######## design 1 ########
Figure 1. Routed clock nets over the placement (design 1).
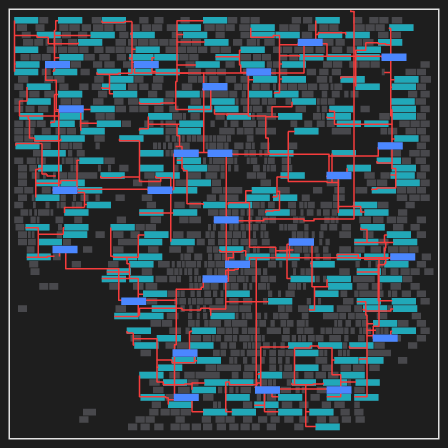

## config.mk

```make
export PLATFORM = sky130hd
export DESIGN_NAME = branch_resolve_ctrl
export DESIGN_NICKNAME = d
export VERILOG_FILES = /design/src/rtl/branch_resolve_ctrl.sv
export SDC_FILE = /design/constraint.sdc
export NUM_CORES = 1
export LEC_CHECK = 0
export CAP_MARGIN = 20
export CORE_UTILIZATION = 40
export DETAILED_ROUTE_END_ITERATION = 12
export HOLD_SLACK_MARGIN = 0.12
export MAX_ROUTING_LAYER = met4
export PLACE_DENSITY = 0.73
export SLEW_MARGIN = 20
export SYNTH_ARGS = -nofsm -noshare
export SYNTH_HDL_FRONTEND = slang
export SYNTH_SLANG_ARGS = --single-unit
```

## constraint.sdc

```tcl
create_clock -name clk -period 2.53 [get_ports clk]
set_clock_uncertainty 0.1 [all_clocks]
set_input_delay 0.506 -clock clk [delete_from_list [all_inputs] [get_ports clk]]
set_output_delay 0.506 -clock clk [all_outputs]
set_load 0.05 [all_outputs]
```

## src/rtl/branch_resolve_ctrl.sv

```systemverilog
// Execute-stage branch sequencer: accepts one branch, waits out operand hazards,
// drives the external comparator and redirects fetch on an aligned taken branch.
module branch_resolve_ctrl #(
   parameter int unsigned CNT_W = 16
) (
   input  logic             clk,
   input  logic             rst_n,
   input  logic             br_valid,
   output logic             br_ready,
   input  logic [2:0]       br_kind,
   input  logic [31:0]      br_pc,
   input  logic [31:0]      br_imm,
   input  logic [31:0]      br_rs1_data,
   input  logic [31:0]      br_rs2_data,
   input  logic             br_hazard,
   input  logic             flush_in,
   output logic [31:0]      cmp_op1,
   output logic [31:0]      cmp_op2,
   output logic [2:0]       cmp_kind,
   input  logic             cmp_result,
   output logic             redirect_valid,
   input  logic             redirect_ready,
   output logic [31:0]      redirect_pc,
   output logic             resolved,
   output logic             resolved_taken,
   output logic             misalign_err,
   output logic [CNT_W-1:0] br_count,
   output logic [CNT_W-1:0] taken_count
);

   localparam int unsigned XLEN   = 32;
   localparam int unsigned KIND_W = 3;

   typedef enum logic [1:0] {
      IDLE,
      WAIT_OPS,
      COMPARE,
      REDIRECT
   } state_t;

   state_t            state;
   logic [XLEN-1:0]   pc_q;
   logic [XLEN-1:0]   imm_q;
   logic [KIND_W-1:0] kind_q;
   logic [XLEN-1:0]   target_c;
   logic              accept_c;

   assign target_c = pc_q + imm_q;
   assign accept_c = br_valid && (state == IDLE) && !flush_in;
   // Ready is held low while reset is asserted even though the state already reads IDLE.
   assign br_ready = rst_n && (state == IDLE) && !flush_in;

   // Sequencer: state, latched branch context, comparator drive, pulses and statistics.
   always_ff @(posedge clk or negedge rst_n) begin
      if (!rst_n) begin
         state          <= IDLE;
         pc_q           <= '0;
         imm_q          <= '0;
         kind_q         <= '0;
         cmp_op1        <= '0;
         cmp_op2        <= '0;
         cmp_kind       <= '0;
         redirect_valid <= 1'b0;
         redirect_pc    <= '0;
         resolved       <= 1'b0;
         resolved_taken <= 1'b0;
         misalign_err   <= 1'b0;
         br_count       <= '0;
         taken_count    <= '0;
      end else begin
         resolved       <= 1'b0;
         resolved_taken <= 1'b0;
         misalign_err   <= 1'b0;
         case (state)
            IDLE: begin
               if (accept_c) begin
                  pc_q   <= br_pc;
                  imm_q  <= br_imm;
                  kind_q <= br_kind;
                  if (!br_hazard) begin
                     cmp_op1  <= br_rs1_data;
                     cmp_op2  <= br_rs2_data;
                     cmp_kind <= br_kind;
                     state    <= COMPARE;
                  end else begin
                     state    <= WAIT_OPS;
                  end
               end
            end
            WAIT_OPS: begin
               if (flush_in) begin
                  state <= IDLE;
               end else if (!br_hazard) begin
                  cmp_op1  <= br_rs1_data;
                  cmp_op2  <= br_rs2_data;
                  cmp_kind <= kind_q;
                  state    <= COMPARE;
               end
            end
            COMPARE: begin
               cmp_kind <= '0;
               state    <= IDLE;
               if (!flush_in) begin
                  resolved <= 1'b1;
                  if (br_count != '1) br_count <= br_count + CNT_W'(1);
                  if (cmp_result) begin
                     resolved_taken <= 1'b1;
                     if (taken_count != '1) taken_count <= taken_count + CNT_W'(1);
                     if (target_c[1:0] != 2'b00) begin
                        misalign_err <= 1'b1;
                     end else begin
                        redirect_valid <= 1'b1;
                        redirect_pc    <= target_c;
                        state          <= REDIRECT;
                     end
                  end
               end
            end
            REDIRECT: begin
               if (flush_in || redirect_ready) begin
                  redirect_valid <= 1'b0;
                  state          <= IDLE;
               end
            end
            default: state <= IDLE;
         endcase
      end
   end

endmodule

```

######## design 2 ########
--- src/rtl/wb_cmd_master.sv ---
// Command-driven Wishbone B3 master: single and incrementing-burst reads and
// writes. Every beat is strobed, acknowledged, then followed by a one-cycle
// strobe gap, so a slave that registers its ack is handled correctly.
//
// Handshakes: a transfer on cmd_* or wr_* happens on a rising edge where
// both valid and ready are high; ready depends only on state, never on valid.
module wb_cmd_master #(
    parameter int unsigned TIMEOUT_CYCLES = 255
) (
    input  logic        clk_i,
    input  logic        reset_i,
    input  logic        cmd_valid_i,
    output logic        cmd_ready_o,
    input  logic        cmd_we_i,
    input  logic [31:0] cmd_adr_i,
    input  logic [3:0]  cmd_len_i,
    input  logic [3:0]  cmd_sel_i,
    input  logic        wr_valid_i,
    output logic        wr_ready_o,
    input  logic [31:0] wr_data_i,
    output logic        rd_valid_o,
    output logic [31:0] rd_data_o,
    output logic        done_o,
    output logic [1:0]  status_o,
    output logic [4:0]  beats_o,
    output logic        cyc_o,
    output logic        stb_o,
    output logic        we_o,
    output logic [31:0] adr_o,
    output logic [31:0] dat_o,
    output logic [3:0]  sel_o,
    output logic [2:0]  cti_o,
    output logic [1:0]  bte_o,
    input  logic [31:0] dat_i,
    input  logic        ack_i,
    input  logic        err_i,
    input  logic        rty_i,
    output logic [2:0]  dbg_state_o
);

    typedef enum logic [2:0] {
        S_IDLE   = 3'd0,
        S_FETCH  = 3'd1,
        S_STROBE = 3'd2,
        S_GAP    = 3'd3,
        S_DONE   = 3'd4
    } state_t;

    // Value the timeout counter holds during the last permitted strobe cycle.
    localparam logic [7:0] TMO_LAST = 8'(TIMEOUT_CYCLES - 1);

    state_t      r_state, w_state;
    logic        r_cyc, w_cyc;
    logic        r_stb, w_stb;
    logic        r_we, w_we;
    logic [31:0] r_adr, w_adr;
    logic [31:0] r_dat, w_dat;
    logic [3:0]  r_sel, w_sel;
    logic [2:0]  r_cti, w_cti;
    logic [3:0]  r_len, w_len;
    logic [4:0]  r_beats, w_beats;
    logic [7:0]  r_tmo, w_tmo;
    logic        r_rd_valid, w_rd_valid;
    logic [31:0] r_rd_data, w_rd_data;
    logic        r_done, w_done;
    logic [1:0]  r_status, w_status;
    logic [4:0]  r_beats_out, w_beats_out;
    logic        w_last_beat;

    // Address bits [1:0] are dropped: the bus is word addressed.
    logic w_unused_adr_lsb;
    assign w_unused_adr_lsb = &{1'b0, cmd_adr_i[1:0]};

    // Cycle type for beat idx of a len+1 beat command.
    function automatic logic [2:0] f_cti(input logic [4:0] idx, input logic [3:0] len);
        if (len == 4'd0)
            return 3'b000;
        else if (idx == {1'b0, len})
            return 3'b111;
        else
            return 3'b010;
    endfunction

    assign cmd_ready_o = (r_state == S_IDLE);
    assign wr_ready_o  = (r_state == S_FETCH);
    assign w_last_beat = (r_beats == {1'b0, r_len});

    assign cyc_o       = r_cyc;
    assign stb_o       = r_stb;
    assign we_o        = r_we;
    assign adr_o       = r_adr;
    assign dat_o       = r_dat;
    assign sel_o       = r_sel;
    assign cti_o       = r_cti;
    assign bte_o       = 2'b00;
    assign rd_valid_o  = r_rd_valid;
    assign rd_data_o   = r_rd_data;
    assign done_o      = r_done;
    assign status_o    = r_status;
    assign beats_o     = r_beats_out;
    assign dbg_state_o = r_state;

    // Next-state and next-output decode; terminations only count while strobing.
    always_comb begin
        w_state     = r_state;
        w_cyc       = r_cyc;
        w_stb       = r_stb;
        w_we        = r_we;
        w_adr       = r_adr;
        w_dat       = r_dat;
        w_sel       = r_sel;
        w_cti       = r_cti;
        w_len       = r_len;
        w_beats     = r_beats;
        w_tmo       = r_tmo;
        w_rd_valid  = 1'b0;
        w_rd_data   = r_rd_data;
        w_done      = 1'b0;
        w_status    = r_status;
        w_beats_out = r_beats_out;
        case (r_state)
            S_IDLE: begin
                if (cmd_valid_i) begin
                    w_adr   = {cmd_adr_i[31:2], 2'b00};
                    w_len   = cmd_len_i;
                    w_we    = cmd_we_i;
                    w_sel   = cmd_sel_i;
                    w_beats = 5'd0;
                    if (cmd_we_i) begin
                        w_state = S_FETCH;
                        w_cyc   = 1'b0;
                        w_stb   = 1'b0;
                    end else begin
                        w_state = S_STROBE;
                        w_cyc   = 1'b1;
                        w_stb   = 1'b1;
                        w_tmo   = 8'd0;
                        w_cti   = f_cti(5'd0, cmd_len_i);
                    end
                end
            end
            S_FETCH: begin
                if (wr_valid_i) begin
                    w_dat   = wr_data_i;
                    w_state = S_STROBE;
                    w_cyc   = 1'b1;
                    w_stb   = 1'b1;
                    w_tmo   = 8'd0;
                    w_cti   = f_cti(r_beats, r_len);
                end
            end
            S_STROBE: begin
                if (err_i || rty_i) begin
                    w_state     = S_DONE;
                    w_cyc       = 1'b0;
                    w_stb       = 1'b0;
                    w_done      = 1'b1;
                    w_status    = err_i ? 2'd1 : 2'd2;
                    w_beats_out = r_beats;
                end else if (ack_i) begin
                    w_beats = r_beats + 5'd1;
                    if (!r_we) begin
                        w_rd_data  = dat_i;
                        w_rd_valid = 1'b1;
                    end
                    if (w_last_beat) begin
                        w_state     = S_DONE;
                        w_cyc       = 1'b0;
                        w_stb       = 1'b0;
                        w_done      = 1'b1;
                        w_status    = 2'd0;
                        w_beats_out = r_beats + 5'd1;
                    end else begin
                        w_adr   = r_adr + 32'd4;
                        w_stb   = 1'b0;
                        w_state = r_we ? S_FETCH : S_GAP;
                    end
                end else if (r_tmo == TMO_LAST) begin
                    w_state     = S_DONE;
                    w_cyc       = 1'b0;
                    w_stb       = 1'b0;
                    w_done      = 1'b1;
                    w_status    = 2'd3;
                    w_beats_out = r_beats;
                end else begin
                    w_tmo = r_tmo + 8'd1;
                end
            end
            S_GAP: begin
                w_state = S_STROBE;
                w_stb   = 1'b1;
                w_tmo   = 8'd0;
                w_cti   = f_cti(r_beats, r_len);
            end
            S_DONE: begin
                w_state = S_IDLE;
            end
            default: begin
                w_state = S_IDLE;
                w_cyc   = 1'b0;
                w_stb   = 1'b0;
            end
        endcase
    end

    // State and registered outputs; reset drops the bus and any pending pulse.
    always_ff @(posedge clk_i) begin
        if (reset_i) begin
            r_state     <= S_IDLE;
            r_cyc       <= 1'b0;
            r_stb       <= 1'b0;
            r_we        <= 1'b0;
            r_adr       <= 32'd0;
            r_dat       <= 32'd0;
            r_sel       <= 4'd0;
            r_cti       <= 3'd0;
            r_len       <= 4'd0;
            r_beats     <= 5'd0;
            r_tmo       <= 8'd0;
            r_rd_valid  <= 1'b0;
            r_rd_data   <= 32'd0;
            r_done      <= 1'b0;
            r_status    <= 2'd0;
            r_beats_out <= 5'd0;
        end else begin
            r_state     <= w_state;
            r_cyc       <= w_cyc;
            r_stb       <= w_stb;
            r_we        <= w_we;
            r_adr       <= w_adr;
            r_dat       <= w_dat;
            r_sel       <= w_sel;
            r_cti       <= w_cti;
            r_len       <= w_len;
            r_beats     <= w_beats;
            r_tmo       <= w_tmo;
            r_rd_valid  <= w_rd_valid;
            r_rd_data   <= w_rd_data;
            r_done      <= w_done;
            r_status    <= w_status;
            r_beats_out <= w_beats_out;
        end
    end

endmodule

--- config.mk ---
export PLATFORM = sky130hd
export DESIGN_NAME = wb_cmd_master
export DESIGN_NICKNAME = d
export VERILOG_FILES = /design/src/rtl/wb_cmd_master.sv
export SDC_FILE = /design/constraint.sdc
export NUM_CORES = 1
export LEC_CHECK = 0
export CAP_MARGIN = 10
export CORE_ASPECT_RATIO = 1.25
export CORE_MARGIN = 2
export CORE_UTILIZATION = 49
export CTS_BUF_LIST = sky130_fd_sc_hd__clkbuf_4
export DETAILED_ROUTE_END_ITERATION = 8
export GPL_TIMING_DRIVEN = 0
export PLACE_DENSITY = 0.93
export SLEW_MARGIN = 0
export SYNTH_ARGS = -nofsm -noshare
export SYNTH_HDL_FRONTEND = slang
export SYNTH_SLANG_ARGS = --single-unit
export TNS_END_PERCENT = 30
--- constraint.sdc ---
create_clock -name clk_i -period 3.7 [get_ports clk_i]
set_input_delay 0.555 -clock clk_i [delete_from_list [all_inputs] [get_ports clk_i]]
set_output_delay 0.555 -clock clk_i [all_outputs]
set_load 0.01 [all_outputs]
######## design 3 ########
File: src/rtl/hazard_ctrl.sv
// rtl/hazard_ctrl.sv - pipeline hazard and sequencing controller for the five-stage 16-bit core
// Resolves memory freezes, redirects, load-use stalls and halt drain; keeps saturating debug counters.
module hazard_ctrl #(
  parameter int REG_BITS     = 3,
  parameter int FLUSH_EXTRA  = 0,
  parameter int DRAIN_CYCLES = 3,
  parameter int CNT_BITS     = 16
) (
  input  logic                clk,
  input  logic                rst,
  input  logic                IDEX_MemRead,
  input  logic [REG_BITS-1:0] IDEX_Rd,
  input  logic [REG_BITS-1:0] IFID_Rs,
  input  logic [REG_BITS-1:0] IFID_Rt,
  input  logic                IFID_RsValid,
  input  logic                IFID_RtValid,
  input  logic                BranchTaken,
  input  logic                HaltInID,
  input  logic                MemStall,
  output logic                PCWrite,
  output logic                IFWrite,
  output logic                IFFlush,
  output logic                IDEXBubble,
  output logic                PipeWrite,
  output logic                Halted,
  output logic [CNT_BITS-1:0] StallCnt,
  output logic [CNT_BITS-1:0] FlushCnt
);

  typedef enum logic [1:0] {RUN, FLUSH, DRAIN, HALT} state_t;

  localparam logic [2:0]          FLUSH_LOAD = 3'(FLUSH_EXTRA);
  localparam logic [2:0]          DRAIN_LOAD = 3'(DRAIN_CYCLES);
  localparam logic [CNT_BITS-1:0] CNT_ONE    = CNT_BITS'(1);

  state_t     state, stateNext;
  logic [2:0] cnt, cntNext;
  logic       stallEv, flushEv;
  logic       loadUse;

  assign loadUse = IDEX_MemRead &
                   ((IFID_RsValid & (IFID_Rs == IDEX_Rd)) |
                    (IFID_RtValid & (IFID_Rt == IDEX_Rd)));

  assign Halted = (state == HALT);

  always_comb begin
    stateNext  = state;
    cntNext    = cnt;
    PCWrite    = 1'b1;
    IFWrite    = 1'b1;
    IFFlush    = 1'b0;
    IDEXBubble = 1'b0;
    PipeWrite  = 1'b1;
    stallEv    = 1'b0;
    flushEv    = 1'b0;

    if (state == HALT) begin
      PCWrite   = 1'b0;
      IFWrite   = 1'b0;
      PipeWrite = 1'b0;
    end else if (MemStall) begin
      // EX is frozen, so a pending branch is re-presented once the stall drops
      PCWrite   = 1'b0;
      IFWrite   = 1'b0;
      PipeWrite = 1'b0;
      stallEv   = 1'b1;
    end else if (BranchTaken) begin
      IFFlush    = 1'b1;
      IDEXBubble = 1'b1;
      flushEv    = 1'b1;
      if (FLUSH_LOAD != 3'd0) begin
        stateNext = FLUSH;
        cntNext   = FLUSH_LOAD;
      end else begin
        stateNext = RUN;
        cntNext   = 3'd0;
      end
    end else begin
      case (state)
        FLUSH: begin
          IFFlush    = 1'b1;
          IDEXBubble = 1'b1;
          if (cnt <= 3'd1) begin
            stateNext = RUN;
            cntNext   = 3'd0;
          end else begin
            cntNext = cnt - 3'd1;
          end
        end
        DRAIN: begin
          // ID holds a NOP here, so load-use cannot occur
          PCWrite = 1'b0;
          IFFlush = 1'b1;
          if (cnt <= 3'd1) begin
            stateNext = HALT;
            cntNext   = 3'd0;
          end else begin
            cntNext = cnt - 3'd1;
          end
        end
        default: begin
          if (loadUse) begin
            PCWrite    = 1'b0;
            IFWrite    = 1'b0;
            IDEXBubble = 1'b1;
            stallEv    = 1'b1;
          end else if (HaltInID) begin
            PCWrite   = 1'b0;
            IFFlush   = 1'b1;
            stateNext = DRAIN;
            cntNext   = DRAIN_LOAD;
          end
        end
      endcase
    end

    // Reset keeps NOPs flowing through every stage
    if (rst) begin
      PCWrite    = 1'b0;
      IFWrite    = 1'b1;
      IFFlush    = 1'b1;
      IDEXBubble = 1'b1;
      PipeWrite  = 1'b1;
    end
  end

  always_ff @(posedge clk or posedge rst) begin
    if (rst) begin
      state    <= RUN;
      cnt      <= 3'd0;
      StallCnt <= '0;
      FlushCnt <= '0;
    end else begin
      state <= stateNext;
      cnt   <= cntNext;
      if (stallEv && (StallCnt != '1)) StallCnt <= StallCnt + CNT_ONE;
      if (flushEv && (FlushCnt != '1)) FlushCnt <= FlushCnt + CNT_ONE;
    end
  end

endmodule
File: config.mk
export PLATFORM = sky130hd
export DESIGN_NAME = hazard_ctrl
export DESIGN_NICKNAME = d
export VERILOG_FILES = /design/src/rtl/hazard_ctrl.sv
export SDC_FILE = /design/constraint.sdc
export NUM_CORES = 1
export LEC_CHECK = 0
export ABC_AREA = 1
export CORE_MARGIN = 2
export CORE_UTILIZATION = 54
export CTS_CLUSTER_SIZE = 30
export DETAILED_ROUTE_END_ITERATION = 7
export GPL_ROUTABILITY_DRIVEN = 0
export GPL_TIMING_DRIVEN = 0
export PLACE_DENSITY = 0.85
export SKIP_CTS_REPAIR_TIMING = 1
export SLEW_MARGIN = 20
export SYNTH_ARGS = -nofsm -noshare
export SYNTH_HDL_FRONTEND = slang
export SYNTH_SLANG_ARGS = --single-unit
File: constraint.sdc
create_clock -name clk -period 3.44 [get_ports clk]
set_input_delay 0.688 -clock clk [delete_from_list [all_inputs] [get_ports clk]]
set_output_delay 0.688 -clock clk [all_outputs]
set_load 0.02 [all_outputs]
######## design 4 ########
## src/rtl/cdb_arbiter.sv

```systemverilog
// cdb_arbiter
//
// Round-robin arbiter for the common data bus. Each cycle at most one
// writeback port with a completed result is granted. The grant is
// combinational, and the granted payload is registered onto the CDB one
// cycle later. A flush suppresses the grant, so nothing new reaches the
// CDB in the following cycle.
//
// Ports
//   clk, rst_n      clock and asynchronous active-low reset
//   flush           pipeline flush: no grant this cycle, rr pointer holds
//   req_valid[i]    writeback port i holds a completed result
//   req_ready[i]    one-hot-or-zero combinational grant
//   req_tag/preg/writes_rd/data/exc[i]   payload of port i
//   cdb_valid       CDB carries a completion this cycle
//   cdb_tag/preg/writes_rd/data/exc      broadcast payload (held when idle)
//   conflict_cnt    saturating count of unflushed cycles with >=2 requesters
module cdb_arbiter #(
  parameter int NUM_REQ  = 4,
  // Design-wide ROB depth; TAG_W follows from it unless overridden.
  parameter int ROB_SIZE = 32,
  parameter int TAG_W    = $clog2(ROB_SIZE),
  parameter int PREG_W   = 6,
  parameter int DATA_W   = 32
) (
  input  logic                            clk,
  input  logic                            rst_n,
  input  logic                            flush,
  input  logic [NUM_REQ-1:0]              req_valid,
  output logic [NUM_REQ-1:0]              req_ready,
  input  logic [NUM_REQ-1:0][TAG_W-1:0]   req_tag,
  input  logic [NUM_REQ-1:0][PREG_W-1:0]  req_preg,
  input  logic [NUM_REQ-1:0]              req_writes_rd,
  input  logic [NUM_REQ-1:0][DATA_W-1:0]  req_data,
  input  logic [NUM_REQ-1:0]              req_exc,
  output logic                            cdb_valid,
  output logic [TAG_W-1:0]                cdb_tag,
  output logic [PREG_W-1:0]               cdb_preg,
  output logic                            cdb_writes_rd,
  output logic [DATA_W-1:0]               cdb_data,
  output logic                            cdb_exc,
  output logic [15:0]                     conflict_cnt
);

  localparam int PTR_W = (NUM_REQ > 1) ? $clog2(NUM_REQ) : 1;
  localparam logic [PTR_W-1:0] LAST_IDX = PTR_W'(NUM_REQ - 1);

  logic [PTR_W-1:0] rr_ptr;
  logic [PTR_W-1:0] rr_ptr_next;
  logic [PTR_W-1:0] gnt_idx;
  logic             grant_any;
  logic             multi_req;

  // Walk the requesters starting at rr_ptr. The index wraps explicitly at
  // NUM_REQ-1 so a non-power-of-two port count never visits a missing port.
  always_comb begin
    logic [PTR_W-1:0] idx;
    logic             found;
    idx     = rr_ptr;
    found   = 1'b0;
    gnt_idx = '0;
    for (int k = 0; k < NUM_REQ; k++) begin
      if (!found && req_valid[idx]) begin
        found   = 1'b1;
        gnt_idx = idx;
      end
      idx = (idx == LAST_IDX) ? '0 : idx + PTR_W'(1);
    end
    // No handshake may complete during flush or while the arbiter is held
    // in reset; otherwise a requester would drop a result that never lands.
    grant_any = found && !flush && rst_n;
  end

  // Two or more valid requesters in the same cycle.
  always_comb begin
    logic seen;
    seen      = 1'b0;
    multi_req = 1'b0;
    for (int i = 0; i < NUM_REQ; i++) begin
      if (req_valid[i]) begin
        if (seen) begin
          multi_req = 1'b1;
        end
        seen = 1'b1;
      end
    end
  end

  assign rr_ptr_next = (gnt_idx == LAST_IDX) ? '0 : gnt_idx + PTR_W'(1);

  for (genvar gi = 0; gi < NUM_REQ; gi++) begin : g_ready
    assign req_ready[gi] = grant_any && (gnt_idx == PTR_W'(gi));
  end

  always_ff @(posedge clk or negedge rst_n) begin
    if (!rst_n) begin
      rr_ptr        <= '0;
      cdb_valid     <= 1'b0;
      cdb_tag       <= '0;
      cdb_preg      <= '0;
      cdb_writes_rd <= 1'b0;
      cdb_data      <= '0;
      cdb_exc       <= 1'b0;
      conflict_cnt  <= '0;
    end else begin
      cdb_valid <= grant_any;
      if (grant_any) begin
        rr_ptr        <= rr_ptr_next;
        cdb_tag       <= req_tag[gnt_idx];
        cdb_preg      <= req_preg[gnt_idx];
        cdb_writes_rd <= req_writes_rd[gnt_idx];
        cdb_data      <= req_data[gnt_idx];
        cdb_exc       <= req_exc[gnt_idx];
      end
      if (multi_req && !flush && (conflict_cnt != 16'hFFFF)) begin
        conflict_cnt <= conflict_cnt + 16'd1;
      end
    end
  end

endmodule

```

## config.mk

```make
export PLATFORM = sky130hd
export DESIGN_NAME = cdb_arbiter
export DESIGN_NICKNAME = d
export VERILOG_FILES = /design/src/rtl/cdb_arbiter.sv
export SDC_FILE = /design/constraint.sdc
export NUM_CORES = 1
export LEC_CHECK = 0
export CORE_MARGIN = 4
export CORE_UTILIZATION = 43
export CTS_CLUSTER_DIAMETER = 150
export DETAILED_ROUTE_END_ITERATION = 6
export PLACE_DENSITY = 0.93
export SLEW_MARGIN = 10
export SYNTH_ARGS = -nofsm -noshare
export SYNTH_HDL_FRONTEND = slang
export SYNTH_SLANG_ARGS = --single-unit
```

## constraint.sdc

```tcl
create_clock -name clk -period 6.44 [get_ports clk]
set_clock_uncertainty 0.2 [all_clocks]
set_input_delay 1.932 -clock clk [delete_from_list [all_inputs] [get_ports clk]]
set_output_delay 1.932 -clock clk [all_outputs]
set_load 0.02 [all_outputs]
```

######## design 5 ########
--- config.mk ---
export PLATFORM = sky130hd
export DESIGN_NAME = ahb_bridge_arbiter
export DESIGN_NICKNAME = d
export VERILOG_FILES = /design/src/rtl/ahb_bridge_arbiter.sv
export SDC_FILE = /design/constraint.sdc
export NUM_CORES = 1
export LEC_CHECK = 0
export CORE_MARGIN = 10
export CORE_UTILIZATION = 27
export CTS_CLUSTER_DIAMETER = 40
export DETAILED_ROUTE_END_ITERATION = 8
export GPL_TIMING_DRIVEN = 0
export HOLD_SLACK_MARGIN = 0.1
export PLACE_DENSITY = 0.91
export SLEW_MARGIN = 10
export SYNTH_ARGS = -nofsm -noshare
export SYNTH_HDL_FRONTEND = slang
export SYNTH_SLANG_ARGS = --single-unit
export TNS_END_PERCENT = 5
--- constraint.sdc ---
create_clock -name Hclk -period 2.3 [get_ports Hclk]
set_clock_uncertainty 0.15 [all_clocks]
set_input_delay 0.46 -clock Hclk [delete_from_list [all_inputs] [get_ports Hclk]]
set_output_delay 0.46 -clock Hclk [all_outputs]
set_load 0.03 [all_outputs]
--- src/rtl/ahb_bridge_arbiter.sv ---
// Three-master round-robin AHB arbiter in front of the AHB-to-APB bridge.
// Ports: Hclk/Hresetn; per-master Hbusreq, Htrans*, Haddr*, Hwrite*, Hwdata*;
//   bridge ready Hreadyout_b; outputs Hgrant, Hmaster, Hmaster_d, muxed
//   *_b bridge inputs, and ready copies Hreadyin_b / Hready_m.
module ahb_bridge_arbiter #(
   parameter int MAX_BEATS = 4,
   parameter int AW        = 32,
   parameter int DW        = 32
) (
   input  logic          Hclk,
   input  logic          Hresetn,
   input  logic [2:0]    Hbusreq,
   input  logic [1:0]    Htrans0,
   input  logic [1:0]    Htrans1,
   input  logic [1:0]    Htrans2,
   input  logic [AW-1:0] Haddr0,
   input  logic [AW-1:0] Haddr1,
   input  logic [AW-1:0] Haddr2,
   input  logic          Hwrite0,
   input  logic          Hwrite1,
   input  logic          Hwrite2,
   input  logic [DW-1:0] Hwdata0,
   input  logic [DW-1:0] Hwdata1,
   input  logic [DW-1:0] Hwdata2,
   input  logic          Hreadyout_b,
   output logic [2:0]    Hgrant,
   output logic [1:0]    Hmaster,
   output logic [1:0]    Hmaster_d,
   output logic [1:0]    Htrans_b,
   output logic [AW-1:0] Haddr_b,
   output logic          Hwrite_b,
   output logic [DW-1:0] Hwdata_b,
   output logic          Hreadyin_b,
   output logic          Hready_m
);

   localparam logic [0:0] IDLE  = 1'b0;
   localparam logic [0:0] OWNED = 1'b1;
   localparam logic [3:0] CAP   = 4'(MAX_BEATS - 1);

   logic [0:0] state;
   logic [1:0] last;
   logic [3:0] beat_cnt;

   logic       owner_req;
   logic       beat;
   logic [2:0] others;
   logic [1:0] pick_any;
   logic [1:0] pick_other;
   logic       change;
   logic       go_idle;
   logic [1:0] new_idx;

   function automatic logic [1:0] nxt(input logic [1:0] x);
      return (x == 2'd2) ? 2'd0 : x + 2'd1;
   endfunction

   // Search order base+1, base+2, base; falls back to base when empty.
   function automatic logic [1:0] rr_pick(input logic [1:0] base,
                                          input logic [2:0] req);
      logic [1:0] i1;
      logic [1:0] i2;
      i1 = nxt(base);
      i2 = nxt(i1);
      if (req[i1])      return i1;
      else if (req[i2]) return i2;
      else              return base;
   endfunction

   assign Hreadyin_b = Hreadyout_b;
   assign Hready_m   = Hreadyout_b;

   // Address-phase mux, forced to an IDLE transfer when nobody owns the bus.
   always_comb begin
      Htrans_b = 2'b00;
      Haddr_b  = '0;
      Hwrite_b = 1'b0;
      if (state == OWNED) begin
         unique case (Hmaster)
            2'd0: begin
               Htrans_b = Htrans0;
               Haddr_b  = Haddr0;
               Hwrite_b = Hwrite0;
            end
            2'd1: begin
               Htrans_b = Htrans1;
               Haddr_b  = Haddr1;
               Hwrite_b = Hwrite1;
            end
            default: begin
               Htrans_b = Htrans2;
               Haddr_b  = Haddr2;
               Hwrite_b = Hwrite2;
            end
         endcase
      end
   end

   // Write data follows the data-phase owner, one accepted beat behind.
   always_comb begin
      unique case (Hmaster_d)
         2'd1:    Hwdata_b = Hwdata1;
         2'd2:    Hwdata_b = Hwdata2;
         default: Hwdata_b = Hwdata0;
      endcase
   end

   assign owner_req  = Hbusreq[Hmaster];
   assign beat       = Hreadyout_b && (state == OWNED) && Htrans_b[1];
   assign others     = Hbusreq & ~Hgrant;
   assign pick_any   = rr_pick(last, Hbusreq);
   assign pick_other = rr_pick(last, others);

   always_comb begin
      change  = 1'b0;
      go_idle = 1'b0;
      new_idx = pick_any;
      if (state == IDLE) begin
         change = |Hbusreq;
      end else if (!owner_req) begin
         change  = |Hbusreq;
         go_idle = ~|Hbusreq;
      end else if (beat && beat_cnt == CAP && |others) begin
         change  = 1'b1;
         new_idx = pick_other;
      end
   end

   always_ff @(posedge Hclk or negedge Hresetn) begin
      if (!Hresetn) begin
         state     <= IDLE;
         Hgrant    <= 3'b000;
         Hmaster   <= 2'd0;
         Hmaster_d <= 2'd0;
         last      <= 2'd2;
         beat_cnt  <= 4'd0;
      end else if (Hreadyout_b) begin
         Hmaster_d <= Hmaster;
         if (go_idle) begin
            state    <= IDLE;
            Hgrant   <= 3'b000;
            beat_cnt <= 4'd0;
         end else if (change) begin
            state    <= OWNED;
            Hgrant   <= 3'b001 << new_idx;
            Hmaster  <= new_idx;
            last     <= new_idx;
            beat_cnt <= 4'd0;
         end else if (beat && beat_cnt != CAP) begin
            beat_cnt <= beat_cnt + 4'd1;
         end
      end
   end

endmodule

Figure 2. Cell sizes after repair (design 3).
The bar under the picture is 20 um long.
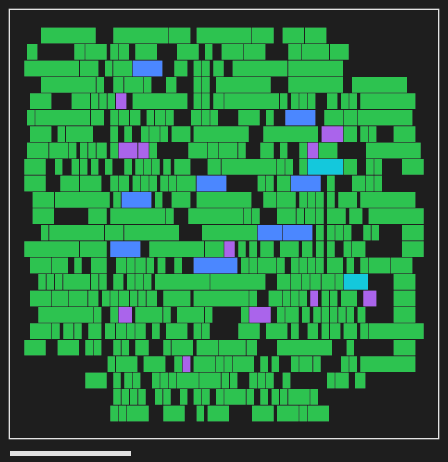
[_3 and _4 cells] cyan | cells: 2 | share: 0.50%
[_0 and _1 cells] green | cells: 380 | share: 95% | most used: nand2_1
[_6 and larger] blue | cells: 9 | share: 2.2% | most used: clkbuf_8
[_2 cells] purple | cells: 11 | share: 2.7% | most used: buf_2
signed area change from the synthesized netlist to the final layout: 30.3%
PnR worst setup slack: 0.239 ns
post-route standard cell area excluding fillers: 3150 um2
number of non-clock buffers: 62

==> run notes, design 3 <==
Notes on the physical implementation.

- The die span in x is 70.9 um, for reference.
- The clock distribution area overhead in the final layout is 3.22%, for reference.
- The cell-mix breakdown from Yosys lists the adder-cell area share as 3.63%.
- The clock-pin transition on the worst setup and hold timing paths is 0.07 ns, for reference.
- The maximum clock skew at final layout is between 0.01 and 0.015 ns, for reference.
- According to the report, the first pass of detailed routing completed in 5 iterations.
- The layout report gives the register share of total cell area as 29.4%.
- The run finished with clean final reports.
- Of the total synthesized cell area, the portion taken by XOR and XNOR cells is 8.70%.
- The maximum number of pins on one net before global-route repair is 27, for reference.
- The normalized max-slew margin is 66.1%, for reference.
- Summed over all failing endpoints, the final setup total negative slack is 0 ns.
- Per the STA report, the cell with the highest stage delay on the worst path is clkdlybuf4s50_1.
- The actual slew at the worst max-slew pin is 0.508 ns, for reference.
- Summed over all layers, the routed wires come to 5.70 mm.
- For this run, the script counts the antenna cells in the layout as 0.
- The share of the yosys chip area belonging to registers is 38.3%, for reference.
- The post-synthesis async set-or-reset flop share is 100%, for reference.
- The netlist area before placement is 2410 um2, for reference.
- The count of synthesis-stage warnings from yosys is 0, for reference.
- The total area inside the core boundary comes to 4320 um2.
[design 3: worst min-delay path by stage]
stage                 from  cells after the start          end  slack, ns
2_1_floorplan     state[1]                      2     state[1]       0.49
3_3_place_gp        cnt[2]                      2       cnt[2]       0.52
3_5_place_dp   FlushCnt[5]                      1  FlushCnt[5]       0.52
4_1_cts        FlushCnt[5]                      1  FlushCnt[5]       0.53
5_1_grt        FlushCnt[5]                      1  FlushCnt[5]       0.55
6_report       FlushCnt[5]                      1  FlushCnt[5]       0.53
[design 3: report_power, final]
part / switching, uW / internal (uW)
Clock: 156 / 181
Combinational: 371 / 288
Sequential: 109 / 524
Total: 636 / 993
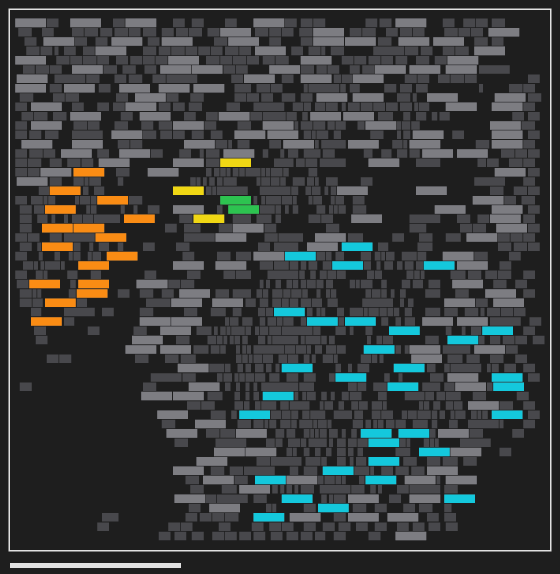
Figure 3: design 1, sequential cells grouped by signal name.
The bar under the picture is 50 um long. Other sequential cells in the stronger grey, the rest of the logic in the fainter grey.
[`state`] green | sequential cells: 2
[`redirect_pc`] cyan | sequential cells: 32
[`br_count`] orange | sequential cells: 16 | where: middle left
[`kind_q`] yellow | sequential cells: 3
not coloured: 151

About Figure 1:
[clock wires] red | length: 2690 um
[clock drivers] blue | count: 25
[flip-flops] cyan | count: 204
flops lie: spread over the die

==> run notes, design 1 <==
Notes on the physical implementation.

- The worst-case max-slew headroom was logged as 39.9%.
- Per the OpenROAD floorplan log, the area of the die is roughly 25000 um2.
- The post-route netlist has between 20% and 30% of its cells at a drive strength greater than 1.
- From left edge to right edge, the die measures 157 um.
- TritonCTS built the clock tree.
- The total I/O pin count is around 270, for reference.
- The proportion of total power due to net switching is ~45%, for reference.
- Dividing the detail-routed wire length by the instance count gives 17.5 um.
- After synthesis, the largest area contributor takes up 52.8% of total cell area.
- Compared with the post-synthesis result, the final layout area differs by 44.8%.
- All stages included, the depth of the critical timing path comes to 8.
- Dividing the final minimum period by the clock period gives 97.6%.
- In this run the clock root is driven by a clkbuf_16.
- After synthesis, flip-flops and latches occupy 52.8% of the total area.
- The run finished with clean final reports.
- The number of instances in the synthesized netlist is 816, for reference.
- The fraction of power consumed by combinational cells is 58.8%, for reference.
- The met2 capacity usage during global routing is about a third, for reference.
- Traced cell by cell, the critical path runs through ha_4 -> a21oi_1 -> o21bai_2 -> o2111ai_2 -> a211oi_2 -> o21ai_2 -> or4_1 -> nand3_1.
- The run reported a max-capacitance violation count of 0.
- Summed over all nets, the switching power comes to approximately 9700 uW.
- The remaining number of nets flagged by the antenna check after routing is 0, for reference.
- Per the STA report, the cell with the highest stage delay on the worst path is or4_1.
- Looking at the power breakdown, sequential logic takes 25.7% of the total.
- The combinational logic power is approximately 13000 uW, for reference.
- The global-route wire length before repair is 39.8 mm, for reference.
- The total number of nets in the final design is between 1k and 1.5k, for reference.
- The post-synthesis async set-or-reset flop share is 100%, for reference.
- The maximum fanout along the worst path is 5, for reference.
- The most critical hold endpoint after final layout shows a slack of 0.378 ns.
==> design 1: final cells by class <==
| cell class | count | area [um2] |
|---|---|---|
| tap | 319 | 399 |
| clock buffer | 34 | 689 |
| inverter | 15 | 56.3 |
| sequential | 204 | 5100 |
| multi-input combinational | 565 | 4500 |
| fill | 1969 | 9620 |
| timing repair buffer | 322 | 3170 |
| antenna | 1 | 2.50 |
| clock inverter | 7 | 71.3 |
==> design 1: worst register-to-register path, delay by kind of cell, from the launching register on <==
family          cells  cell delay, ns
compound gates      5            1.03
simple gates        2            0.60
flops               1            0.40
fa+ha+maj           1            0.30
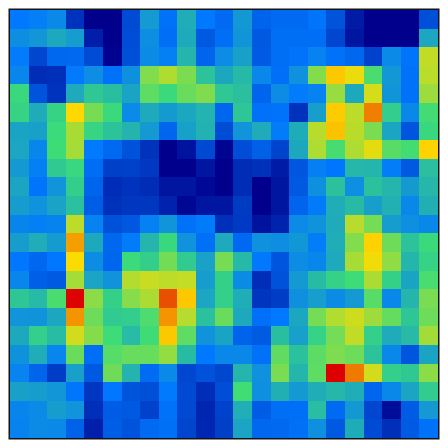
Figure 4: design 5, routed metal per tile.
23 x 23 tiles, from dark blue (low) to red (high), scaled to the fullest tile. Values are wire area over tile area, all layers added.
tiles over half the peak: 20%
fullest tile: 0.62
emptiest ninth of the die: centre

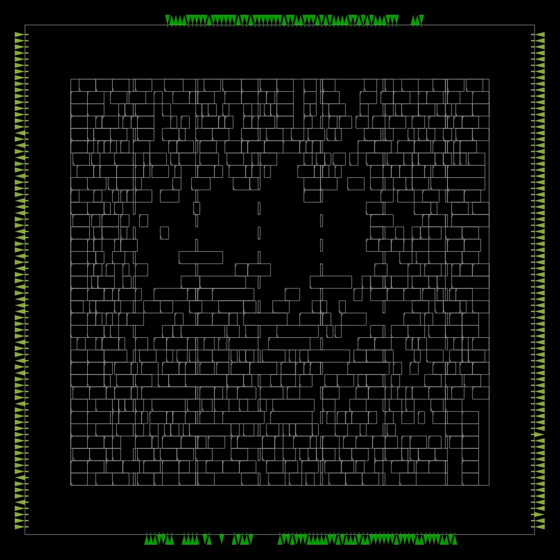
Figure 5: design 5, placement view.
Layout fillers: 723
Finished Core Util: 64.5%
tapcell count: 105
area inside the core boundary: 8300 um2
number of standard cells in the final layout excluding fillers: 748

==> run notes, design 5 <==
Notes on the physical implementation.

- Logged for this run, the post-placement worst setup slack is -0.781 ns.
- After detailed placement, the design holds a cell count of 741.
- Per the area breakdown, the dominant cell category is non-clock buffers.
- The clock buffer count is 4, for reference.
- The post-synthesis async set-or-reset flop share is 100%, for reference.
- For the completed layout, the total cell area is recorded as 5350 um2.
- The total of endpoints with negative setup slack in the final report is 10, for reference.
- The path with the worst hold slack has its endpoint at Hgrant[0].
- Counting the warning lines in the Yosys log gives 0.
- Measured on the final layout, the clock distribution area share stands at less than 1%.
- In this run, post-CTS hold repair placed 0 buffers.
- For this run, the script counts the antenna cells in the layout as 0.
- The fraction of power consumed by combinational cells is 90.4%, for reference.
- The design draws about 6600 uW.
- The arrival time of data at the critical path endpoint is 1.74 ns, for reference.
- The checks that failed: negative setup slack.
- In this run the post-CTS setup repair buffer count came out at 3.
- The flow ran to the end, but the final reports show violations.
- Across all setup checks in the final design, the least slack found is -0.0515 ns.
## design 5: how the worst max path moves through the flow
stage                 start            to  slack [ns]  depth (start not counted)
3_5_place_dp     Hmaster[0]   Haddr_b[24]       -0.78                          8
5_1_grt          Hmaster[0]   Haddr_b[25]       -0.14                          8
3_3_place_gp     Hmaster[0]   Haddr_b[24]       -0.75                          8
2_1_floorplan  Hmaster_d[0]  Hwdata_b[27]       -0.11                          6
4_1_cts          Hmaster[0]    Haddr_b[0]       -0.08                          7
6_report         Hmaster[0]    Haddr_b[9]       -0.05                          7
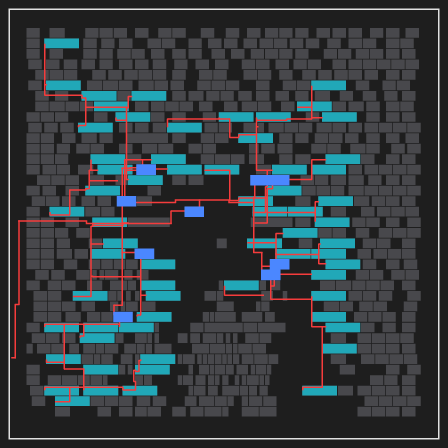
Figure 6: design 4, routed clock nets over the placement.
[clock wires] red | length: 806 um
[flip-flops] cyan | count: 64
[clock drivers] blue | count: 9
routed clock nets: 10

==> run notes, design 4 <==
Notes on the physical implementation.

- The run finished with clean final reports.
- The maximum fanout along the worst path is 8, for reference.
- The clock latency of the later-clocked register in the worst-skew pair is 0.33 ns, for reference.
- Looking at the power breakdown, combinational cells take 69.6% of the total.
- The average cell area after synthesis is 11.7 um2, for reference.
- Dividing the detail-routed wire length by the instance count gives 18.4 um.
- The logic gate fraction of the total cell area is a little over a third, for reference.
- The detailed placer reported the number of placed instances as 753.
- The vertical die dimension reported for this design is 111 um.
- Once the clock tree was built, the setup fixing pass inserted 0 buffers.
- STA classifies the critical path endpoint as an output pin.
- The count of cells in the finished layout, fillers not included, comes to 769.
- Setup slack on the worst reg-to-reg path comes out at 1.83 ns.
- The count of instances resized after the clock tree is built is 3, for reference.
- The highest-delay cell along the critical path is clkdlybuf4s50_1, for reference.
- The number of DRC markers after the initial detailed-route iteration is around 170, for reference.
- The number of logic inverters in the finished layout is 6, for reference.
- The count of cells along the worst hold path is 1, for reference.
- The TritonCTS clock tree is done, for reference.
- Summing all multi-input logic gate instances after layout gives 2640 um2.
- The max-cap violation count is 0, for reference.
- Once synthesis finished, the tally of register bits stood at approximately 64.
- The number of synthesized flops with an enable pin is 0, for reference.
## design 4: per-layer routing
layer | part of all wire [%] | vias to the layer above | global-route usage [%] | routed length [um]
li1 | - | 1890 | - | -
met1 | 39 | 1913 | 25.2 | 5540
met2 | 51 | 206 | 40.8 | 7180
met3 | 8.0 | 32 | 7.01 | 1140
met4 | 2.2 | 0 | 6.08 | 313
met5 | 0 | - | 0 | 0
## design 4: critical path, delay by kind of cell
kind                   cells  cell delay (ns)
buffers and inverters      2             1.15
AND-OR/OR-AND              2             0.39
AND/OR/NAND/NOR            3             0.46
multiplexers               1             0.27
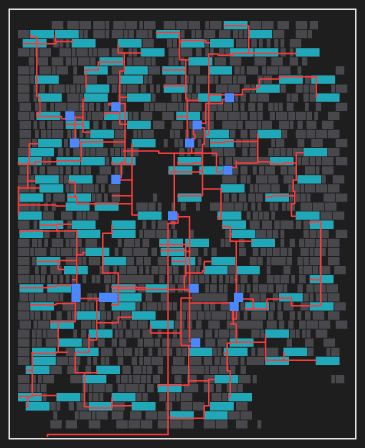
Figure 7: design 2, routed clock nets over the placement.
[clock wires] red | length: 1600 um
[clock drivers] blue | count: 17
[flip-flops] cyan | count: 132
flops lie: spread over the die

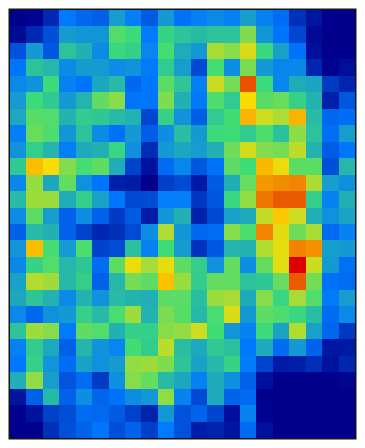
Figure 8: design 2, routed metal per tile.
21 x 26 tiles, from dark blue (low) to red (high), scaled to the fullest tile. Values are wire area over tile area, all layers added.
emptiest ninth of the die: lower right
nearly empty tiles: 6.4%
densest ninth of the die: middle right
tiles over half the peak: 25%
fullest tile: 0.72
aggregate global-route resource usage: 29.7%
overall via count from detail_route: 6828

==> run notes, design 2 <==
Notes on the physical implementation.

- The most common library cell in the layout ignoring fill and taps is clkdlybuf4s50_1, for reference.
- The effective utilization at floorplan is between 50% and 60%, for reference.
- The cell-mix breakdown from Yosys lists the XOR/XNOR area share as 2.02%.
- The finished design was reported to have a net count of 1146.
- Setup repair after global routing left no endpoint under its margin.
- The post-route utilization of the core is recorded as 73.1%.
- The post-synthesis cell type count is ~63, for reference.
- Warnings reported by Yosys during synthesis add up to 0.
- The number of warnings reported in the stage logs is 31.
- The total I/O pin count is 234, for reference.
- The achievable clock frequency is 332 MHz, for reference.
- The skew report gives the latency at the later pin of the worst-skew pair as 0.52 ns.
- The run finished with clean final reports.
- The die extent in y is 128 um, for reference.
- The synthesized design contains 0 enable-type register cells.
- For reference, the most critical setup path is categorized as reg -> out.
- The post-route minimum period is 3.01 ns, for reference.
- The post-cts hold buffer count is 0, for reference.
- The post-synthesis register bit count is approximately 130, for reference.
- The area of the placeable core is 12100 um2, for reference.
- For this run the top cell type by instance count after synthesis was nand2_1.
- The kind of cell with the highest combined delay along the critical path is buffers and inverters.
- The cell row count is around 45, for reference.
- The adder-cell area share of the yosys netlist is 0.826%, for reference.
- The post-layout period usage of the worst path is 81.3%, for reference.
- The mux contribution to synthesized area is 0.682%, for reference.
- The maximum clock path buffer count is 2, for reference.
- The highest metal layer with signal wires is met4, for reference.
- Per the detail_route report, vias per standard cell equal 5.66.
==> design 2: area by class of cell <==
type / count / area [um2] / share of cell area, %
sequential: 132 / 2640 / 29.9
inverter: 4 / 15.0 / 0.170
tap: 164 / 205 / 2.32
buffer: 65 / 282 / 3.18
multi-input combinational: 584 / 3130 / 35.4
clock inverter: 11 / 160 / 1.81
clock buffer: 20 / 150 / 1.70
antenna: 1 / 2.50 / 0.0283
timing repair buffer: 226 / 2260 / 25.6
==> design 2: power breakdown <==
group          switching, uW  total [uW]  internal, uW
sequential               110        1640          1530
combinational            503         984           481
clock                    527        1080           549

######## design 6 ########
Figure 9. M3 wires (design 6).
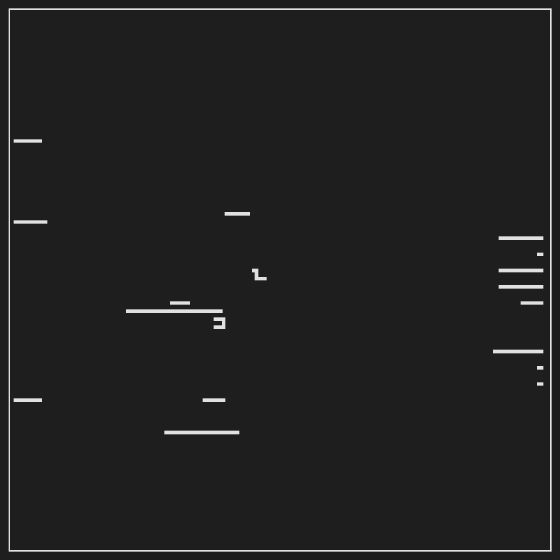

<file path="config.mk">
export PLATFORM = sky130hd
export DESIGN_NAME = ring_rr_arbiter
export DESIGN_NICKNAME = d
export VERILOG_FILES = /design/src/rtl/ring_arb_pkg.sv /design/src/rtl/rr_pick.sv /design/src/rtl/ring_rr_arbiter.sv
export SDC_FILE = /design/constraint.sdc
export NUM_CORES = 1
export LEC_CHECK = 0
export CAP_MARGIN = 20
export CORE_MARGIN = 2
export CORE_UTILIZATION = 55
export DETAILED_ROUTE_END_ITERATION = 10
export PLACE_DENSITY = 0.82
export RECOVER_POWER = 25
export SETUP_SLACK_MARGIN = 0.3
export SYNTH_ARGS = -nofsm -noshare
export SYNTH_HDL_FRONTEND = slang
export SYNTH_SLANG_ARGS = --single-unit
</file>
<file path="constraint.sdc">
create_clock -name clk -period 7.7 [get_ports clk]
set_input_delay 2.31 -clock clk [delete_from_list [all_inputs] [get_ports clk]]
set_output_delay 2.31 -clock clk [all_outputs]
set_load 0.01 [all_outputs]
</file>
<file path="src/rtl/ring_arb_pkg.sv">
`default_nettype none
// ============================================================================
// Module : ring_arb_pkg
// Brief  : Shared types and one-hot helpers for the ring round-robin arbiter.
// Rev    : 1.0
// ============================================================================
package ring_arb_pkg;

    localparam int c_MAX_N = 64;

    typedef enum logic [0:0] {
        IDLE  = 1'b0,
        GRANT = 1'b1
    } state_t;

    function automatic logic is_onehot(input logic [c_MAX_N-1:0] vec);
        return (vec != '0) && ((vec & (vec - 1'b1)) == '0);
    endfunction

    // Rotate left by one within the low n bits; bits above n must be zero.
    function automatic logic [c_MAX_N-1:0] rotl1(input logic [c_MAX_N-1:0] vec,
                                                  input int n);
        logic [c_MAX_N-1:0] mask;
        mask = (n >= c_MAX_N) ? '1 : ((c_MAX_N'(1) << n) - c_MAX_N'(1));
        return ((vec << 1) | (vec >> (n - 1))) & mask;
    endfunction

endpackage
`default_nettype wire

</file>
<file path="src/rtl/rr_pick.sv">
`default_nettype none
// ============================================================================
// Module : rr_pick
// Brief  : Combinational cyclic priority picker starting at a one-hot position.
// Rev    : 1.0
// ============================================================================
module rr_pick
    import ring_arb_pkg::*;
#(
    parameter int N = 4
) (
    input  logic [N-1:0] req,
    input  logic [N-1:0] pos_onehot,
    output logic [N-1:0] win_onehot,
    output logic         any
);

    logic [2*N-1:0] w_dreq;
    logic [2*N-1:0] w_dgnt;

    // Subtracting the position borrows from the first request at/above it,
    // the upper copy supplies the wrap-around.
    assign w_dreq     = {req, req};
    assign w_dgnt     = w_dreq & ~(w_dreq - {{N{1'b0}}, pos_onehot});
    assign win_onehot = w_dgnt[N-1:0] | w_dgnt[2*N-1:N];
    assign any        = |req;

endmodule
`default_nettype wire

</file>
<file path="src/rtl/ring_rr_arbiter.sv">
`default_nettype none
// ============================================================================
// Module : ring_rr_arbiter
// Brief  : Round-robin arbiter with self-repairing one-hot token and hold cap.
// Rev    : 1.0
// ============================================================================
module ring_rr_arbiter
    import ring_arb_pkg::*;
#(
    parameter int N        = 4,
    parameter int MAX_HOLD = 8
) (
    input  logic         clk,
    input  logic         rst,
    input  logic [N-1:0] req,
    output logic [N-1:0] grant,
    output logic         busy,
    output logic [N-1:0] token,
    output logic         tok_err
);

    localparam int              c_HW        = (MAX_HOLD > 0) ? $clog2(MAX_HOLD + 1) : 1;
    localparam logic [c_HW-1:0] c_HOLD_LAST = c_HW'((MAX_HOLD > 0) ? MAX_HOLD - 1 : 0);
    localparam logic [N-1:0]    c_POS0      = {{(N-1){1'b0}}, 1'b1};

    state_t          r_state, w_state_nxt;
    logic [N-1:0]    r_grant, w_grant_nxt;
    logic [N-1:0]    r_token, w_token_nxt;
    logic [c_HW-1:0] r_hold,  w_hold_nxt;
    logic            r_tok_err;

    logic [N-1:0]    w_rot, w_pos, w_win;
    logic            w_any, w_tok_ok, w_req_g, w_cap, w_exit;

    assign w_tok_ok = is_onehot(c_MAX_N'(r_token));
    assign w_rot    = N'(rotl1(c_MAX_N'(r_grant), N));
    assign w_req_g  = |(req & r_grant);
    assign w_cap    = (MAX_HOLD != 0) && (r_hold == c_HOLD_LAST);
    assign w_exit   = (r_state == GRANT) && (!w_req_g || w_cap);

    // On exit the search starts after the leaving owner; otherwise at the
    // token, falling back to position 0 while the token is being repaired.
    assign w_pos = w_exit ? w_rot : (w_tok_ok ? r_token : c_POS0);

    rr_pick #(
        .N (N)
    ) u_pick (
        .req        (req),
        .pos_onehot (w_pos),
        .win_onehot (w_win),
        .any        (w_any)
    );

    always_ff @(posedge clk) begin
        if (rst) begin
            r_state   <= IDLE;
            r_grant   <= '0;
            r_token   <= c_POS0;
            r_hold    <= '0;
            r_tok_err <= 1'b0;
        end else begin
            r_state   <= w_state_nxt;
            r_grant   <= w_grant_nxt;
            r_token   <= w_token_nxt;
            r_hold    <= w_hold_nxt;
            r_tok_err <= !w_tok_ok;
        end
    end

    always_comb begin
        w_state_nxt = r_state;
        case (r_state)
            IDLE:    if (w_any)            w_state_nxt = GRANT;
            GRANT:   if (w_exit && !w_any) w_state_nxt = IDLE;
            default:                       w_state_nxt = IDLE;
        endcase
    end

    always_comb begin
        w_grant_nxt = r_grant;
        w_hold_nxt  = r_hold;
        w_token_nxt = w_tok_ok ? r_token : c_POS0;
        case (r_state)
            IDLE: begin
                w_grant_nxt = w_win;
                w_hold_nxt  = '0;
            end
            GRANT: begin
                if (w_exit) begin
                    w_token_nxt = w_rot;
                    w_grant_nxt = w_win;
                    w_hold_nxt  = '0;
                end else if (MAX_HOLD != 0) begin
                    w_hold_nxt = r_hold + 1'b1;
                end
            end
            default: begin
                w_grant_nxt = '0;
                w_hold_nxt  = '0;
            end
        endcase
    end

    assign grant   = r_grant;
    assign busy    = |r_grant;
    assign token   = r_token;
    assign tok_err = r_tok_err;

endmodule
`default_nettype wire

</file>
######## design 7 ########
$ cat config.mk
export PLATFORM = sky130hd
export DESIGN_NAME = multicycle_controller_flat
export DESIGN_NICKNAME = d
export VERILOG_FILES = /design/src/rtl/multicycle_controller_if.sv /design/src/rtl/multicycle_controller.sv /design/src/flat_wrapper.sv
export SDC_FILE = /design/constraint.sdc
export NUM_CORES = 1
export LEC_CHECK = 0
export CAP_MARGIN = 40
export CORE_MARGIN = 1
export CORE_UTILIZATION = 45
export DETAILED_ROUTE_END_ITERATION = 8
export GPL_TIMING_DRIVEN = 0
export PLACE_DENSITY_LB_ADDON = 0.15
export SYNTH_ARGS = -nofsm -noshare
export SYNTH_HDL_FRONTEND = slang
export SYNTH_SLANG_ARGS = --single-unit
$ cat constraint.sdc
create_clock -name clk -period 3.9 [get_ports clk]
set_clock_uncertainty 0.2 [all_clocks]
set_input_delay 0.585 -clock clk [delete_from_list [all_inputs] [get_ports clk]]
set_output_delay 0.585 -clock clk [all_outputs]
set_load 0.05 [all_outputs]
$ cat src/rtl/multicycle_controller_if.sv
// Memory handshake bundle for multicycle_controller: instruction and data
// memory request/ready pairs. The controller takes the master side.
interface multicycle_controller_if;
  logic imem_req;
  logic imem_ready;
  logic dmem_req;
  logic dmem_ready;

  modport master (output imem_req, output dmem_req,
                  input  imem_ready, input dmem_ready);
  modport slave  (input  imem_req, input  dmem_req,
                  output imem_ready, output dmem_ready);
endinterface

$ cat src/rtl/multicycle_controller.sv
// multicycle_controller: sequences RV32 instructions through
// BOOT/FETCH/DECODE/EXEC/MEM/WB/HALTED and drives the multi-cycle datapath
// controls, memory handshakes, a memory-stall timeout and illegal-opcode trap.
// Optional macro CTRL_PERF_CNT_EN adds cycle_cnt/instret_cnt counters
// (and the CNT_W parameter).
module multicycle_controller #(
  parameter int OPCODE_W    = 7,
  parameter int MEM_TIMEOUT = 16
`ifdef CTRL_PERF_CNT_EN
  , parameter int CNT_W     = 32
`endif
) (
  input  logic                clk,
  input  logic                rst_n,
  input  logic [OPCODE_W-1:0] Opcode,
  multicycle_controller_if.master mem,
  output logic                ir_write,
  output logic                pc_write,
  output logic                ALUSrc,
  output logic                MemtoReg,
  output logic                MemRead,
  output logic                MemWrite,
  output logic                Branch,
  output logic                JalrSel,
  output logic [1:0]          ALUOp,
  output logic [1:0]          RWSel,
  output logic                RegWrite,
  output logic                halted,
  output logic                illegal,
  output logic                timeout
`ifdef CTRL_PERF_CNT_EN
  , output logic [CNT_W-1:0]  cycle_cnt
  , output logic [CNT_W-1:0]  instret_cnt
`endif
);

  localparam logic [2:0] S_BOOT   = 3'd0;
  localparam logic [2:0] S_FETCH  = 3'd1;
  localparam logic [2:0] S_DECODE = 3'd2;
  localparam logic [2:0] S_EXEC   = 3'd3;
  localparam logic [2:0] S_MEM    = 3'd4;
  localparam logic [2:0] S_WB     = 3'd5;
  localparam logic [2:0] S_HALTED = 3'd6;

  localparam logic [OPCODE_W-1:0] OP_R    = OPCODE_W'(7'b0110011);
  localparam logic [OPCODE_W-1:0] OP_I    = OPCODE_W'(7'b0010011);
  localparam logic [OPCODE_W-1:0] OP_LW   = OPCODE_W'(7'b0000011);
  localparam logic [OPCODE_W-1:0] OP_SW   = OPCODE_W'(7'b0100011);
  localparam logic [OPCODE_W-1:0] OP_BR   = OPCODE_W'(7'b1100011);
  localparam logic [OPCODE_W-1:0] OP_JAL  = OPCODE_W'(7'b1101111);
  localparam logic [OPCODE_W-1:0] OP_JALR = OPCODE_W'(7'b1100111);
  localparam logic [OPCODE_W-1:0] OP_LUI  = OPCODE_W'(7'b0110111);
  localparam logic [OPCODE_W-1:0] OP_HALT = OPCODE_W'(7'b1111111);

  localparam int TW = (MEM_TIMEOUT > 1) ? $clog2(MEM_TIMEOUT) : 1;

  logic [2:0]          state, state_d;
  logic [OPCODE_W-1:0] op_q;
  logic [TW-1:0]       wait_cnt;
  logic                stall_limit;
  logic                set_illegal, set_timeout;
  logic                imem_req_c, dmem_req_c;
  logic                is_r, is_i, is_lw, is_sw, is_br, is_jal, is_jalr, is_lui;

  assign is_r    = (op_q == OP_R);
  assign is_i    = (op_q == OP_I);
  assign is_lw   = (op_q == OP_LW);
  assign is_sw   = (op_q == OP_SW);
  assign is_br   = (op_q == OP_BR);
  assign is_jal  = (op_q == OP_JAL);
  assign is_jalr = (op_q == OP_JALR);
  assign is_lui  = (op_q == OP_LUI);

  // wait_cnt holds the wait cycles already spent, so the current cycle is
  // the MEM_TIMEOUT-th one when it equals MEM_TIMEOUT-1.
  assign stall_limit = (MEM_TIMEOUT > 0) && (wait_cnt == TW'(MEM_TIMEOUT - 1));

  assign mem.imem_req = imem_req_c;
  assign mem.dmem_req = dmem_req_c;
  assign halted       = (state == S_HALTED);

  // Next-state selection, phase strobes and decode outputs from op_q
  always_comb begin
    state_d     = state;
    set_illegal = 1'b0;
    set_timeout = 1'b0;
    imem_req_c  = 1'b0;
    dmem_req_c  = 1'b0;
    ir_write    = 1'b0;
    pc_write    = 1'b0;
    MemRead     = 1'b0;
    MemWrite    = 1'b0;
    RegWrite    = 1'b0;
    ALUSrc      = 1'b0;
    MemtoReg    = 1'b0;
    Branch      = 1'b0;
    JalrSel     = 1'b0;
    ALUOp       = '0;
    RWSel       = '0;
    case (state)
      S_BOOT: state_d = S_FETCH;
      S_FETCH: begin
        imem_req_c = 1'b1;
        if (mem.imem_ready) begin
          ir_write = 1'b1;
          state_d  = S_DECODE;
        end else if (stall_limit) begin
          set_timeout = 1'b1;
          state_d     = S_HALTED;
        end
      end
      S_DECODE: begin
        case (Opcode)
          OP_R, OP_I, OP_LW, OP_SW, OP_BR, OP_JAL, OP_JALR, OP_LUI:
            state_d = S_EXEC;
          OP_HALT: state_d = S_HALTED;
          default: begin
            set_illegal = 1'b1;
            state_d     = S_HALTED;
          end
        endcase
      end
      S_EXEC: begin
        if (is_br) begin
          pc_write = 1'b1;
          state_d  = S_FETCH;
        end else if (is_lw || is_sw) begin
          state_d = S_MEM;
        end else begin
          state_d = S_WB;
        end
      end
      S_MEM: begin
        dmem_req_c = 1'b1;
        MemRead    = is_lw;
        MemWrite   = is_sw;
        if (mem.dmem_ready) begin
          pc_write = is_sw;
          state_d  = is_sw ? S_FETCH : S_WB;
        end else if (stall_limit) begin
          set_timeout = 1'b1;
          state_d     = S_HALTED;
        end
      end
      S_WB: begin
        RegWrite = 1'b1;
        pc_write = 1'b1;
        state_d  = S_FETCH;
      end
      S_HALTED: state_d = S_HALTED;
      default:  state_d = S_BOOT;
    endcase
    if (state == S_EXEC || state == S_MEM || state == S_WB) begin
      ALUSrc   = is_lw | is_sw | is_i | is_jalr;
      MemtoReg = is_lw;
      ALUOp    = {is_r | is_i | is_jal | is_lui, is_br | is_jal | is_lui};
      Branch   = is_br | is_jal;
      JalrSel  = is_jalr;
      RWSel    = {is_lui, is_jal | is_jalr};
    end
  end

  // State register, opcode capture, stall counter and sticky flags
  always_ff @(posedge clk or negedge rst_n) begin
    if (!rst_n) begin
      state    <= S_BOOT;
      op_q     <= '0;
      wait_cnt <= '0;
      illegal  <= 1'b0;
      timeout  <= 1'b0;
    end else begin
      state <= state_d;
      if (state == S_DECODE) op_q <= Opcode;
      // Leaving or completing a wait clears the count, so each FETCH/MEM entry starts at zero
      if ((state == S_FETCH && !mem.imem_ready) || (state == S_MEM && !mem.dmem_ready))
        wait_cnt <= wait_cnt + 1'b1;
      else
        wait_cnt <= '0;
      if (set_illegal) illegal <= 1'b1;
      if (set_timeout) timeout <= 1'b1;
    end
  end

`ifdef CTRL_PERF_CNT_EN
  // Active-cycle and retired-instruction counters, frozen in BOOT/HALTED
  always_ff @(posedge clk or negedge rst_n) begin
    if (!rst_n) begin
      cycle_cnt   <= '0;
      instret_cnt <= '0;
    end else begin
      if (state != S_BOOT && state != S_HALTED) cycle_cnt <= cycle_cnt + 1'b1;
      if (pc_write) instret_cnt <= instret_cnt + 1'b1;
    end
  end
`endif

endmodule
$ cat src/flat_wrapper.sv
// flat-port wrapper written by rule: the top's interface ports become plain ports
module multicycle_controller_flat 
#(
  parameter int OPCODE_W    = 7,
  parameter int MEM_TIMEOUT = 16

)
  (clk, rst_n, Opcode, ir_write, pc_write, ALUSrc, MemtoReg, MemRead, MemWrite, Branch, JalrSel, ALUOp, RWSel, RegWrite, halted, illegal, timeout, mem_imem_req, mem_dmem_req, mem_imem_ready, mem_dmem_ready);
  multicycle_controller_if mem_i ();
  input  logic clk;
  input  logic rst_n;
  input  logic [OPCODE_W-1:0] Opcode;
  output logic ir_write;
  output logic pc_write;
  output logic ALUSrc;
  output logic MemtoReg;
  output logic MemRead;
  output logic MemWrite;
  output logic Branch;
  output logic JalrSel;
  output logic [1:0] ALUOp;
  output logic [1:0] RWSel;
  output logic RegWrite;
  output logic halted;
  output logic illegal;
  output logic timeout;
  output wire logic [$bits(mem_i.imem_req)-1:0] mem_imem_req;
  output wire logic [$bits(mem_i.dmem_req)-1:0] mem_dmem_req;
  input wire logic [$bits(mem_i.imem_ready)-1:0] mem_imem_ready;
  input wire logic [$bits(mem_i.dmem_ready)-1:0] mem_dmem_ready;
  assign mem_imem_req = mem_i.imem_req;
  assign mem_dmem_req = mem_i.dmem_req;
  assign mem_i.imem_ready = mem_imem_ready;
  assign mem_i.dmem_ready = mem_dmem_ready;
  multicycle_controller #(.OPCODE_W(OPCODE_W), .MEM_TIMEOUT(MEM_TIMEOUT)) u_core (.clk(clk), .rst_n(rst_n), .Opcode(Opcode), .mem(mem_i), .ir_write(ir_write), .pc_write(pc_write), .ALUSrc(ALUSrc), .MemtoReg(MemtoReg), .MemRead(MemRead), .MemWrite(MemWrite), .Branch(Branch), .JalrSel(JalrSel), .ALUOp(ALUOp), .RWSel(RWSel), .RegWrite(RegWrite), .halted(halted), .illegal(illegal), .timeout(timeout));
endmodule
######## design 8 ########
## config.mk

```make
export PLATFORM = sky130hd
export DESIGN_NAME = scs8hd_cell_test_seq
export DESIGN_NICKNAME = d
export VERILOG_FILES = /design/src/rtl/scs8hd_cell_test_seq.sv
export SDC_FILE = /design/constraint.sdc
export NUM_CORES = 1
export LEC_CHECK = 0
export CAP_MARGIN = 20
export CORE_ASPECT_RATIO = 0.75
export CORE_MARGIN = 2
export CORE_UTILIZATION = 46
export DETAILED_ROUTE_END_ITERATION = 8
export PLACE_DENSITY_LB_ADDON = 0.08
export SYNTH_ARGS = -nofsm -noshare
export SYNTH_HDL_FRONTEND = slang
export SYNTH_SLANG_ARGS = --single-unit
```

## constraint.sdc

```tcl
create_clock -name i_clk -period 2.4 [get_ports i_clk]
set_input_delay 0.48 -clock i_clk [delete_from_list [all_inputs] [get_ports i_clk]]
set_output_delay 0.48 -clock i_clk [all_outputs]
set_load 0.005 [all_outputs]
```

## src/rtl/scs8hd_cell_test_seq.sv

```systemverilog
// Truth-table sequencer for one 2-input library cell: walks every {B,A} vector, lets the
// cell settle, samples Y against the expected table and counts mismatches.
module scs8hd_cell_test_seq #(
    parameter int unsigned SETTLE_CYC = 2,
    parameter int unsigned LOOPS      = 1,
    parameter logic [3:0]  EXP_TABLE  = 4'b0111,
    parameter int unsigned ERR_W      = 8
) (
    input  logic             i_clk,
    input  logic             i_reset,
    input  logic             i_start,
    output logic             o_a_drv,
    output logic             o_b_drv,
    input  logic             i_y_obs,
    output logic             o_busy,
    output logic             o_done,
    output logic             o_fail,
    output logic [1:0]       o_first_fail_idx,
    output logic [ERR_W-1:0] o_err_cnt
);

    typedef enum logic [1:0] {
        IDLE,
        SETTLE,
        SAMPLE,
        FINISH
    } state_t;

    localparam logic [7:0]       SETTLE_LAST = 8'(SETTLE_CYC - 1);
    localparam logic [7:0]       LOOP_LAST   = 8'(LOOPS - 1);
    localparam logic [ERR_W-1:0] ERR_MAX     = '1;

    state_t           r_state;
    logic [1:0]       r_idx;
    logic [7:0]       r_loop;
    logic [7:0]       r_settle_cnt;
    logic [1:0]       r_drv;
    logic             r_busy;
    logic             r_done;
    logic             r_fail;
    logic [1:0]       r_first_fail_idx;
    logic [ERR_W-1:0] r_err_cnt;

    logic             w_mismatch;
    logic             w_last_vector;
    logic [1:0]       w_next_idx;

    // Case-inequality so that an X or Z on the observed output is reported as a failure
    assign w_mismatch    = (i_y_obs !== EXP_TABLE[r_idx]);
    assign w_last_vector = (r_idx == 2'd3) && (r_loop == LOOP_LAST);
    assign w_next_idx    = r_idx + 2'd1;

    always_ff @(posedge i_clk) begin
        if (i_reset) begin
            r_state          <= IDLE;
            r_idx            <= 2'd0;
            r_loop           <= 8'd0;
            r_settle_cnt     <= 8'd0;
            r_drv            <= 2'b00;
            r_busy           <= 1'b0;
            r_done           <= 1'b0;
            r_fail           <= 1'b0;
            r_first_fail_idx <= 2'd0;
            r_err_cnt        <= '0;
        end else begin
            r_done <= 1'b0;
            case (r_state)
                IDLE: begin
                    r_drv <= 2'b00;
                    if (i_start) begin
                        r_state          <= SETTLE;
                        r_idx            <= 2'd0;
                        r_loop           <= 8'd0;
                        r_settle_cnt     <= 8'd0;
                        r_busy           <= 1'b1;
                        r_fail           <= 1'b0;
                        r_first_fail_idx <= 2'd0;
                        r_err_cnt        <= '0;
                    end
                end
                SETTLE: begin
                    if (r_settle_cnt == SETTLE_LAST) begin
                        r_settle_cnt <= 8'd0;
                        r_state      <= SAMPLE;
                    end else begin
                        r_settle_cnt <= r_settle_cnt + 8'd1;
                    end
                end
                SAMPLE: begin
                    if (w_mismatch) begin
                        if (r_err_cnt != ERR_MAX) begin
                            r_err_cnt <= r_err_cnt + 1'b1;
                        end
                        if (!r_fail) begin
                            r_fail           <= 1'b1;
                            r_first_fail_idx <= r_idx;
                        end
                    end
                    if (w_last_vector) begin
                        r_state <= FINISH;
                        r_drv   <= 2'b00;
                        r_done  <= 1'b1;
                    end else begin
                        // Vector 3 wraps back to 0 and opens the next pass
                        r_idx   <= w_next_idx;
                        r_drv   <= w_next_idx;
                        r_state <= SETTLE;
                        if (r_idx == 2'd3) begin
                            r_loop <= r_loop + 8'd1;
                        end
                    end
                end
                FINISH: begin
                    r_state <= IDLE;
                    r_busy  <= 1'b0;
                end
                default: begin
                    r_state <= IDLE;
                    r_busy  <= 1'b0;
                    r_drv   <= 2'b00;
                end
            endcase
        end
    end

    assign o_a_drv          = r_drv[0];
    assign o_b_drv          = r_drv[1];
    assign o_busy           = r_busy;
    assign o_done           = r_done;
    assign o_fail           = r_fail;
    assign o_first_fail_idx = r_first_fail_idx;
    assign o_err_cnt        = r_err_cnt;

endmodule
```

######## design 9 ########
--- config.mk ---
export PLATFORM = sky130hd
export DESIGN_NAME = ws_fetch
export DESIGN_NICKNAME = d
export VERILOG_FILES = /design/src/rtl/ws_pkg.sv /design/src/rtl/ws_char_class.sv /design/src/rtl/ws_fetch.sv
export SDC_FILE = /design/constraint.sdc
export NUM_CORES = 1
export LEC_CHECK = 0
export CORE_ASPECT_RATIO = 1.4
export CORE_MARGIN = 2
export CORE_UTILIZATION = 46
export CTS_CLUSTER_DIAMETER = 30
export CTS_CLUSTER_SIZE = 14
export DETAILED_ROUTE_END_ITERATION = 8
export PLACE_DENSITY = 0.9
export RECOVER_POWER = 50
export SKIP_CTS_REPAIR_TIMING = 1
export SYNTH_ARGS = -nofsm -noshare
export SYNTH_HDL_FRONTEND = slang
export SYNTH_HIERARCHICAL = 1
export SYNTH_SLANG_ARGS = --single-unit
--- constraint.sdc ---
create_clock -name clk -period 2.6 [get_ports clk]
set_input_delay 0.52 -clock clk [delete_from_list [all_inputs] [get_ports clk]]
set_output_delay 0.52 -clock clk [all_outputs]
set_load 0.005 [all_outputs]
--- src/rtl/ws_pkg.sv ---
// Shared types and constants for the whitespace-program fetch unit.
// Pure definitions; no timing or flow-control behaviour.
package ws_pkg;

    localparam int ADDR_W_DEF = 10;

    localparam logic [7:0] ASCII_SP  = 8'h20;
    localparam logic [7:0] ASCII_TAB = 8'h09;
    localparam logic [7:0] ASCII_LF  = 8'h0a;
    localparam logic [7:0] ASCII_NUL = 8'h00;

    typedef enum logic [1:0] {
        TOK_SP  = 2'd0,
        TOK_TAB = 2'd1,
        TOK_LF  = 2'd2
    } tok_e;

    typedef enum logic [1:0] {
        FETCH = 2'd0,
        DATA  = 2'd1,
        OUT   = 2'd2,
        HALT  = 2'd3
    } state_e;

endpackage

--- src/rtl/ws_char_class.sv ---
// Classifies a program byte as token, terminator or comment.
// Purely combinational; no flow control.
module ws_char_class
    import ws_pkg::*;
(
    input  logic [7:0] i_byte,
    output logic       o_is_tok,
    output tok_e       o_tok,
    output logic       o_is_end
);

    always_comb begin
        o_is_tok = 1'b0;
        o_tok    = TOK_SP;
        o_is_end = 1'b0;
        case (i_byte)
            ASCII_SP:  begin o_is_tok = 1'b1; o_tok = TOK_SP;  end
            ASCII_TAB: begin o_is_tok = 1'b1; o_tok = TOK_TAB; end
            ASCII_LF:  begin o_is_tok = 1'b1; o_tok = TOK_LF;  end
            ASCII_NUL: o_is_end = 1'b1;
            default:   ;
        endcase
    end

endmodule

--- src/rtl/ws_fetch.sv ---
// Fetches program bytes and emits SP/TAB/LF tokens, skipping comment bytes.
// Token appears 2 cycles after fetch start (+2 per comment); held until tok_ready.
module ws_fetch
    import ws_pkg::*;
#(
    parameter int ADDR_W = ADDR_W_DEF
) (
    input  logic              clk,
    input  logic              rst_n,
    output logic [ADDR_W-1:0] mem_addr,
    output logic              mem_wen,
    output logic [7:0]        mem_wdata,
    input  logic [7:0]        mem_rdata,
    output logic              tok_valid,
    input  logic              tok_ready,
    output logic [1:0]        tok,
    output logic [ADDR_W-1:0] tok_pc,
    input  logic              jmp_valid,
    input  logic [ADDR_W-1:0] jmp_addr,
    output logic              halted
);

    state_e            r_state;
    state_e            w_next_state;
    logic [ADDR_W-1:0] r_pc;
    logic [ADDR_W-1:0] r_tok_pc;
    tok_e              r_tok;
    logic              r_tok_valid;
    logic              r_halted;

    logic              w_is_tok;
    logic              w_is_end;
    tok_e              w_tok;
    logic              w_latch_tok;
    logic              w_inc_pc;
    logic              w_set_halt;
    logic              w_handshake;

    ws_char_class u_class (
        .i_byte   (mem_rdata),
        .o_is_tok (w_is_tok),
        .o_tok    (w_tok),
        .o_is_end (w_is_end)
    );

    always_ff @(posedge clk or negedge rst_n) begin
        if (!rst_n) begin
            r_state <= FETCH;
        end else begin
            r_state <= w_next_state;
        end
    end

    // A jump overrides whatever the current state would do next.
    always_comb begin
        w_next_state = r_state;
        if (jmp_valid) begin
            w_next_state = FETCH;
        end else begin
            case (r_state)
                FETCH: w_next_state = DATA;
                DATA: begin
                    if (w_is_tok)      w_next_state = OUT;
                    else if (w_is_end) w_next_state = HALT;
                    else               w_next_state = FETCH;
                end
                OUT:   if (tok_ready) w_next_state = FETCH;
                HALT:  w_next_state = HALT;
            endcase
        end
    end

    always_comb begin
        w_latch_tok = 1'b0;
        w_inc_pc    = 1'b0;
        w_set_halt  = 1'b0;
        w_handshake = 1'b0;
        if (!jmp_valid && r_state == DATA) begin
            w_latch_tok = w_is_tok;
            w_inc_pc    = !w_is_end;
            w_set_halt  = w_is_end;
        end
        if (r_state == OUT && r_tok_valid && tok_ready) begin
            w_handshake = 1'b1;
        end
    end

    always_ff @(posedge clk or negedge rst_n) begin
        if (!rst_n) begin
            r_pc        <= '0;
            r_tok_pc    <= '0;
            r_tok       <= TOK_SP;
            r_tok_valid <= 1'b0;
            r_halted    <= 1'b0;
        end else if (jmp_valid) begin
            r_pc        <= jmp_addr;
            r_tok_valid <= 1'b0;
            r_halted    <= 1'b0;
        end else begin
            if (w_inc_pc) begin
                r_pc <= r_pc + {{(ADDR_W-1){1'b0}}, 1'b1};
            end
            if (w_latch_tok) begin
                r_tok       <= w_tok;
                r_tok_pc    <= r_pc;
                r_tok_valid <= 1'b1;
            end else if (w_handshake) begin
                r_tok_valid <= 1'b0;
            end
            if (w_set_halt) begin
                r_halted <= 1'b1;
            end
        end
    end

    assign mem_addr  = r_pc;
    assign mem_wen   = 1'b0;
    assign mem_wdata = 8'h00;
    assign tok_valid = r_tok_valid;
    assign tok       = r_tok;
    assign tok_pc    = r_tok_pc;
    assign halted    = r_halted;

endmodule

Figure 10. Sequential cells grouped by signal name (design 7).
The bar under the picture is 10 um long. Other sequential cells in the stronger grey, the rest of the logic in the fainter grey.
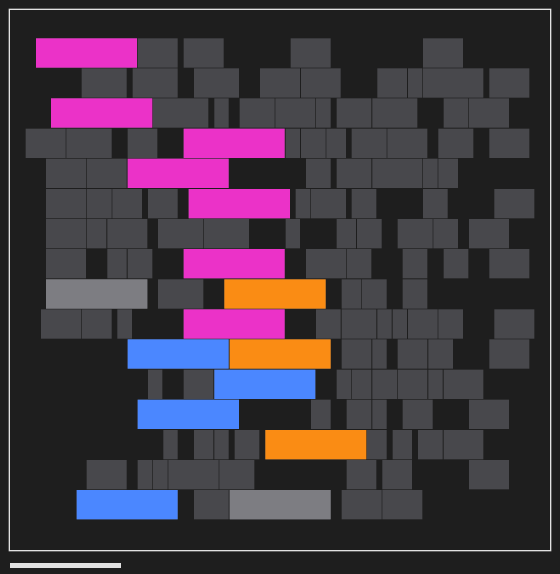
[`u_core.state`] orange | sequential cells: 3
[`u_core.wait_cnt`] blue | sequential cells: 4
[`u_core.op_q`] magenta | sequential cells: 7
Sequential Power: 292 uW
Finished Core Util: 67.0%

==> run notes, design 7 <==
Notes on the physical implementation.

- The post-route minimum period is 3.56 ns, for reference.
- The analysis attributes to cell leakage a power of 0.000534 uW.
- After Yosys synthesis, full adders, half adders and majority gates account for 1.27% of the synthesized area.
- The mux contribution to synthesized area is between 8 and 9%, for reference.
- For this run, the script counts the antenna cells in the layout as 0.
- Per the gpl log, the routability congestion estimate is between 0.8 and 0.9.
- The flow ran to the end, and the final reports show no timing, DRC or antenna violations.
- The worst setup path startpoint is u_core.state[2], for reference.
- The post-route netlist has approximately an eighth of its cells at a drive strength greater than 1.
- The worst setup slack after layout is 0.341 ns, for reference.
- The global-route met3 utilization is 1.89%, for reference.
- The count of multi-input combinational gates is 78, for reference.
- STA classifies the critical path endpoint as an output pin.
- The most common library cell in the layout ignoring fill and taps is clkdlybuf4s50_1, for reference.
- Per the detail_route log, met2 wirelength is 917 um.
- The post-synth net total is approximately 110, for reference.
[design 7: cell usage after synthesis, types with 2 or more instances]
library cell,n
nand3_1,3
nand4_1,2
nand3b_1,2
nor2_1,10
and2_1,2
clkbuf_1,3
o21bai_1,2
nand2_1,2
nor4b_1,2
nor4_1,2
nand2b_1,4
o21ai_0,5
mux2_2,7
a31oi_1,2
nor2b_1,2
or2b_1,2
dfrtp_1,16
nor3b_1,2
xor2_1,2
and3_1,4
inv_1,4
[design 7: sequential cells by signal, indices dropped and copies added, names as in the netlist]
register         cells
u_core.op_q          7
u_core.wait_cnt      4
u_core.state         3
u_core.illegal       1
u_core.timeout       1
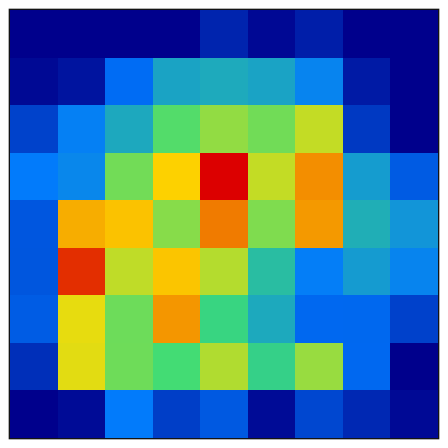
Figure 11: design 6, routed metal per tile.
9 x 9 tiles, from dark blue (low) to red (high), scaled to the fullest tile. Values are wire area over tile area, all layers added.
densest ninth of the die: centre
mean over tiles: 0.15
nearly empty tiles: 16%
fullest tile: 0.42
tiles over half the peak: 33%

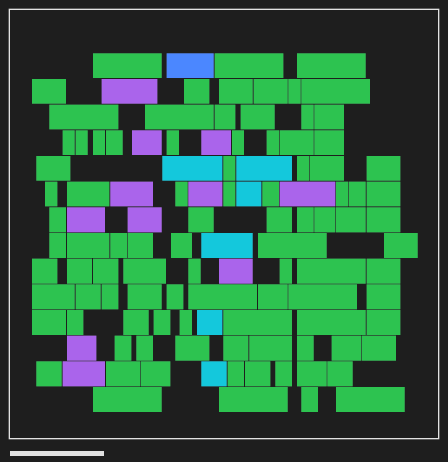
Figure 12: design 6, cell sizes after repair.
The bar under the picture is 10 um long.
[_6 and larger] blue | cells: 1 | share: 0.88% | most used: clkbuf_8
[_0 and _1 cells] green | cells: 96 | share: 84% | most used: dfxtp_1
[_2 cells] purple | cells: 11 | share: 9.6%
[_3 and _4 cells] cyan | cells: 6 | share: 5.3% | most used: clkbuf_4
signed area change from the synthesized netlist to the final layout: 18.1%
post-route standard cell area excluding fillers: 1110 um2

About Figure 9:
longest straight run: 7.80 um
main direction: horizontal

==> run notes, design 6 <==
Notes on the physical implementation.

- The flow ran to the end, and the final reports show no timing, DRC or antenna violations.
- Input and output buffers added on the ports amount to 15.
- Sorting the synthesized cells by how often they occur yields dfxtp_1 (14), inv_1 (7), nor2_1 (7), nor3_1 (7), ha_1 (5).
- The global-route met3 utilization is 1.20%, for reference.
- In this run, the number of DRC markers left after iteration 0 of detailed routing was 19.
- The number of antenna cells inserted is 0, for reference.
- For this design the top-level I/O count stands at 16.
- In the layout the commonest cells are dfxtp_1 (14), clkdlybuf4s50_1 (12), inv_1 (7), nor2_1 (7), nor3_1 (7).
- The normalized max-slew margin is 48.4%, for reference.
- After synthesis, flip-flops and latches occupy 29.8% of the total area.
- Per the post-run analysis, buffers plus inverters along the critical path come to 1.
- In this run the cell area measured after placement is 1090 um2.
- The nature of the critical path startpoint is a primary input, for reference.
- After Yosys synthesis, XOR and XNOR cells account for ~2.8% of the synthesized area.
- The met2 capacity usage during global routing is 38.0%, for reference.
- In this run, distinct cell masters in the synthesized netlist total 38.
- In this run the maximum-capacitance check reported violations numbering 0.
[design 6: area by class of cell]
cell class	instances	area, um2	share of cell area [%]
clock buffer	4	36.3	3.27
inverter	7	26.3	2.37
multi-input combinational	74	597	53.8
sequential	14	280	25.3
tap	16	20.0	1.80
timing repair buffer	15	150	13.5
[design 6: worst paths after layout]
kind              startpoint   endpoint  slack [ns]  cells past startpoint
hold / removal     r_hold[0]  r_hold[0]        0.47                      1
hold reg to reg    r_hold[0]  r_hold[0]        0.47                      1
setup reg to reg   r_hold[0]   grant[3]        5.05                     10
setup / recovery      req[0]   grant[3]        2.79                     10
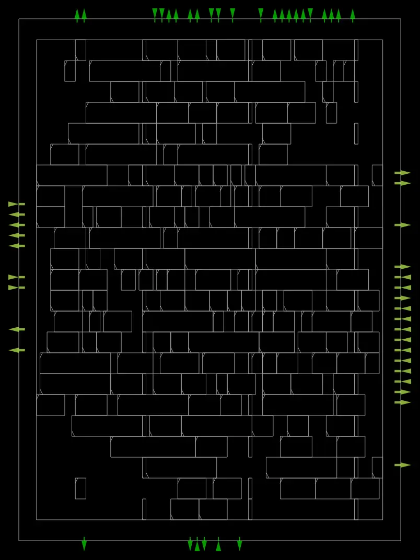
Figure 13: design 9, placement view.
fraction of area in registers: 33.9%
Layout fillers: 230

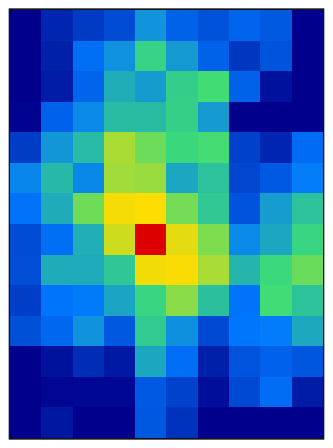
Figure 14: design 9, routed metal per tile.
10 x 14 tiles, from dark blue (low) to red (high), scaled to the fullest tile. Values are wire area over tile area, all layers added.
fullest tile: 0.56
densest ninth of the die: centre
emptiest ninth of the die: lower left
mean over tiles: 0.15
tiles over half the peak: 14%

==> run notes, design 9 <==
Notes on the physical implementation.

- The run finished with clean final reports.
- Cells fill about two thirds of the core in the end.
- The maximum clock path buffer count is 2, for reference.
- Of the available clock period, the critical path in the final layout requires 90.8%.
- The proportion of power drawn by flip-flops and latches is 47.9%, for reference.
- Nets still carrying antenna violations after routing amount to 0.
- The global-route wire length before repair is 4.82 mm, for reference.
- The global-route met3 utilization is 3.06%, for reference.
- Recorded from the global router log, the overflow total was 0.
- After detailed placement, the design holds a cell count of 209.
- The area share of buffers outside the clock network is a little over a quarter, for reference.
- The largest share of the power goes to registers.
- The share of cells above drive strength 1 is between 10% and 20%, for reference.
- The area share of and-or/or-and cells after synthesis is under 10%, for reference.
- The dominant kind of combinational cell is simple AND/OR/NAND/NOR gates, for reference.
- The mux contribution to synthesized area is 13.2%, for reference.
design 9: layout by cell type (no fill, tap or decap), types with 4 or more instances in the layout:
master	Yosys	final
xnor2_1	6	6
o21ai_1	5	5
mux2_1	10	10
nand2_1	11	11
buf_4	10	8
nor3_1	4	4
conb_1	1	9
mux2_2	4	4
dlygate4sd3_1	0	13
clkdlybuf4s50_1	0	32
dfrtp_1	26	26
o21ai_0	5	5
nor2_1	5	5
xor2_1	4	4
design 9: state kept, by name, indices dropped and copies added, names as in the netlist:
name	flops
tok	2
mem_addr	10
halted	1
tok_pc	10
r_state	2
tok_valid	1
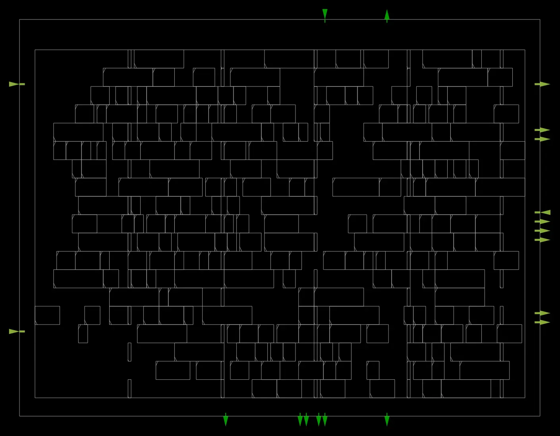
Figure 15: design 8, placement view.
area inside the core boundary: 3760 um2
Finished Core Util: 57.6%
fraction of area in registers: 32.4%

==> run notes, design 8 <==
Notes on the physical implementation.

- The flow ran to the end, and the final reports show no timing, DRC or antenna violations.
- The number of synthesized flops with an enable pin is 0, for reference.
- According to the tapcell log, the count of inserted taps is 52.
- The achievable clock frequency is 505 MHz, for reference.
- Entering global routing, the biggest net connects 18 pins.
- The number of antenna violations at the first check in global routing came to 0.
- For this design the top-level I/O count stands at 19.
- The clock buffer count is 8, for reference.
- The most numerous cell in the Yosys netlist is dfxtp_1, for reference.
- The dominant kind of combinational cell is simple AND/OR/NAND/NOR gates, for reference.
- In this run the horizontal extent of the chip is 77.2 um.
- Internal power comes to 915 uW.
- Per the area breakdown, the dominant cell category is logic gates.
- The nature of the critical path startpoint is a primary input, for reference.
- Overall power consumption after layout is estimated at 1210 uW.
- The post-synthesis async set-or-reset flop share is 0%, for reference.
- Dividing the detail-routed via count by the number of cells gives 5.85.
- Per the synthesis report, the AND-OR/OR-AND share of the synthesized area is a little under a quarter.
- Per the synthesis report, the adder-cell share of the synthesized area is 4.74%.
- The maximum clock path buffer count is 2, for reference.
- The maximum fanout along the worst path is 10, for reference.
- The share of cells above drive strength 1 is roughly 8.3%, for reference.
- The number of setup buffers added after CTS is 0, for reference.
[design 8: through the flow]
step	instances	utilization [%]	setup slack, ns
global placement	272	55.0	0.198
detailed placement	272	55.0	0.160
floorplan	208	-	0.728
global route	280	57.6	0.367
CTS	280	57.6	0.424
finish	280	57.6	0.419
[design 8: final timing paths]
path              startpoint   endpoint  slack, ns  cells past startpoint
setup / recovery     i_start  r_loop[5]       0.42                      4
hold / removal      r_drv[0]   r_drv[0]       0.48                      2
setup reg to reg   r_loop[0]  r_loop[5]       0.48                      6
hold reg to reg     r_drv[0]   r_drv[0]       0.48                      2

## Gallery

Routed clock nets over the placement.
panel A
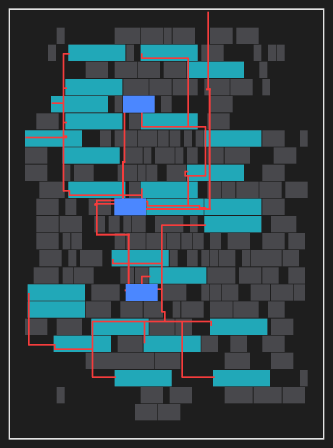
panel B
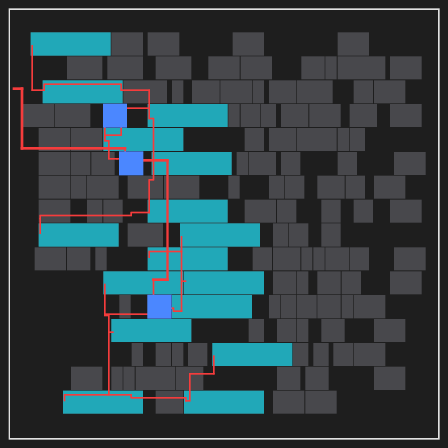
panel C
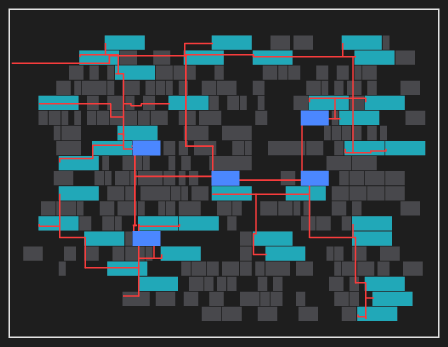
panel D
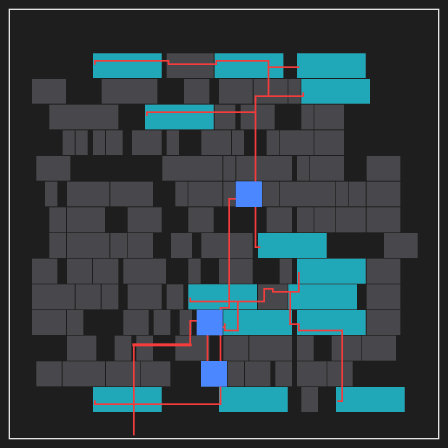
- panel B = design 7
- panel D = design 6
- panel A = design 9
- panel C = design 8
Of these, most sequential cells: panel C


######## design 10 ########
Figure 16. Placement view (design 10).
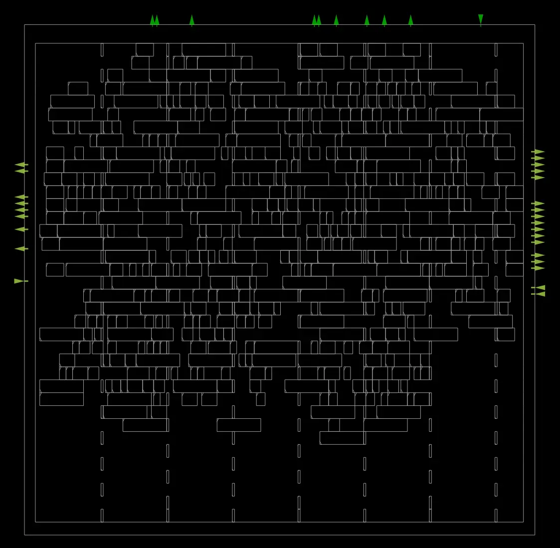

===== src/rtl/vga_sync_decoder.sv =====
// Recovers column/row position and lock status from a VGA HSync/VSync pair.
// Latency: counters load 2 clocks after a sync edge is sampled; no backpressure (free-running stream).
module vga_sync_decoder #(
    parameter int TOTAL_COLS  = 800,
    parameter int TOTAL_ROWS  = 525,
    parameter int ACTIVE_COLS = 640,
    parameter int ACTIVE_ROWS = 480,
    parameter int LOCK_FRAMES = 2
) (
    input  logic       i_Clk,
    input  logic       Reset,
    input  logic       i_HSync,
    input  logic       i_VSync,
    output logic [9:0] o_Col_Count,
    output logic [9:0] o_Row_Count,
    output logic       o_Active,
    output logic       o_Frame_Start,
    output logic       o_Locked,
    output logic       o_Err_Pulse,
    output logic [7:0] o_Err_Count
);

    typedef enum logic [1:0] {
        SEARCH = 2'd0,
        VERIFY = 2'd1,
        LOCKED = 2'd2
    } state_t;

    localparam logic [9:0]  COLS_M1  = 10'(TOTAL_COLS - 1);
    localparam logic [9:0]  ROWS_M1  = 10'(TOTAL_ROWS - 1);
    localparam logic [10:0] ROWS_W   = 11'(TOTAL_ROWS);
    localparam logic [9:0]  ACOLS    = 10'(ACTIVE_COLS);
    localparam logic [9:0]  AROWS    = 10'(ACTIVE_ROWS);
    localparam logic [7:0]  LOCK_N   = 8'(LOCK_FRAMES);
    localparam logic [9:0]  SAT      = 10'h3FF;

    logic       hs_q, hs_d, hs_dly_q, hs_dly_d;
    logic       vs_q, vs_d, vs_dly_q, vs_dly_d;
    logic       hs_rise, vs_rise;

    logic [9:0] col_q, col_d;
    logic [9:0] row_q, row_d;
    logic       fs_q, fs_d;

    logic [9:0] line_len_q, line_len_d;
    logic [9:0] hi_run_q, hi_run_d;
    logic [9:0] frame_lines_q, frame_lines_d;
    logic [9:0] vs_hi_q, vs_hi_d;

    logic       line_err, miss_err, frame_err, any_err;

    state_t     state_q, state_d;
    logic [7:0] good_cnt_q, good_cnt_d;
    logic       clean_q, clean_d;
    logic       err_pulse_q, err_pulse_d;
    logic [7:0] err_cnt_q, err_cnt_d;

    assign hs_rise = hs_q & ~hs_dly_q;
    assign vs_rise = vs_q & ~vs_dly_q;

    always_comb begin
        hs_d     = i_HSync;
        hs_dly_d = hs_q;
        vs_d     = i_VSync;
        vs_dly_d = vs_q;
    end

    // Position counters run in every FSM state; only o_Active depends on lock.
    always_comb begin
        col_d = col_q + 10'd1;
        if (hs_rise || col_q == COLS_M1) begin
            col_d = '0;
        end

        row_d = row_q;
        if (vs_rise) begin
            row_d = '0;
        end else if (hs_rise) begin
            row_d = (row_q == ROWS_M1) ? 10'd0 : row_q + 10'd1;
        end

        fs_d = vs_rise;
    end

    // Timing measurements, all saturating so a dead input cannot wrap back to a legal value.
    always_comb begin
        line_len_d = line_len_q;
        if (hs_rise) begin
            line_len_d = '0;
        end else if (line_len_q != SAT) begin
            line_len_d = line_len_q + 10'd1;
        end

        hi_run_d = hi_run_q;
        if (hs_rise) begin
            hi_run_d = 10'd1;
        end else if (hs_q && hi_run_q != SAT) begin
            hi_run_d = hi_run_q + 10'd1;
        end

        frame_lines_d = frame_lines_q;
        if (vs_rise) begin
            frame_lines_d = '0;
        end else if (hs_rise && frame_lines_q != SAT) begin
            frame_lines_d = frame_lines_q + 10'd1;
        end

        vs_hi_d = vs_hi_q;
        if (vs_rise) begin
            vs_hi_d = {9'd0, hs_rise};
        end else if (vs_q && hs_rise && vs_hi_q != SAT) begin
            vs_hi_d = vs_hi_q + 10'd1;
        end
    end

    // A VSync rise landing on a line start counts that line toward the closing frame.
    always_comb begin
        line_err  = hs_rise && (line_len_q != COLS_M1 || hi_run_q != ACOLS);
        miss_err  = !hs_rise && (line_len_q == COLS_M1);
        frame_err = vs_rise &&
                    ((({1'b0, frame_lines_q} + {10'd0, hs_rise}) != ROWS_W) ||
                     (vs_hi_q != AROWS));
        any_err   = line_err | miss_err | frame_err;
    end

    always_comb begin
        state_d     = state_q;
        good_cnt_d  = good_cnt_q;
        clean_d     = clean_q;
        err_pulse_d = 1'b0;
        err_cnt_d   = err_cnt_q;
        case (state_q)
            SEARCH: begin
                if (vs_rise) begin
                    state_d    = VERIFY;
                    good_cnt_d = '0;
                    clean_d    = 1'b1;
                end
            end
            VERIFY: begin
                if (vs_rise) begin
                    clean_d = 1'b1;
                    if (any_err || !clean_q) begin
                        good_cnt_d = '0;
                    end else if (good_cnt_q + 8'd1 >= LOCK_N) begin
                        state_d    = LOCKED;
                        good_cnt_d = '0;
                    end else begin
                        good_cnt_d = good_cnt_q + 8'd1;
                    end
                end else if (any_err) begin
                    good_cnt_d = '0;
                    clean_d    = 1'b0;
                end
            end
            LOCKED: begin
                if (any_err) begin
                    err_pulse_d = 1'b1;
                    state_d     = SEARCH;
                    if (err_cnt_q != 8'hFF) begin
                        err_cnt_d = err_cnt_q + 8'd1;
                    end
                end
            end
            default: state_d = SEARCH;
        endcase
    end

    always_ff @(posedge i_Clk or posedge Reset) begin
        if (Reset) begin
            hs_q          <= 1'b0;
            hs_dly_q      <= 1'b0;
            vs_q          <= 1'b0;
            vs_dly_q      <= 1'b0;
            col_q         <= '0;
            row_q         <= '0;
            fs_q          <= 1'b0;
            line_len_q    <= '0;
            hi_run_q      <= '0;
            frame_lines_q <= '0;
            vs_hi_q       <= '0;
            state_q       <= SEARCH;
            good_cnt_q    <= '0;
            clean_q       <= 1'b0;
            err_pulse_q   <= 1'b0;
            err_cnt_q     <= '0;
        end else begin
            hs_q          <= hs_d;
            hs_dly_q      <= hs_dly_d;
            vs_q          <= vs_d;
            vs_dly_q      <= vs_dly_d;
            col_q         <= col_d;
            row_q         <= row_d;
            fs_q          <= fs_d;
            line_len_q    <= line_len_d;
            hi_run_q      <= hi_run_d;
            frame_lines_q <= frame_lines_d;
            vs_hi_q       <= vs_hi_d;
            state_q       <= state_d;
            good_cnt_q    <= good_cnt_d;
            clean_q       <= clean_d;
            err_pulse_q   <= err_pulse_d;
            err_cnt_q     <= err_cnt_d;
        end
    end

    assign o_Col_Count   = col_q;
    assign o_Row_Count   = row_q;
    assign o_Locked      = (state_q == LOCKED);
    assign o_Active      = o_Locked && (col_q < ACOLS) && (row_q < AROWS);
    assign o_Frame_Start = fs_q;
    assign o_Err_Pulse   = err_pulse_q;
    assign o_Err_Count   = err_cnt_q;

endmodule


===== config.mk =====
export PLATFORM = sky130hd
export DESIGN_NAME = vga_sync_decoder
export DESIGN_NICKNAME = d
export VERILOG_FILES = /design/src/rtl/vga_sync_decoder.sv
export SDC_FILE = /design/constraint.sdc
export NUM_CORES = 1
export LEC_CHECK = 0
export ABC_AREA = 0
export ABC_CLOCK_PERIOD_IN_PS = 7100
export CORE_MARGIN = 2
export CORE_UTILIZATION = 40
export CTS_BUF_LIST = sky130_fd_sc_hd__clkbuf_16
export DETAILED_ROUTE_END_ITERATION = 7
export PLACE_DENSITY = 0.7
export SYNTH_ARGS = -nofsm -noshare
export SYNTH_HDL_FRONTEND = slang
export SYNTH_SLANG_ARGS = --single-unit

===== constraint.sdc =====
create_clock -name i_Clk -period 7.1 [get_ports i_Clk]
set_input_delay 0.71 -clock i_Clk [delete_from_list [all_inputs] [get_ports i_Clk]]
set_output_delay 0.71 -clock i_Clk [all_outputs]
set_load 0.03 [all_outputs]

######## design 11 ########
## config.mk

```make
export PLATFORM = sky130hd
export DESIGN_NAME = card_shoe
export DESIGN_NICKNAME = d
export VERILOG_FILES = /design/src/rtl/card_shoe.sv
export SDC_FILE = /design/constraint.sdc
export NUM_CORES = 1
export LEC_CHECK = 0
export ABC_AREA = 1
export CAP_MARGIN = 25
export CORE_ASPECT_RATIO = 1.4
export CORE_MARGIN = 4
export CORE_UTILIZATION = 35
export DETAILED_ROUTE_END_ITERATION = 6
export HOLD_SLACK_MARGIN = 0.08
export PLACE_DENSITY = 0.52
export SLEW_MARGIN = 20
export SYNTH_ARGS = -nofsm -noshare
export SYNTH_HDL_FRONTEND = slang
export SYNTH_SLANG_ARGS = --single-unit
```

## constraint.sdc

```tcl
create_clock -name clk -period 2.5 [get_ports clk]
set_clock_uncertainty 0.05 [all_clocks]
set_input_delay 0.25 -clock clk [delete_from_list [all_inputs] [get_ports clk]]
set_output_delay 0.25 -clock clk [all_outputs]
set_load 0.03 [all_outputs]
```

## src/rtl/card_shoe.sv

```systemverilog
// rtl/card_shoe.sv - finite multi-deck shoe dealing card ranks without replacement
// Optional CARD_SHOE_AUTO_SHUFFLE_EN: a request accepted while empty refills the shoe first.
module card_shoe #(
  parameter int unsigned NUM_DECKS = 1,
  parameter logic [15:0] LFSR_SEED = 16'hACE1
) (
  input  logic       clk,
  input  logic       resetb,
  input  logic       shuffle,
  input  logic       deal_req,
  output logic       ready,
  output logic       deal_valid,
  output logic [3:0] deal_card,
  output logic [8:0] cards_left,
  output logic       empty
);

  localparam logic [0:0] IDLE      = 1'b0;
  localparam logic [0:0] SCAN      = 1'b1;
  localparam logic [5:0] RANK_FULL = 6'(4 * NUM_DECKS);
  localparam logic [8:0] SHOE_FULL = 9'(52 * NUM_DECKS);

  logic [0:0]  state_q, state_d;
  logic [3:0]  ptr_q, ptr_d;
  logic [5:0]  cnt_q [1:13];
  logic [5:0]  cnt_d [1:13];
  logic [8:0]  left_q, left_d;
  logic        valid_q, valid_d;
  logic [3:0]  card_q, card_d;
  logic [15:0] lfsr_q, lfsr_d;
  logic        accept;
  logic [3:0]  start_ptr;

  assign empty = (left_q == 9'd0);
`ifdef CARD_SHOE_AUTO_SHUFFLE_EN
  assign ready = (state_q == IDLE);
`else
  assign ready = (state_q == IDLE) && !empty;
`endif
  assign accept    = deal_req && ready;
  assign start_ptr = (lfsr_q[3:0] % 4'd13) + 4'd1;
  // Free-running so that request timing perturbs which rank is picked.
  assign lfsr_d    = {lfsr_q[14:0], lfsr_q[15] ^ lfsr_q[13] ^ lfsr_q[12] ^ lfsr_q[10]};

  always_comb begin
    state_d = state_q;
    ptr_d   = ptr_q;
    cnt_d   = cnt_q;
    left_d  = left_q;
    valid_d = 1'b0;
    card_d  = card_q;
    if (shuffle) begin
      for (int r = 1; r <= 13; r++) cnt_d[r] = RANK_FULL;
      left_d  = SHOE_FULL;
      state_d = IDLE;
      card_d  = 4'd0;
    end else if (state_q == IDLE) begin
      if (accept) begin
        state_d = SCAN;
        ptr_d   = start_ptr;
`ifdef CARD_SHOE_AUTO_SHUFFLE_EN
        if (empty) begin
          for (int r = 1; r <= 13; r++) cnt_d[r] = RANK_FULL;
          left_d = SHOE_FULL;
        end
`endif
      end
    end else begin
      // Walk ranks upward until one still has cards; shoe is non-empty here.
      if (cnt_q[ptr_q] != 6'd0) begin
        cnt_d[ptr_q] = cnt_q[ptr_q] - 6'd1;
        left_d       = left_q - 9'd1;
        card_d       = ptr_q;
        valid_d      = 1'b1;
        state_d      = IDLE;
      end else begin
        ptr_d = (ptr_q == 4'd13) ? 4'd1 : ptr_q + 4'd1;
      end
    end
  end

  always_ff @(posedge clk) begin
    if (!resetb) begin
      state_q <= IDLE;
      ptr_q   <= 4'd1;
      for (int r = 1; r <= 13; r++) cnt_q[r] <= RANK_FULL;
      left_q  <= SHOE_FULL;
      valid_q <= 1'b0;
      card_q  <= 4'd0;
      lfsr_q  <= LFSR_SEED;
    end else begin
      state_q <= state_d;
      ptr_q   <= ptr_d;
      cnt_q   <= cnt_d;
      left_q  <= left_d;
      valid_q <= valid_d;
      card_q  <= card_d;
      lfsr_q  <= lfsr_d;
    end
  end

  assign deal_valid = valid_q;
  assign deal_card  = card_q;
  assign cards_left = left_q;

endmodule
```

######## design 12 ########
File: src/rtl/dmem_store_buffer_pkg.sv
// dmem_store_buffer_pkg: shared bus width, store-entry type and log2 helper for the store buffer
package dmem_store_buffer_pkg;
  localparam int DATA_BUS_WIDTH = 32;
  typedef struct packed {
    logic [DATA_BUS_WIDTH-1:0] addr;
    logic [DATA_BUS_WIDTH-1:0] data;
  } sb_entry_t;
  function automatic int sb_log2(input int n);
    return $clog2(n);
  endfunction
endpackage

File: src/rtl/dmem_store_buffer_sb_match.sv
// sb_match: youngest-first address search over buffer entries (i_addrs/i_valid/i_tail/i_addr in, o_hit/o_idx out)
module sb_match
  import dmem_store_buffer_pkg::*;
#(
  parameter int DEPTH = 4
) (
  input  logic [DEPTH*DATA_BUS_WIDTH-1:0] i_addrs,
  input  logic [DEPTH-1:0]                i_valid,
  input  logic [sb_log2(DEPTH)-1:0]       i_tail,
  input  logic [DATA_BUS_WIDTH-1:0]       i_addr,
  output logic                            o_hit,
  output logic [sb_log2(DEPTH)-1:0]       o_idx
);
  localparam int AW = sb_log2(DEPTH);
  logic [AW-1:0] w_j;
  always_comb begin
    o_hit = 1'b0;
    o_idx = '0;
    w_j = '0;
    for (int k = DEPTH; k >= 1; k--) begin
      w_j = i_tail - AW'(k);
      if (i_valid[w_j] && i_addrs[int'(w_j)*DATA_BUS_WIDTH +: DATA_BUS_WIDTH] == i_addr) begin
        o_hit = 1'b1;
        o_idx = w_j;
      end
    end
  end
endmodule

File: src/rtl/dmem_store_buffer.sv
// dmem_store_buffer: posted-store FIFO between core port (c_*) and single-port memory (m_*) with load forwarding, flush and empty
module dmem_store_buffer
  import dmem_store_buffer_pkg::*;
#(
  parameter int DEPTH = 4
) (
  input  logic                      clk,
  input  logic                      reset,
  input  logic [DATA_BUS_WIDTH-1:0] c_addr,
  input  logic                      c_wr,
  input  logic                      c_re,
  input  logic [DATA_BUS_WIDTH-1:0] c_wdata,
  output logic [DATA_BUS_WIDTH-1:0] c_rdata,
  output logic                      c_stall,
  output logic [DATA_BUS_WIDTH-1:0] m_addr,
  output logic                      m_wr,
  output logic                      m_re,
  output logic [DATA_BUS_WIDTH-1:0] m_wdata,
  input  logic [DATA_BUS_WIDTH-1:0] m_rdata,
  input  logic                      flush,
  output logic                      empty
);
  localparam int AW = sb_log2(DEPTH);
  sb_entry_t r_mem [DEPTH];
  logic [DEPTH-1:0] r_valid;
  logic [AW-1:0] r_head, r_tail, w_idx;
  logic [AW:0] r_count;
  logic [DEPTH*DATA_BUS_WIDTH-1:0] w_addrs;
  logic w_full, w_load, w_flushing, w_drain, w_enq, w_hit;
  for (genvar g = 0; g < DEPTH; g++) begin : g_addr
    assign w_addrs[g*DATA_BUS_WIDTH +: DATA_BUS_WIDTH] = r_mem[g].addr;
  end
  sb_match #(.DEPTH(DEPTH)) u_match (
    .i_addrs(w_addrs),
    .i_valid(r_valid),
    .i_tail (r_tail),
    .i_addr (c_addr),
    .o_hit  (w_hit),
    .o_idx  (w_idx)
  );
  always_comb begin
    empty = r_count == '0;
    w_full = r_count == (AW+1)'(DEPTH);
    w_load = c_re && !c_wr;
    w_flushing = flush && !empty;
    w_drain = !empty && (!w_load || w_flushing);
    c_stall = w_flushing ? (c_wr || c_re) : (c_wr && w_full);
    w_enq = c_wr && !c_stall;
    m_wr = w_drain;
    m_re = w_load && !w_flushing;
    m_addr = w_drain ? r_mem[r_head].addr : c_addr;
    m_wdata = w_drain ? r_mem[r_head].data : '0;
    c_rdata = !m_re ? '0 : w_hit ? r_mem[w_idx].data : m_rdata;
  end
  always_ff @(posedge clk)
    if (w_enq) r_mem[r_tail] <= '{addr: c_addr, data: c_wdata};
  always_ff @(posedge clk) begin
    if (reset) begin
      r_head <= '0;
      r_tail <= '0;
      r_count <= '0;
      r_valid <= '0;
    end else begin
      r_head <= r_head + AW'(w_drain);
      r_tail <= r_tail + AW'(w_enq);
      r_count <= r_count + (AW+1)'(w_enq) - (AW+1)'(w_drain);
      r_valid <= (r_valid & ~(DEPTH'(w_drain) << r_head)) | (DEPTH'(w_enq) << r_tail);
    end
  end
endmodule

File: config.mk
export PLATFORM = sky130hd
export DESIGN_NAME = dmem_store_buffer
export DESIGN_NICKNAME = d
export VERILOG_FILES = /design/src/rtl/dmem_store_buffer_pkg.sv /design/src/rtl/dmem_store_buffer_sb_match.sv /design/src/rtl/dmem_store_buffer.sv
export SDC_FILE = /design/constraint.sdc
export NUM_CORES = 1
export LEC_CHECK = 0
export ABC_AREA = 1
export CAP_MARGIN = 25
export CELL_PAD_IN_SITES_DETAIL_PLACEMENT = 1
export CELL_PAD_IN_SITES_GLOBAL_PLACEMENT = 1
export CORE_MARGIN = 8
export CORE_UTILIZATION = 45
export DETAILED_ROUTE_END_ITERATION = 7
export GPL_TIMING_DRIVEN = 0
export PLACE_DENSITY_LB_ADDON = 0.1
export SYNTH_ARGS = -nofsm -noshare
export SYNTH_HDL_FRONTEND = slang
export SYNTH_HIERARCHICAL = 1
export SYNTH_SLANG_ARGS = --single-unit
File: constraint.sdc
create_clock -name clk -period 9.7 [get_ports clk]
set_input_delay 1.94 -clock clk [delete_from_list [all_inputs] [get_ports clk]]
set_output_delay 1.94 -clock clk [all_outputs]
set_load 0.02 [all_outputs]
Figure 17. Sequential cells grouped by signal name (design 12).
The bar under the picture is 50 um long. Other sequential cells in the stronger grey, the rest of the logic in the fainter grey.
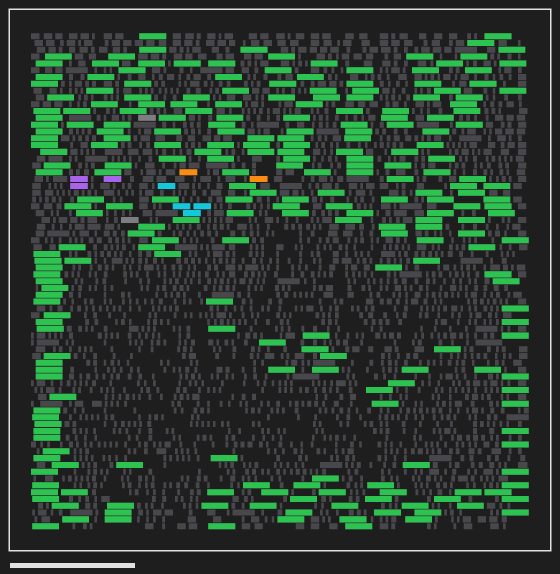
[`r_valid`] cyan | sequential cells: 4
[`r_mem`] green | sequential cells: 256 | where: spread over the die
[`r_count`] purple | sequential cells: 3
[`r_head`] orange | sequential cells: 2
not coloured: 2
Sequential Power: 1490 uW
fraction of area in registers: 35.9%
Storage cell area: 7910 um2
Finished Core Util: 55.6%

==> run notes, design 12 <==
Notes on the physical implementation.

- The analysis attributes to net switching a power of around 3200 uW.
- Routing resource usage on met1 recorded by global route was about half.
- The fraction of power consumed by combinational cells is 58.8%, for reference.
- Per STA, the worst path is made up of clkdlybuf4s50_1 -> inv_1 -> nand3_1 -> nand2_1 -> nor2_1 -> nand2_1 -> nor2_1 -> nand3_1 -> nor2_2 -> nor2_1 -> nand2_1 -> nand3_1 -> nand2_1 -> inv_1 -> inv_1 -> clkbuf_1 -> o21ai_0 -> nand2_1 -> a21oi_2 -> clkdlybuf4s50_1.
- Sequential elements use between 40 and 50% of the synthesized area.
- The number of global-route vias before repair came to 21.0k.
- The cell leakage power is between 0.009 and 0.01 uW, for reference.
- The mapped netlist covers 18000 um2.
- The flow ran to the end, and the final reports show no timing, DRC or antenna violations.
- The relative area change from synthesis to final layout is 22.5%, for reference.
- Setup repair after global routing left no endpoint under its margin.
- The detailed-route vias per instance is 6.33, for reference.
- The maximum clock path buffer count is 3, for reference.
- In the synthesized netlist, the cells that appear most often are nand2_1 (991), nor2_1 (265), edfxtp_1 (256).
- The master cell of the clock root buffer is clkbuf_16, for reference.
- The total negative slack for setup checks is 0 ns, for reference.
- The post-cts hold buffer count is 0, for reference.
- TritonCTS built the clock tree.
- The clock latency of the later-clocked register in the worst-skew pair is roughly 0.62 ns, for reference.
- The highest metal layer with signal wires is met5, for reference.
==> design 12: layout make-up <==
type                       count  area [um2]  area share (%)
timing repair buffer         236        2420            11.0
sequential                   267        7910            35.9
multi-input combinational   1952        8740            39.7
antenna                        2        5.00          0.0227
tap                          525         657            2.99
inverter                     104         395            1.80
clock buffer                  33         762            3.46
buffer                       146         950            4.32
clock inverter                22         174           0.790
==> design 12: critical path, delay by kind of cell <==
family	cells	cell delay, ns
AND/OR/NAND/NOR	12	1.71
buffers and inverters	6	2.31
AND-OR/OR-AND	2	0.32
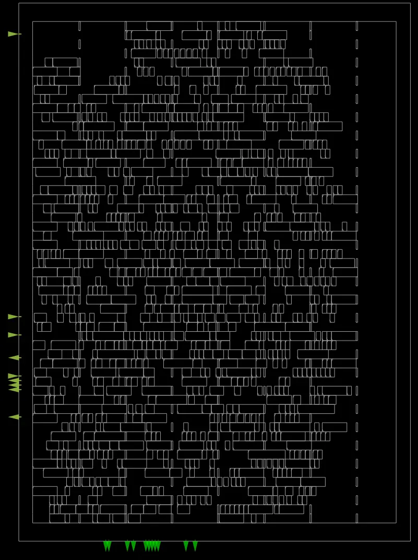
Figure 18: design 11, placement view.
tapcell count: 199
number of standard cells in the final layout excluding fillers: 1215
fraction of area in registers: 29.8%

==> run notes, design 11 <==
Notes on the physical implementation.

- The overall die size recorded for this design is 18800 um2.
- The synthesized design devotes to its leading area cell type 38.9% of total area.
- The run finished with clean final reports.
- The fraction of power consumed by combinational cells is 16.9%, for reference.
- The clock distribution area overhead in the final layout is 8.00%, for reference.
- Leaving out fill and tap cells, the most frequent cell in the layout is nand2_1.
- The post-route worst hold slack is 0.362 ns, for reference.
- The share of the Yosys chip area taken by registers is 38.9%.
- The average cell area after synthesis is 6.27 um2, for reference.
- The combinational power reported by the tool is 887 uW.
- The mux contribution to synthesized area is 0%, for reference.
- The post-synthesis xor/xnor area fraction is 1.36%, for reference.
- The slowest stage of the critical path is the dfxtp_4 cell.
- The adder-cell area share of the yosys netlist is around 1.3%, for reference.
- The post-synthesis async set-or-reset flop share is 0%, for reference.
- The ratio of total power to cell area is 689 nW/um2, for reference.
- The transition time recorded at the tightest slew-check pin is 0.605 ns.
- The worst setup slack after layout is 0.108 ns, for reference.
- The number of synthesized flops with an enable pin is 0, for reference.
- The sum of overflow across all layers after global routing is 0, for reference.
- For the worst setup path, the data arrival time is 2.65 ns.
- Following the worst setup path forward leads to its endpoint at ptr_q[1].
- Per the post-synthesis report, the number of cells in the design is 927.
- The number of logic inverters in the finished layout is 117, for reference.
- The die extent in y is 161 um, for reference.
- The dominant power group in this design is the clock network.
- Per the post-place timing report, worst setup slack is -0.137 ns.
-- design 11: routing by layer --
metal | vias to the layer above | wire length, um | share of wire [%] | GRT usage (%)
met4 | 0 | 491 | 3.0 | 7.88
met2 | 78 | 8400 | 51 | 31.1
met3 | 34 | 408 | 2.5 | 3.66
met1 | 2419 | 7070 | 43 | 21.4
met5 | - | 0 | 0 | 0
li1 | 2941 | - | - | -
-- design 11: registers in the layout (all words and copies together), names as in the netlist --
name        count
deal_card       4
deal_valid      1
cards_left      9
ptr_q           4
lfsr_q         16
state_q         1
cnt_q          78
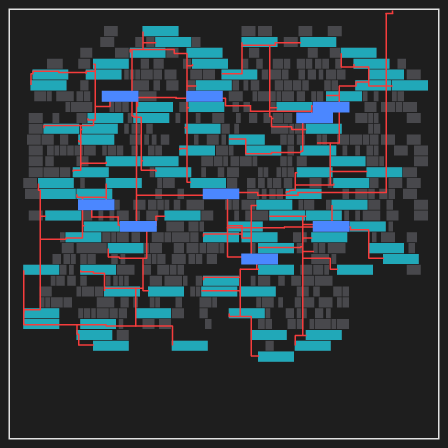
Figure 19: design 10, routed clock nets over the placement.
[clock drivers] blue | count: 9
[clock wires] red | length: 1060 um
[flip-flops] cyan | count: 85
routed clock nets: 10
Worst Skew: 0.00730 ns
clock power share: 34.7%
worst skew pair latency: 0.33 ns
power in the clock group: 412 uW

## Picture notes: Figure 16
Layout fillers: 948
placement row count: 37
number of standard cells in the final layout excluding fillers: 617
area inside the core boundary: 10300 um2

==> run notes, design 10 <==
Notes on the physical implementation.

- The commonest cells after synthesis are dfrtp_1 (85), nor2_1 (54), nand2_1 (32).
- The flow ran to the end, and the final reports show no timing, DRC or antenna violations.
- The total negative slack for setup checks is 0 ns, for reference.
- The net switching power of the design is 348 uW, for reference.
- The die span in x is 107 um, for reference.
- The congestion estimate from routability-driven global placement came to between 0.7 and 0.8.
- IR analysis of the VDD net gives a maximum drop of between 150 and 200 uV.
- Per the synth log, the flip-flop and latch total comes to 85.
- Per the OpenROAD floorplan log, the height of the die is around 110 um.
- The end-of-flow timing check tallies setup violations at 0.
- The number of clock sinks is 85, for reference.
- The clock-pin transition on the worst setup and hold timing paths is 0.06 ns, for reference.
- The reg-to-reg startpoint is hs_dly_d, for reference.
- The worst setup path startpoint is hs_dly_d, for reference.
- The fraction of power consumed by combinational cells is about 17%, for reference.
- Counting tap cells, the placed design contains a total of 601 instances.
- Nets still carrying antenna violations after routing amount to 0.
- The tree is rooted in a clkbuf_16.
- Summed over all layers, the routed wires come to 8.63 mm.
- Setup slack on the critical path of the routed design comes to 3.64 ns.
[design 10: worst reg2reg max path: cells and delay by family (launching register included)]
family	cells	cell delay, ns
compound gates	1	0.74
simple gates	6	1.25
mux	1	0.35
fa+ha+maj	2	0.48
buf+inv	1	0.10
flops	1	0.42
[design 10: layer usage]
layer	vias up	routed length (um)	track usage, %	share of wire (%)
met1	1615	4170	21.8	48
met3	5	339	4.48	3.9
met4	0	77	4.55	0.89
met5	-	0	0	0
li1	1624	-	-	-
met2	75	4040	25.7	47

## Gallery

Routed metal per tile.
Plate I
23 x 32 tiles, from dark blue (low) to red (high), scaled to the fullest tile. Values are wire area over tile area, all layers added.
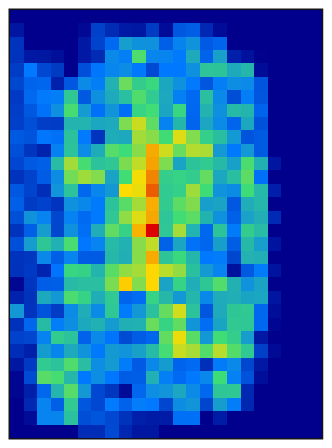
Plate II
21 x 21 tiles, from dark blue (low) to red (high), scaled to the fullest tile. Values are wire area over tile area, all layers added.
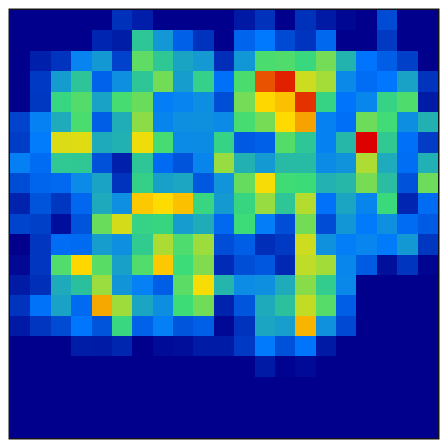
Plate III
22 x 22 tiles, from dark blue (low) to red (high), scaled to the fullest tile. Values are wire area over tile area, all layers added.
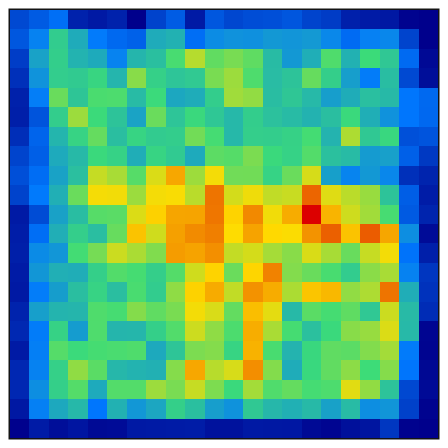
design 10: Plate II
design 12: Plate III
design 11: Plate I

Key to Plate III:
mean over tiles: 0.36
nearly empty tiles: 2.7%
tiles over half the peak: 40%


######## design 13 ########
Figure 20. Cell sizes after repair (design 13).
The bar under the picture is 100 um long.
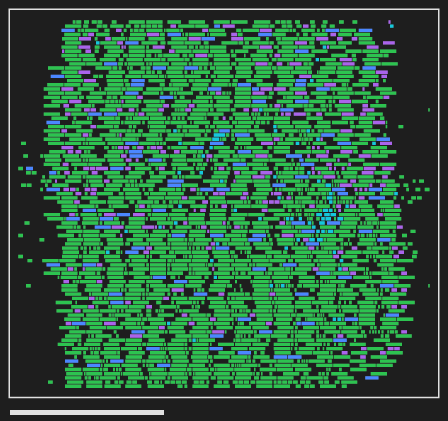
## src/rtl/icache.sv

```systemverilog
// Two-way set-associative, read-only instruction cache with one LRU bit per set.
// Hits are answered combinationally in IDLE; misses run a single-word fill from memory.
module icache #(
  parameter int SETS = 8
) (
  input  logic        CLK,
  input  logic        nRST,
  input  logic        imemREN,
  input  logic [31:0] imemaddr,
  output logic [31:0] imemload,
  output logic        ihit,
  output logic        iREN,
  output logic [31:0] iaddr,
  input  logic [31:0] iload,
  input  logic        iwait
);

  localparam int IW = $clog2(SETS);
  localparam int TW = 30 - IW;

  typedef enum logic {IDLE, FILL} state_t;

  state_t state, next_state;

  logic [29:0]     miss_addr;
  logic            miss_way;
  logic [SETS-1:0] valid0, valid1, lru;
  logic [TW-1:0]   tag0 [SETS];
  logic [TW-1:0]   tag1 [SETS];
  logic [31:0]     data0 [SETS];
  logic [31:0]     data1 [SETS];

  logic [IW-1:0] set_idx, miss_set;
  logic [TW-1:0] req_tag, miss_tag;
  logic          hit0, hit1, victim, fill_we, miss_start;
  logic          unused_ok;

  // Byte offset is irrelevant to a word-wide cache.
  assign unused_ok = &{1'b0, imemaddr[1:0]};

  assign set_idx  = imemaddr[IW+1:2];
  assign req_tag  = imemaddr[31:IW+2];
  assign miss_set = miss_addr[IW-1:0];
  assign miss_tag = miss_addr[29:IW];

  assign hit0 = valid0[set_idx] && (tag0[set_idx] == req_tag);
  assign hit1 = valid1[set_idx] && (tag1[set_idx] == req_tag);

  // Fill empty ways first, then fall back to the LRU bit.
  assign victim = !valid0[set_idx] ? 1'b0 :
                  !valid1[set_idx] ? 1'b1 : lru[set_idx];

  always_ff @(posedge CLK or negedge nRST) begin
    if (!nRST) state <= IDLE;
    else       state <= next_state;
  end

  always_comb begin
    next_state = state;
    ihit       = 1'b0;
    imemload   = 32'h0;
    iREN       = 1'b0;
    iaddr      = 32'h0;
    fill_we    = 1'b0;
    miss_start = 1'b0;
    case (state)
      IDLE: begin
        if (imemREN) begin
          if (hit0 || hit1) begin
            ihit     = 1'b1;
            imemload = hit0 ? data0[set_idx] : data1[set_idx];
          end else begin
            miss_start = 1'b1;
            next_state = FILL;
          end
        end
      end
      FILL: begin
        // Driven only from latched state so memory never sees imemaddr changes.
        iREN  = 1'b1;
        iaddr = {miss_addr, 2'b00};
        if (!iwait) begin
          fill_we    = 1'b1;
          next_state = IDLE;
        end
      end
      default: next_state = IDLE;
    endcase
  end

  always_ff @(posedge CLK or negedge nRST) begin
    if (!nRST) begin
      miss_addr <= '0;
      miss_way  <= 1'b0;
      valid0    <= '0;
      valid1    <= '0;
      lru       <= '0;
    end else begin
      if (miss_start) begin
        miss_addr <= imemaddr[31:2];
        miss_way  <= victim;
      end
      if (fill_we) begin
        if (miss_way) valid1[miss_set] <= 1'b1;
        else          valid0[miss_set] <= 1'b1;
        lru[miss_set] <= ~miss_way;
      end else if (ihit) begin
        lru[set_idx] <= ~hit1;
      end
    end
  end

  // Tag and data arrays carry no reset; valid bits guard them.
  always_ff @(posedge CLK) begin
    if (fill_we) begin
      if (miss_way) begin
        tag1[miss_set]  <= miss_tag;
        data1[miss_set] <= iload;
      end else begin
        tag0[miss_set]  <= miss_tag;
        data0[miss_set] <= iload;
      end
    end
  end

endmodule

```

## config.mk

```make
export PLATFORM = sky130hd
export DESIGN_NAME = icache
export DESIGN_NICKNAME = d
export VERILOG_FILES = /design/src/rtl/icache.sv
export SDC_FILE = /design/constraint.sdc
export NUM_CORES = 1
export LEC_CHECK = 0
export ABC_AREA = 0
export CORE_ASPECT_RATIO = 0.9
export CORE_MARGIN = 5
export CORE_UTILIZATION = 60
export CTS_BUF_LIST = sky130_fd_sc_hd__clkbuf_8 sky130_fd_sc_hd__clkbuf_16
export DETAILED_ROUTE_END_ITERATION = 6
export PLACE_DENSITY = 0.78
export SLEW_MARGIN = 20
export SYNTH_ARGS = -nofsm -noshare
export SYNTH_HDL_FRONTEND = slang
export SYNTH_SLANG_ARGS = --single-unit
export TNS_END_PERCENT = 20
```

## constraint.sdc

```tcl
create_clock -name CLK -period 9.3 [get_ports CLK]
set_clock_uncertainty 0.1 [all_clocks]
set_input_delay 1.395 -clock CLK [delete_from_list [all_inputs] [get_ports CLK]]
set_output_delay 1.395 -clock CLK [all_outputs]
set_load 0.01 [all_outputs]
```

==> run notes <==
Notes on the physical implementation.

- Per report_power, the clock group accounts for around 37% of the total.
- The endpoint class of the critical path is an output pin, for reference.
- The area taken by flip-flops and latches is 29700 um2, for reference.
- The cell leakage power is 0.0144 uW, for reference.
- The cell class contributing the biggest share of worst-path delay is simple AND/OR/NAND/NOR gates, for reference.
- Warnings raised by the tools during the run amount to 29.
- The post-layout instance count excluding filler cells is 3251, for reference.
- The netlist area before placement is 38800 um2, for reference.
- The first global-routing pass estimated between 100 and 150 mm of wire.
- The number of remaining DRC errors is 0, for reference.
- After its last routability iteration, the placer logged a weighted congestion of 0.778.
- For this design the total switching power over the nets is 2250 uW.
- The area share of buffers outside the clock network is 4.08%, for reference.
- The total number of nets in the final design is about 2.4k, for reference.
- By instance count after routing, the leading logic cell type is edfxtp_1.
- The number of antenna violations at the first check in global routing is 9.
- The global routing report lists combined usage of all routing layers as 27.8%.
- The longest incremental delay of any stage on the critical path is reported as between 0.6 and 0.7 ns.
- The clock-pin transition on the worst setup and hold timing paths is 0.06 ns, for reference.
- The HPWL after detailed placement is 51.4 mm.
- The flow ran to the end, and the final reports show no timing, DRC or antenna violations.
- The actual slew at the worst max-slew pin is approximately 1.1 ns, for reference.
Notes on Figure 20 above:
[_6 and larger] blue | cells: 112 | share: 4.7% | most used: clkbuf_16
[_0 and _1 cells] green | cells: 1958 | share: 82% | most used: edfxtp_1
[_2 cells] purple | cells: 250 | share: 10% | most used: mux2_2
[_3 and _4 cells] cyan | cells: 71 | share: 3.0% | most used: buf_4

[path summary, 6_finish.rpt]
kind                                 endpoint  slack, ns  cells after the start
min in group asynchronous       miss_addr[11]       0.87                      2
max in group asynchronous        miss_addr[2]       7.65                      2
worst max register to register  miss_addr[23]       4.97                     10
worst min register to register      valid0[0]       0.36                      1
worst max-delay path             imemload[25]       1.11                     10
worst min-delay path                valid0[0]       0.36                      1
[metal layers]
layer	track usage [%]	up-vias	routed length, um
li1	-	9072	-
met1	38.3	11100	36000
met2	45.0	1466	47600
met3	5.89	261	11200
met4	10.2	6	3420
met5	0	-	51


==> screenshots <==
Placement view.
shot_01.png
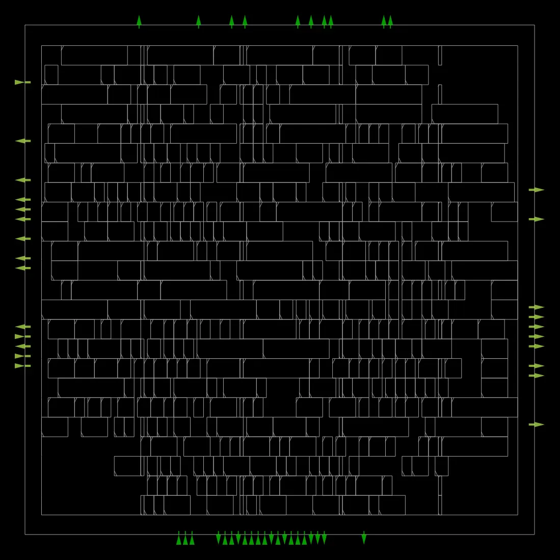
shot_02.png
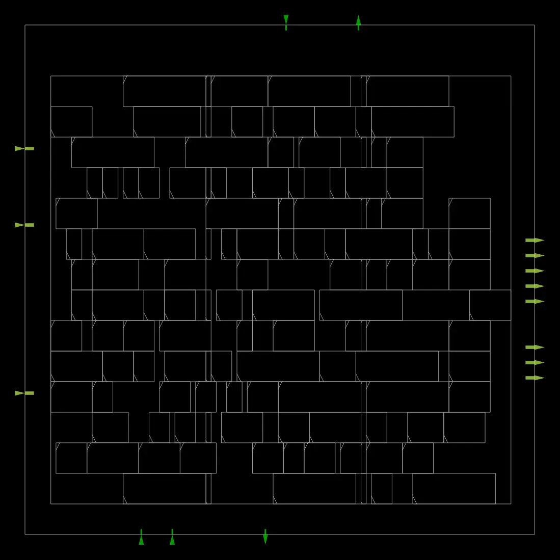
shot_03.png
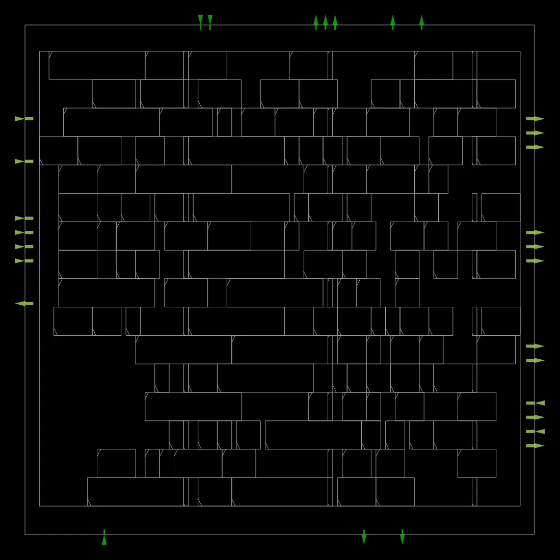
shot_04.png
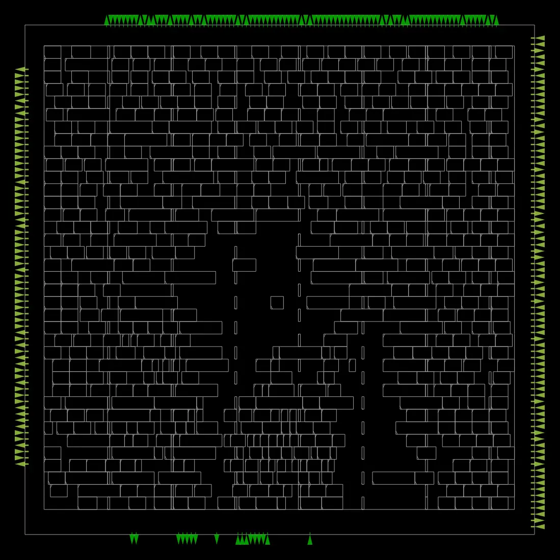
shot_05.png
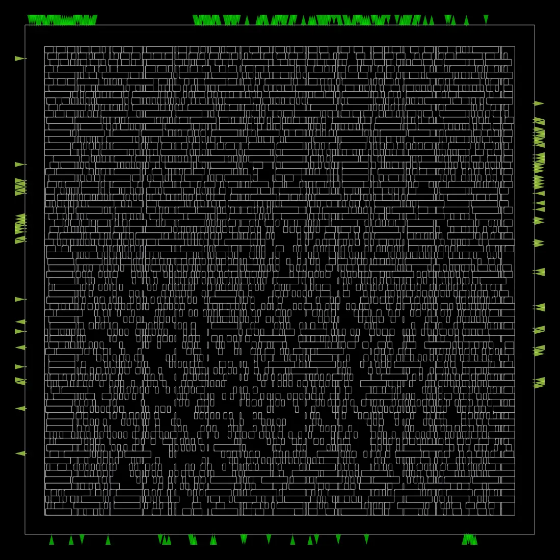
shot_06.png
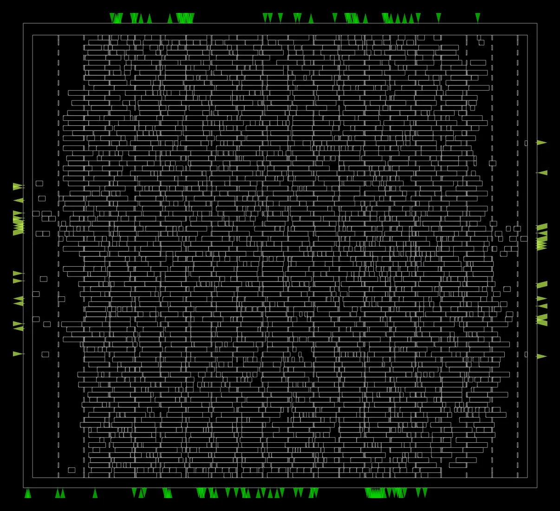
The one with the most sequential cells is shot_06.png.
shot_02.png: design 6
shot_05.png: design 12
shot_01.png: design 3
shot_04.png: design 4
shot_03.png: design 7
shot_06.png: design 13


==> layout pictures side by side <==
Routed clock nets over the placement.
picture 1
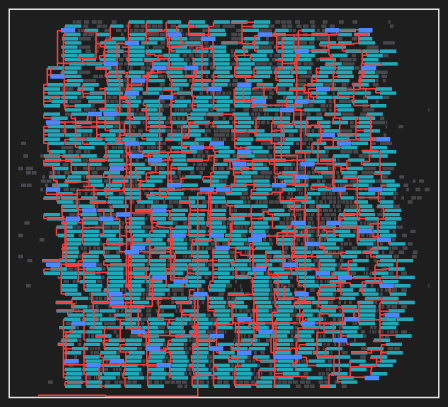
picture 2
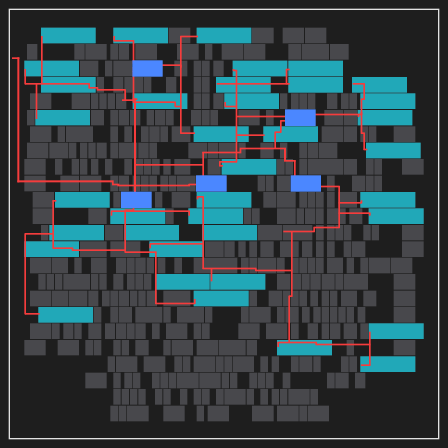
picture 3
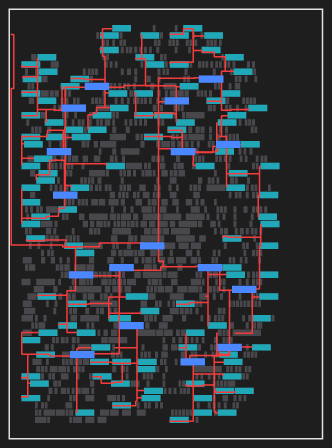
picture 4
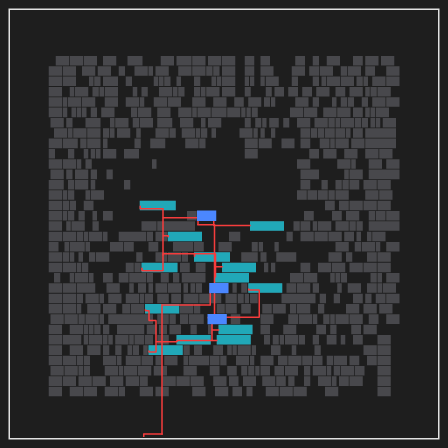
picture 5
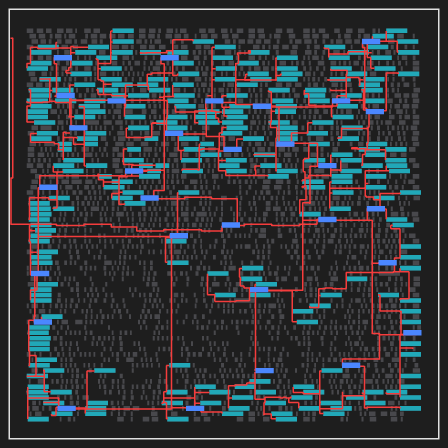
design 5 -> picture 4
design 3 -> picture 2
design 12 -> picture 5
design 13 -> picture 1
design 11 -> picture 3
Of these, most sequential cells: picture 1

Power and IR drop assume default switching activity.
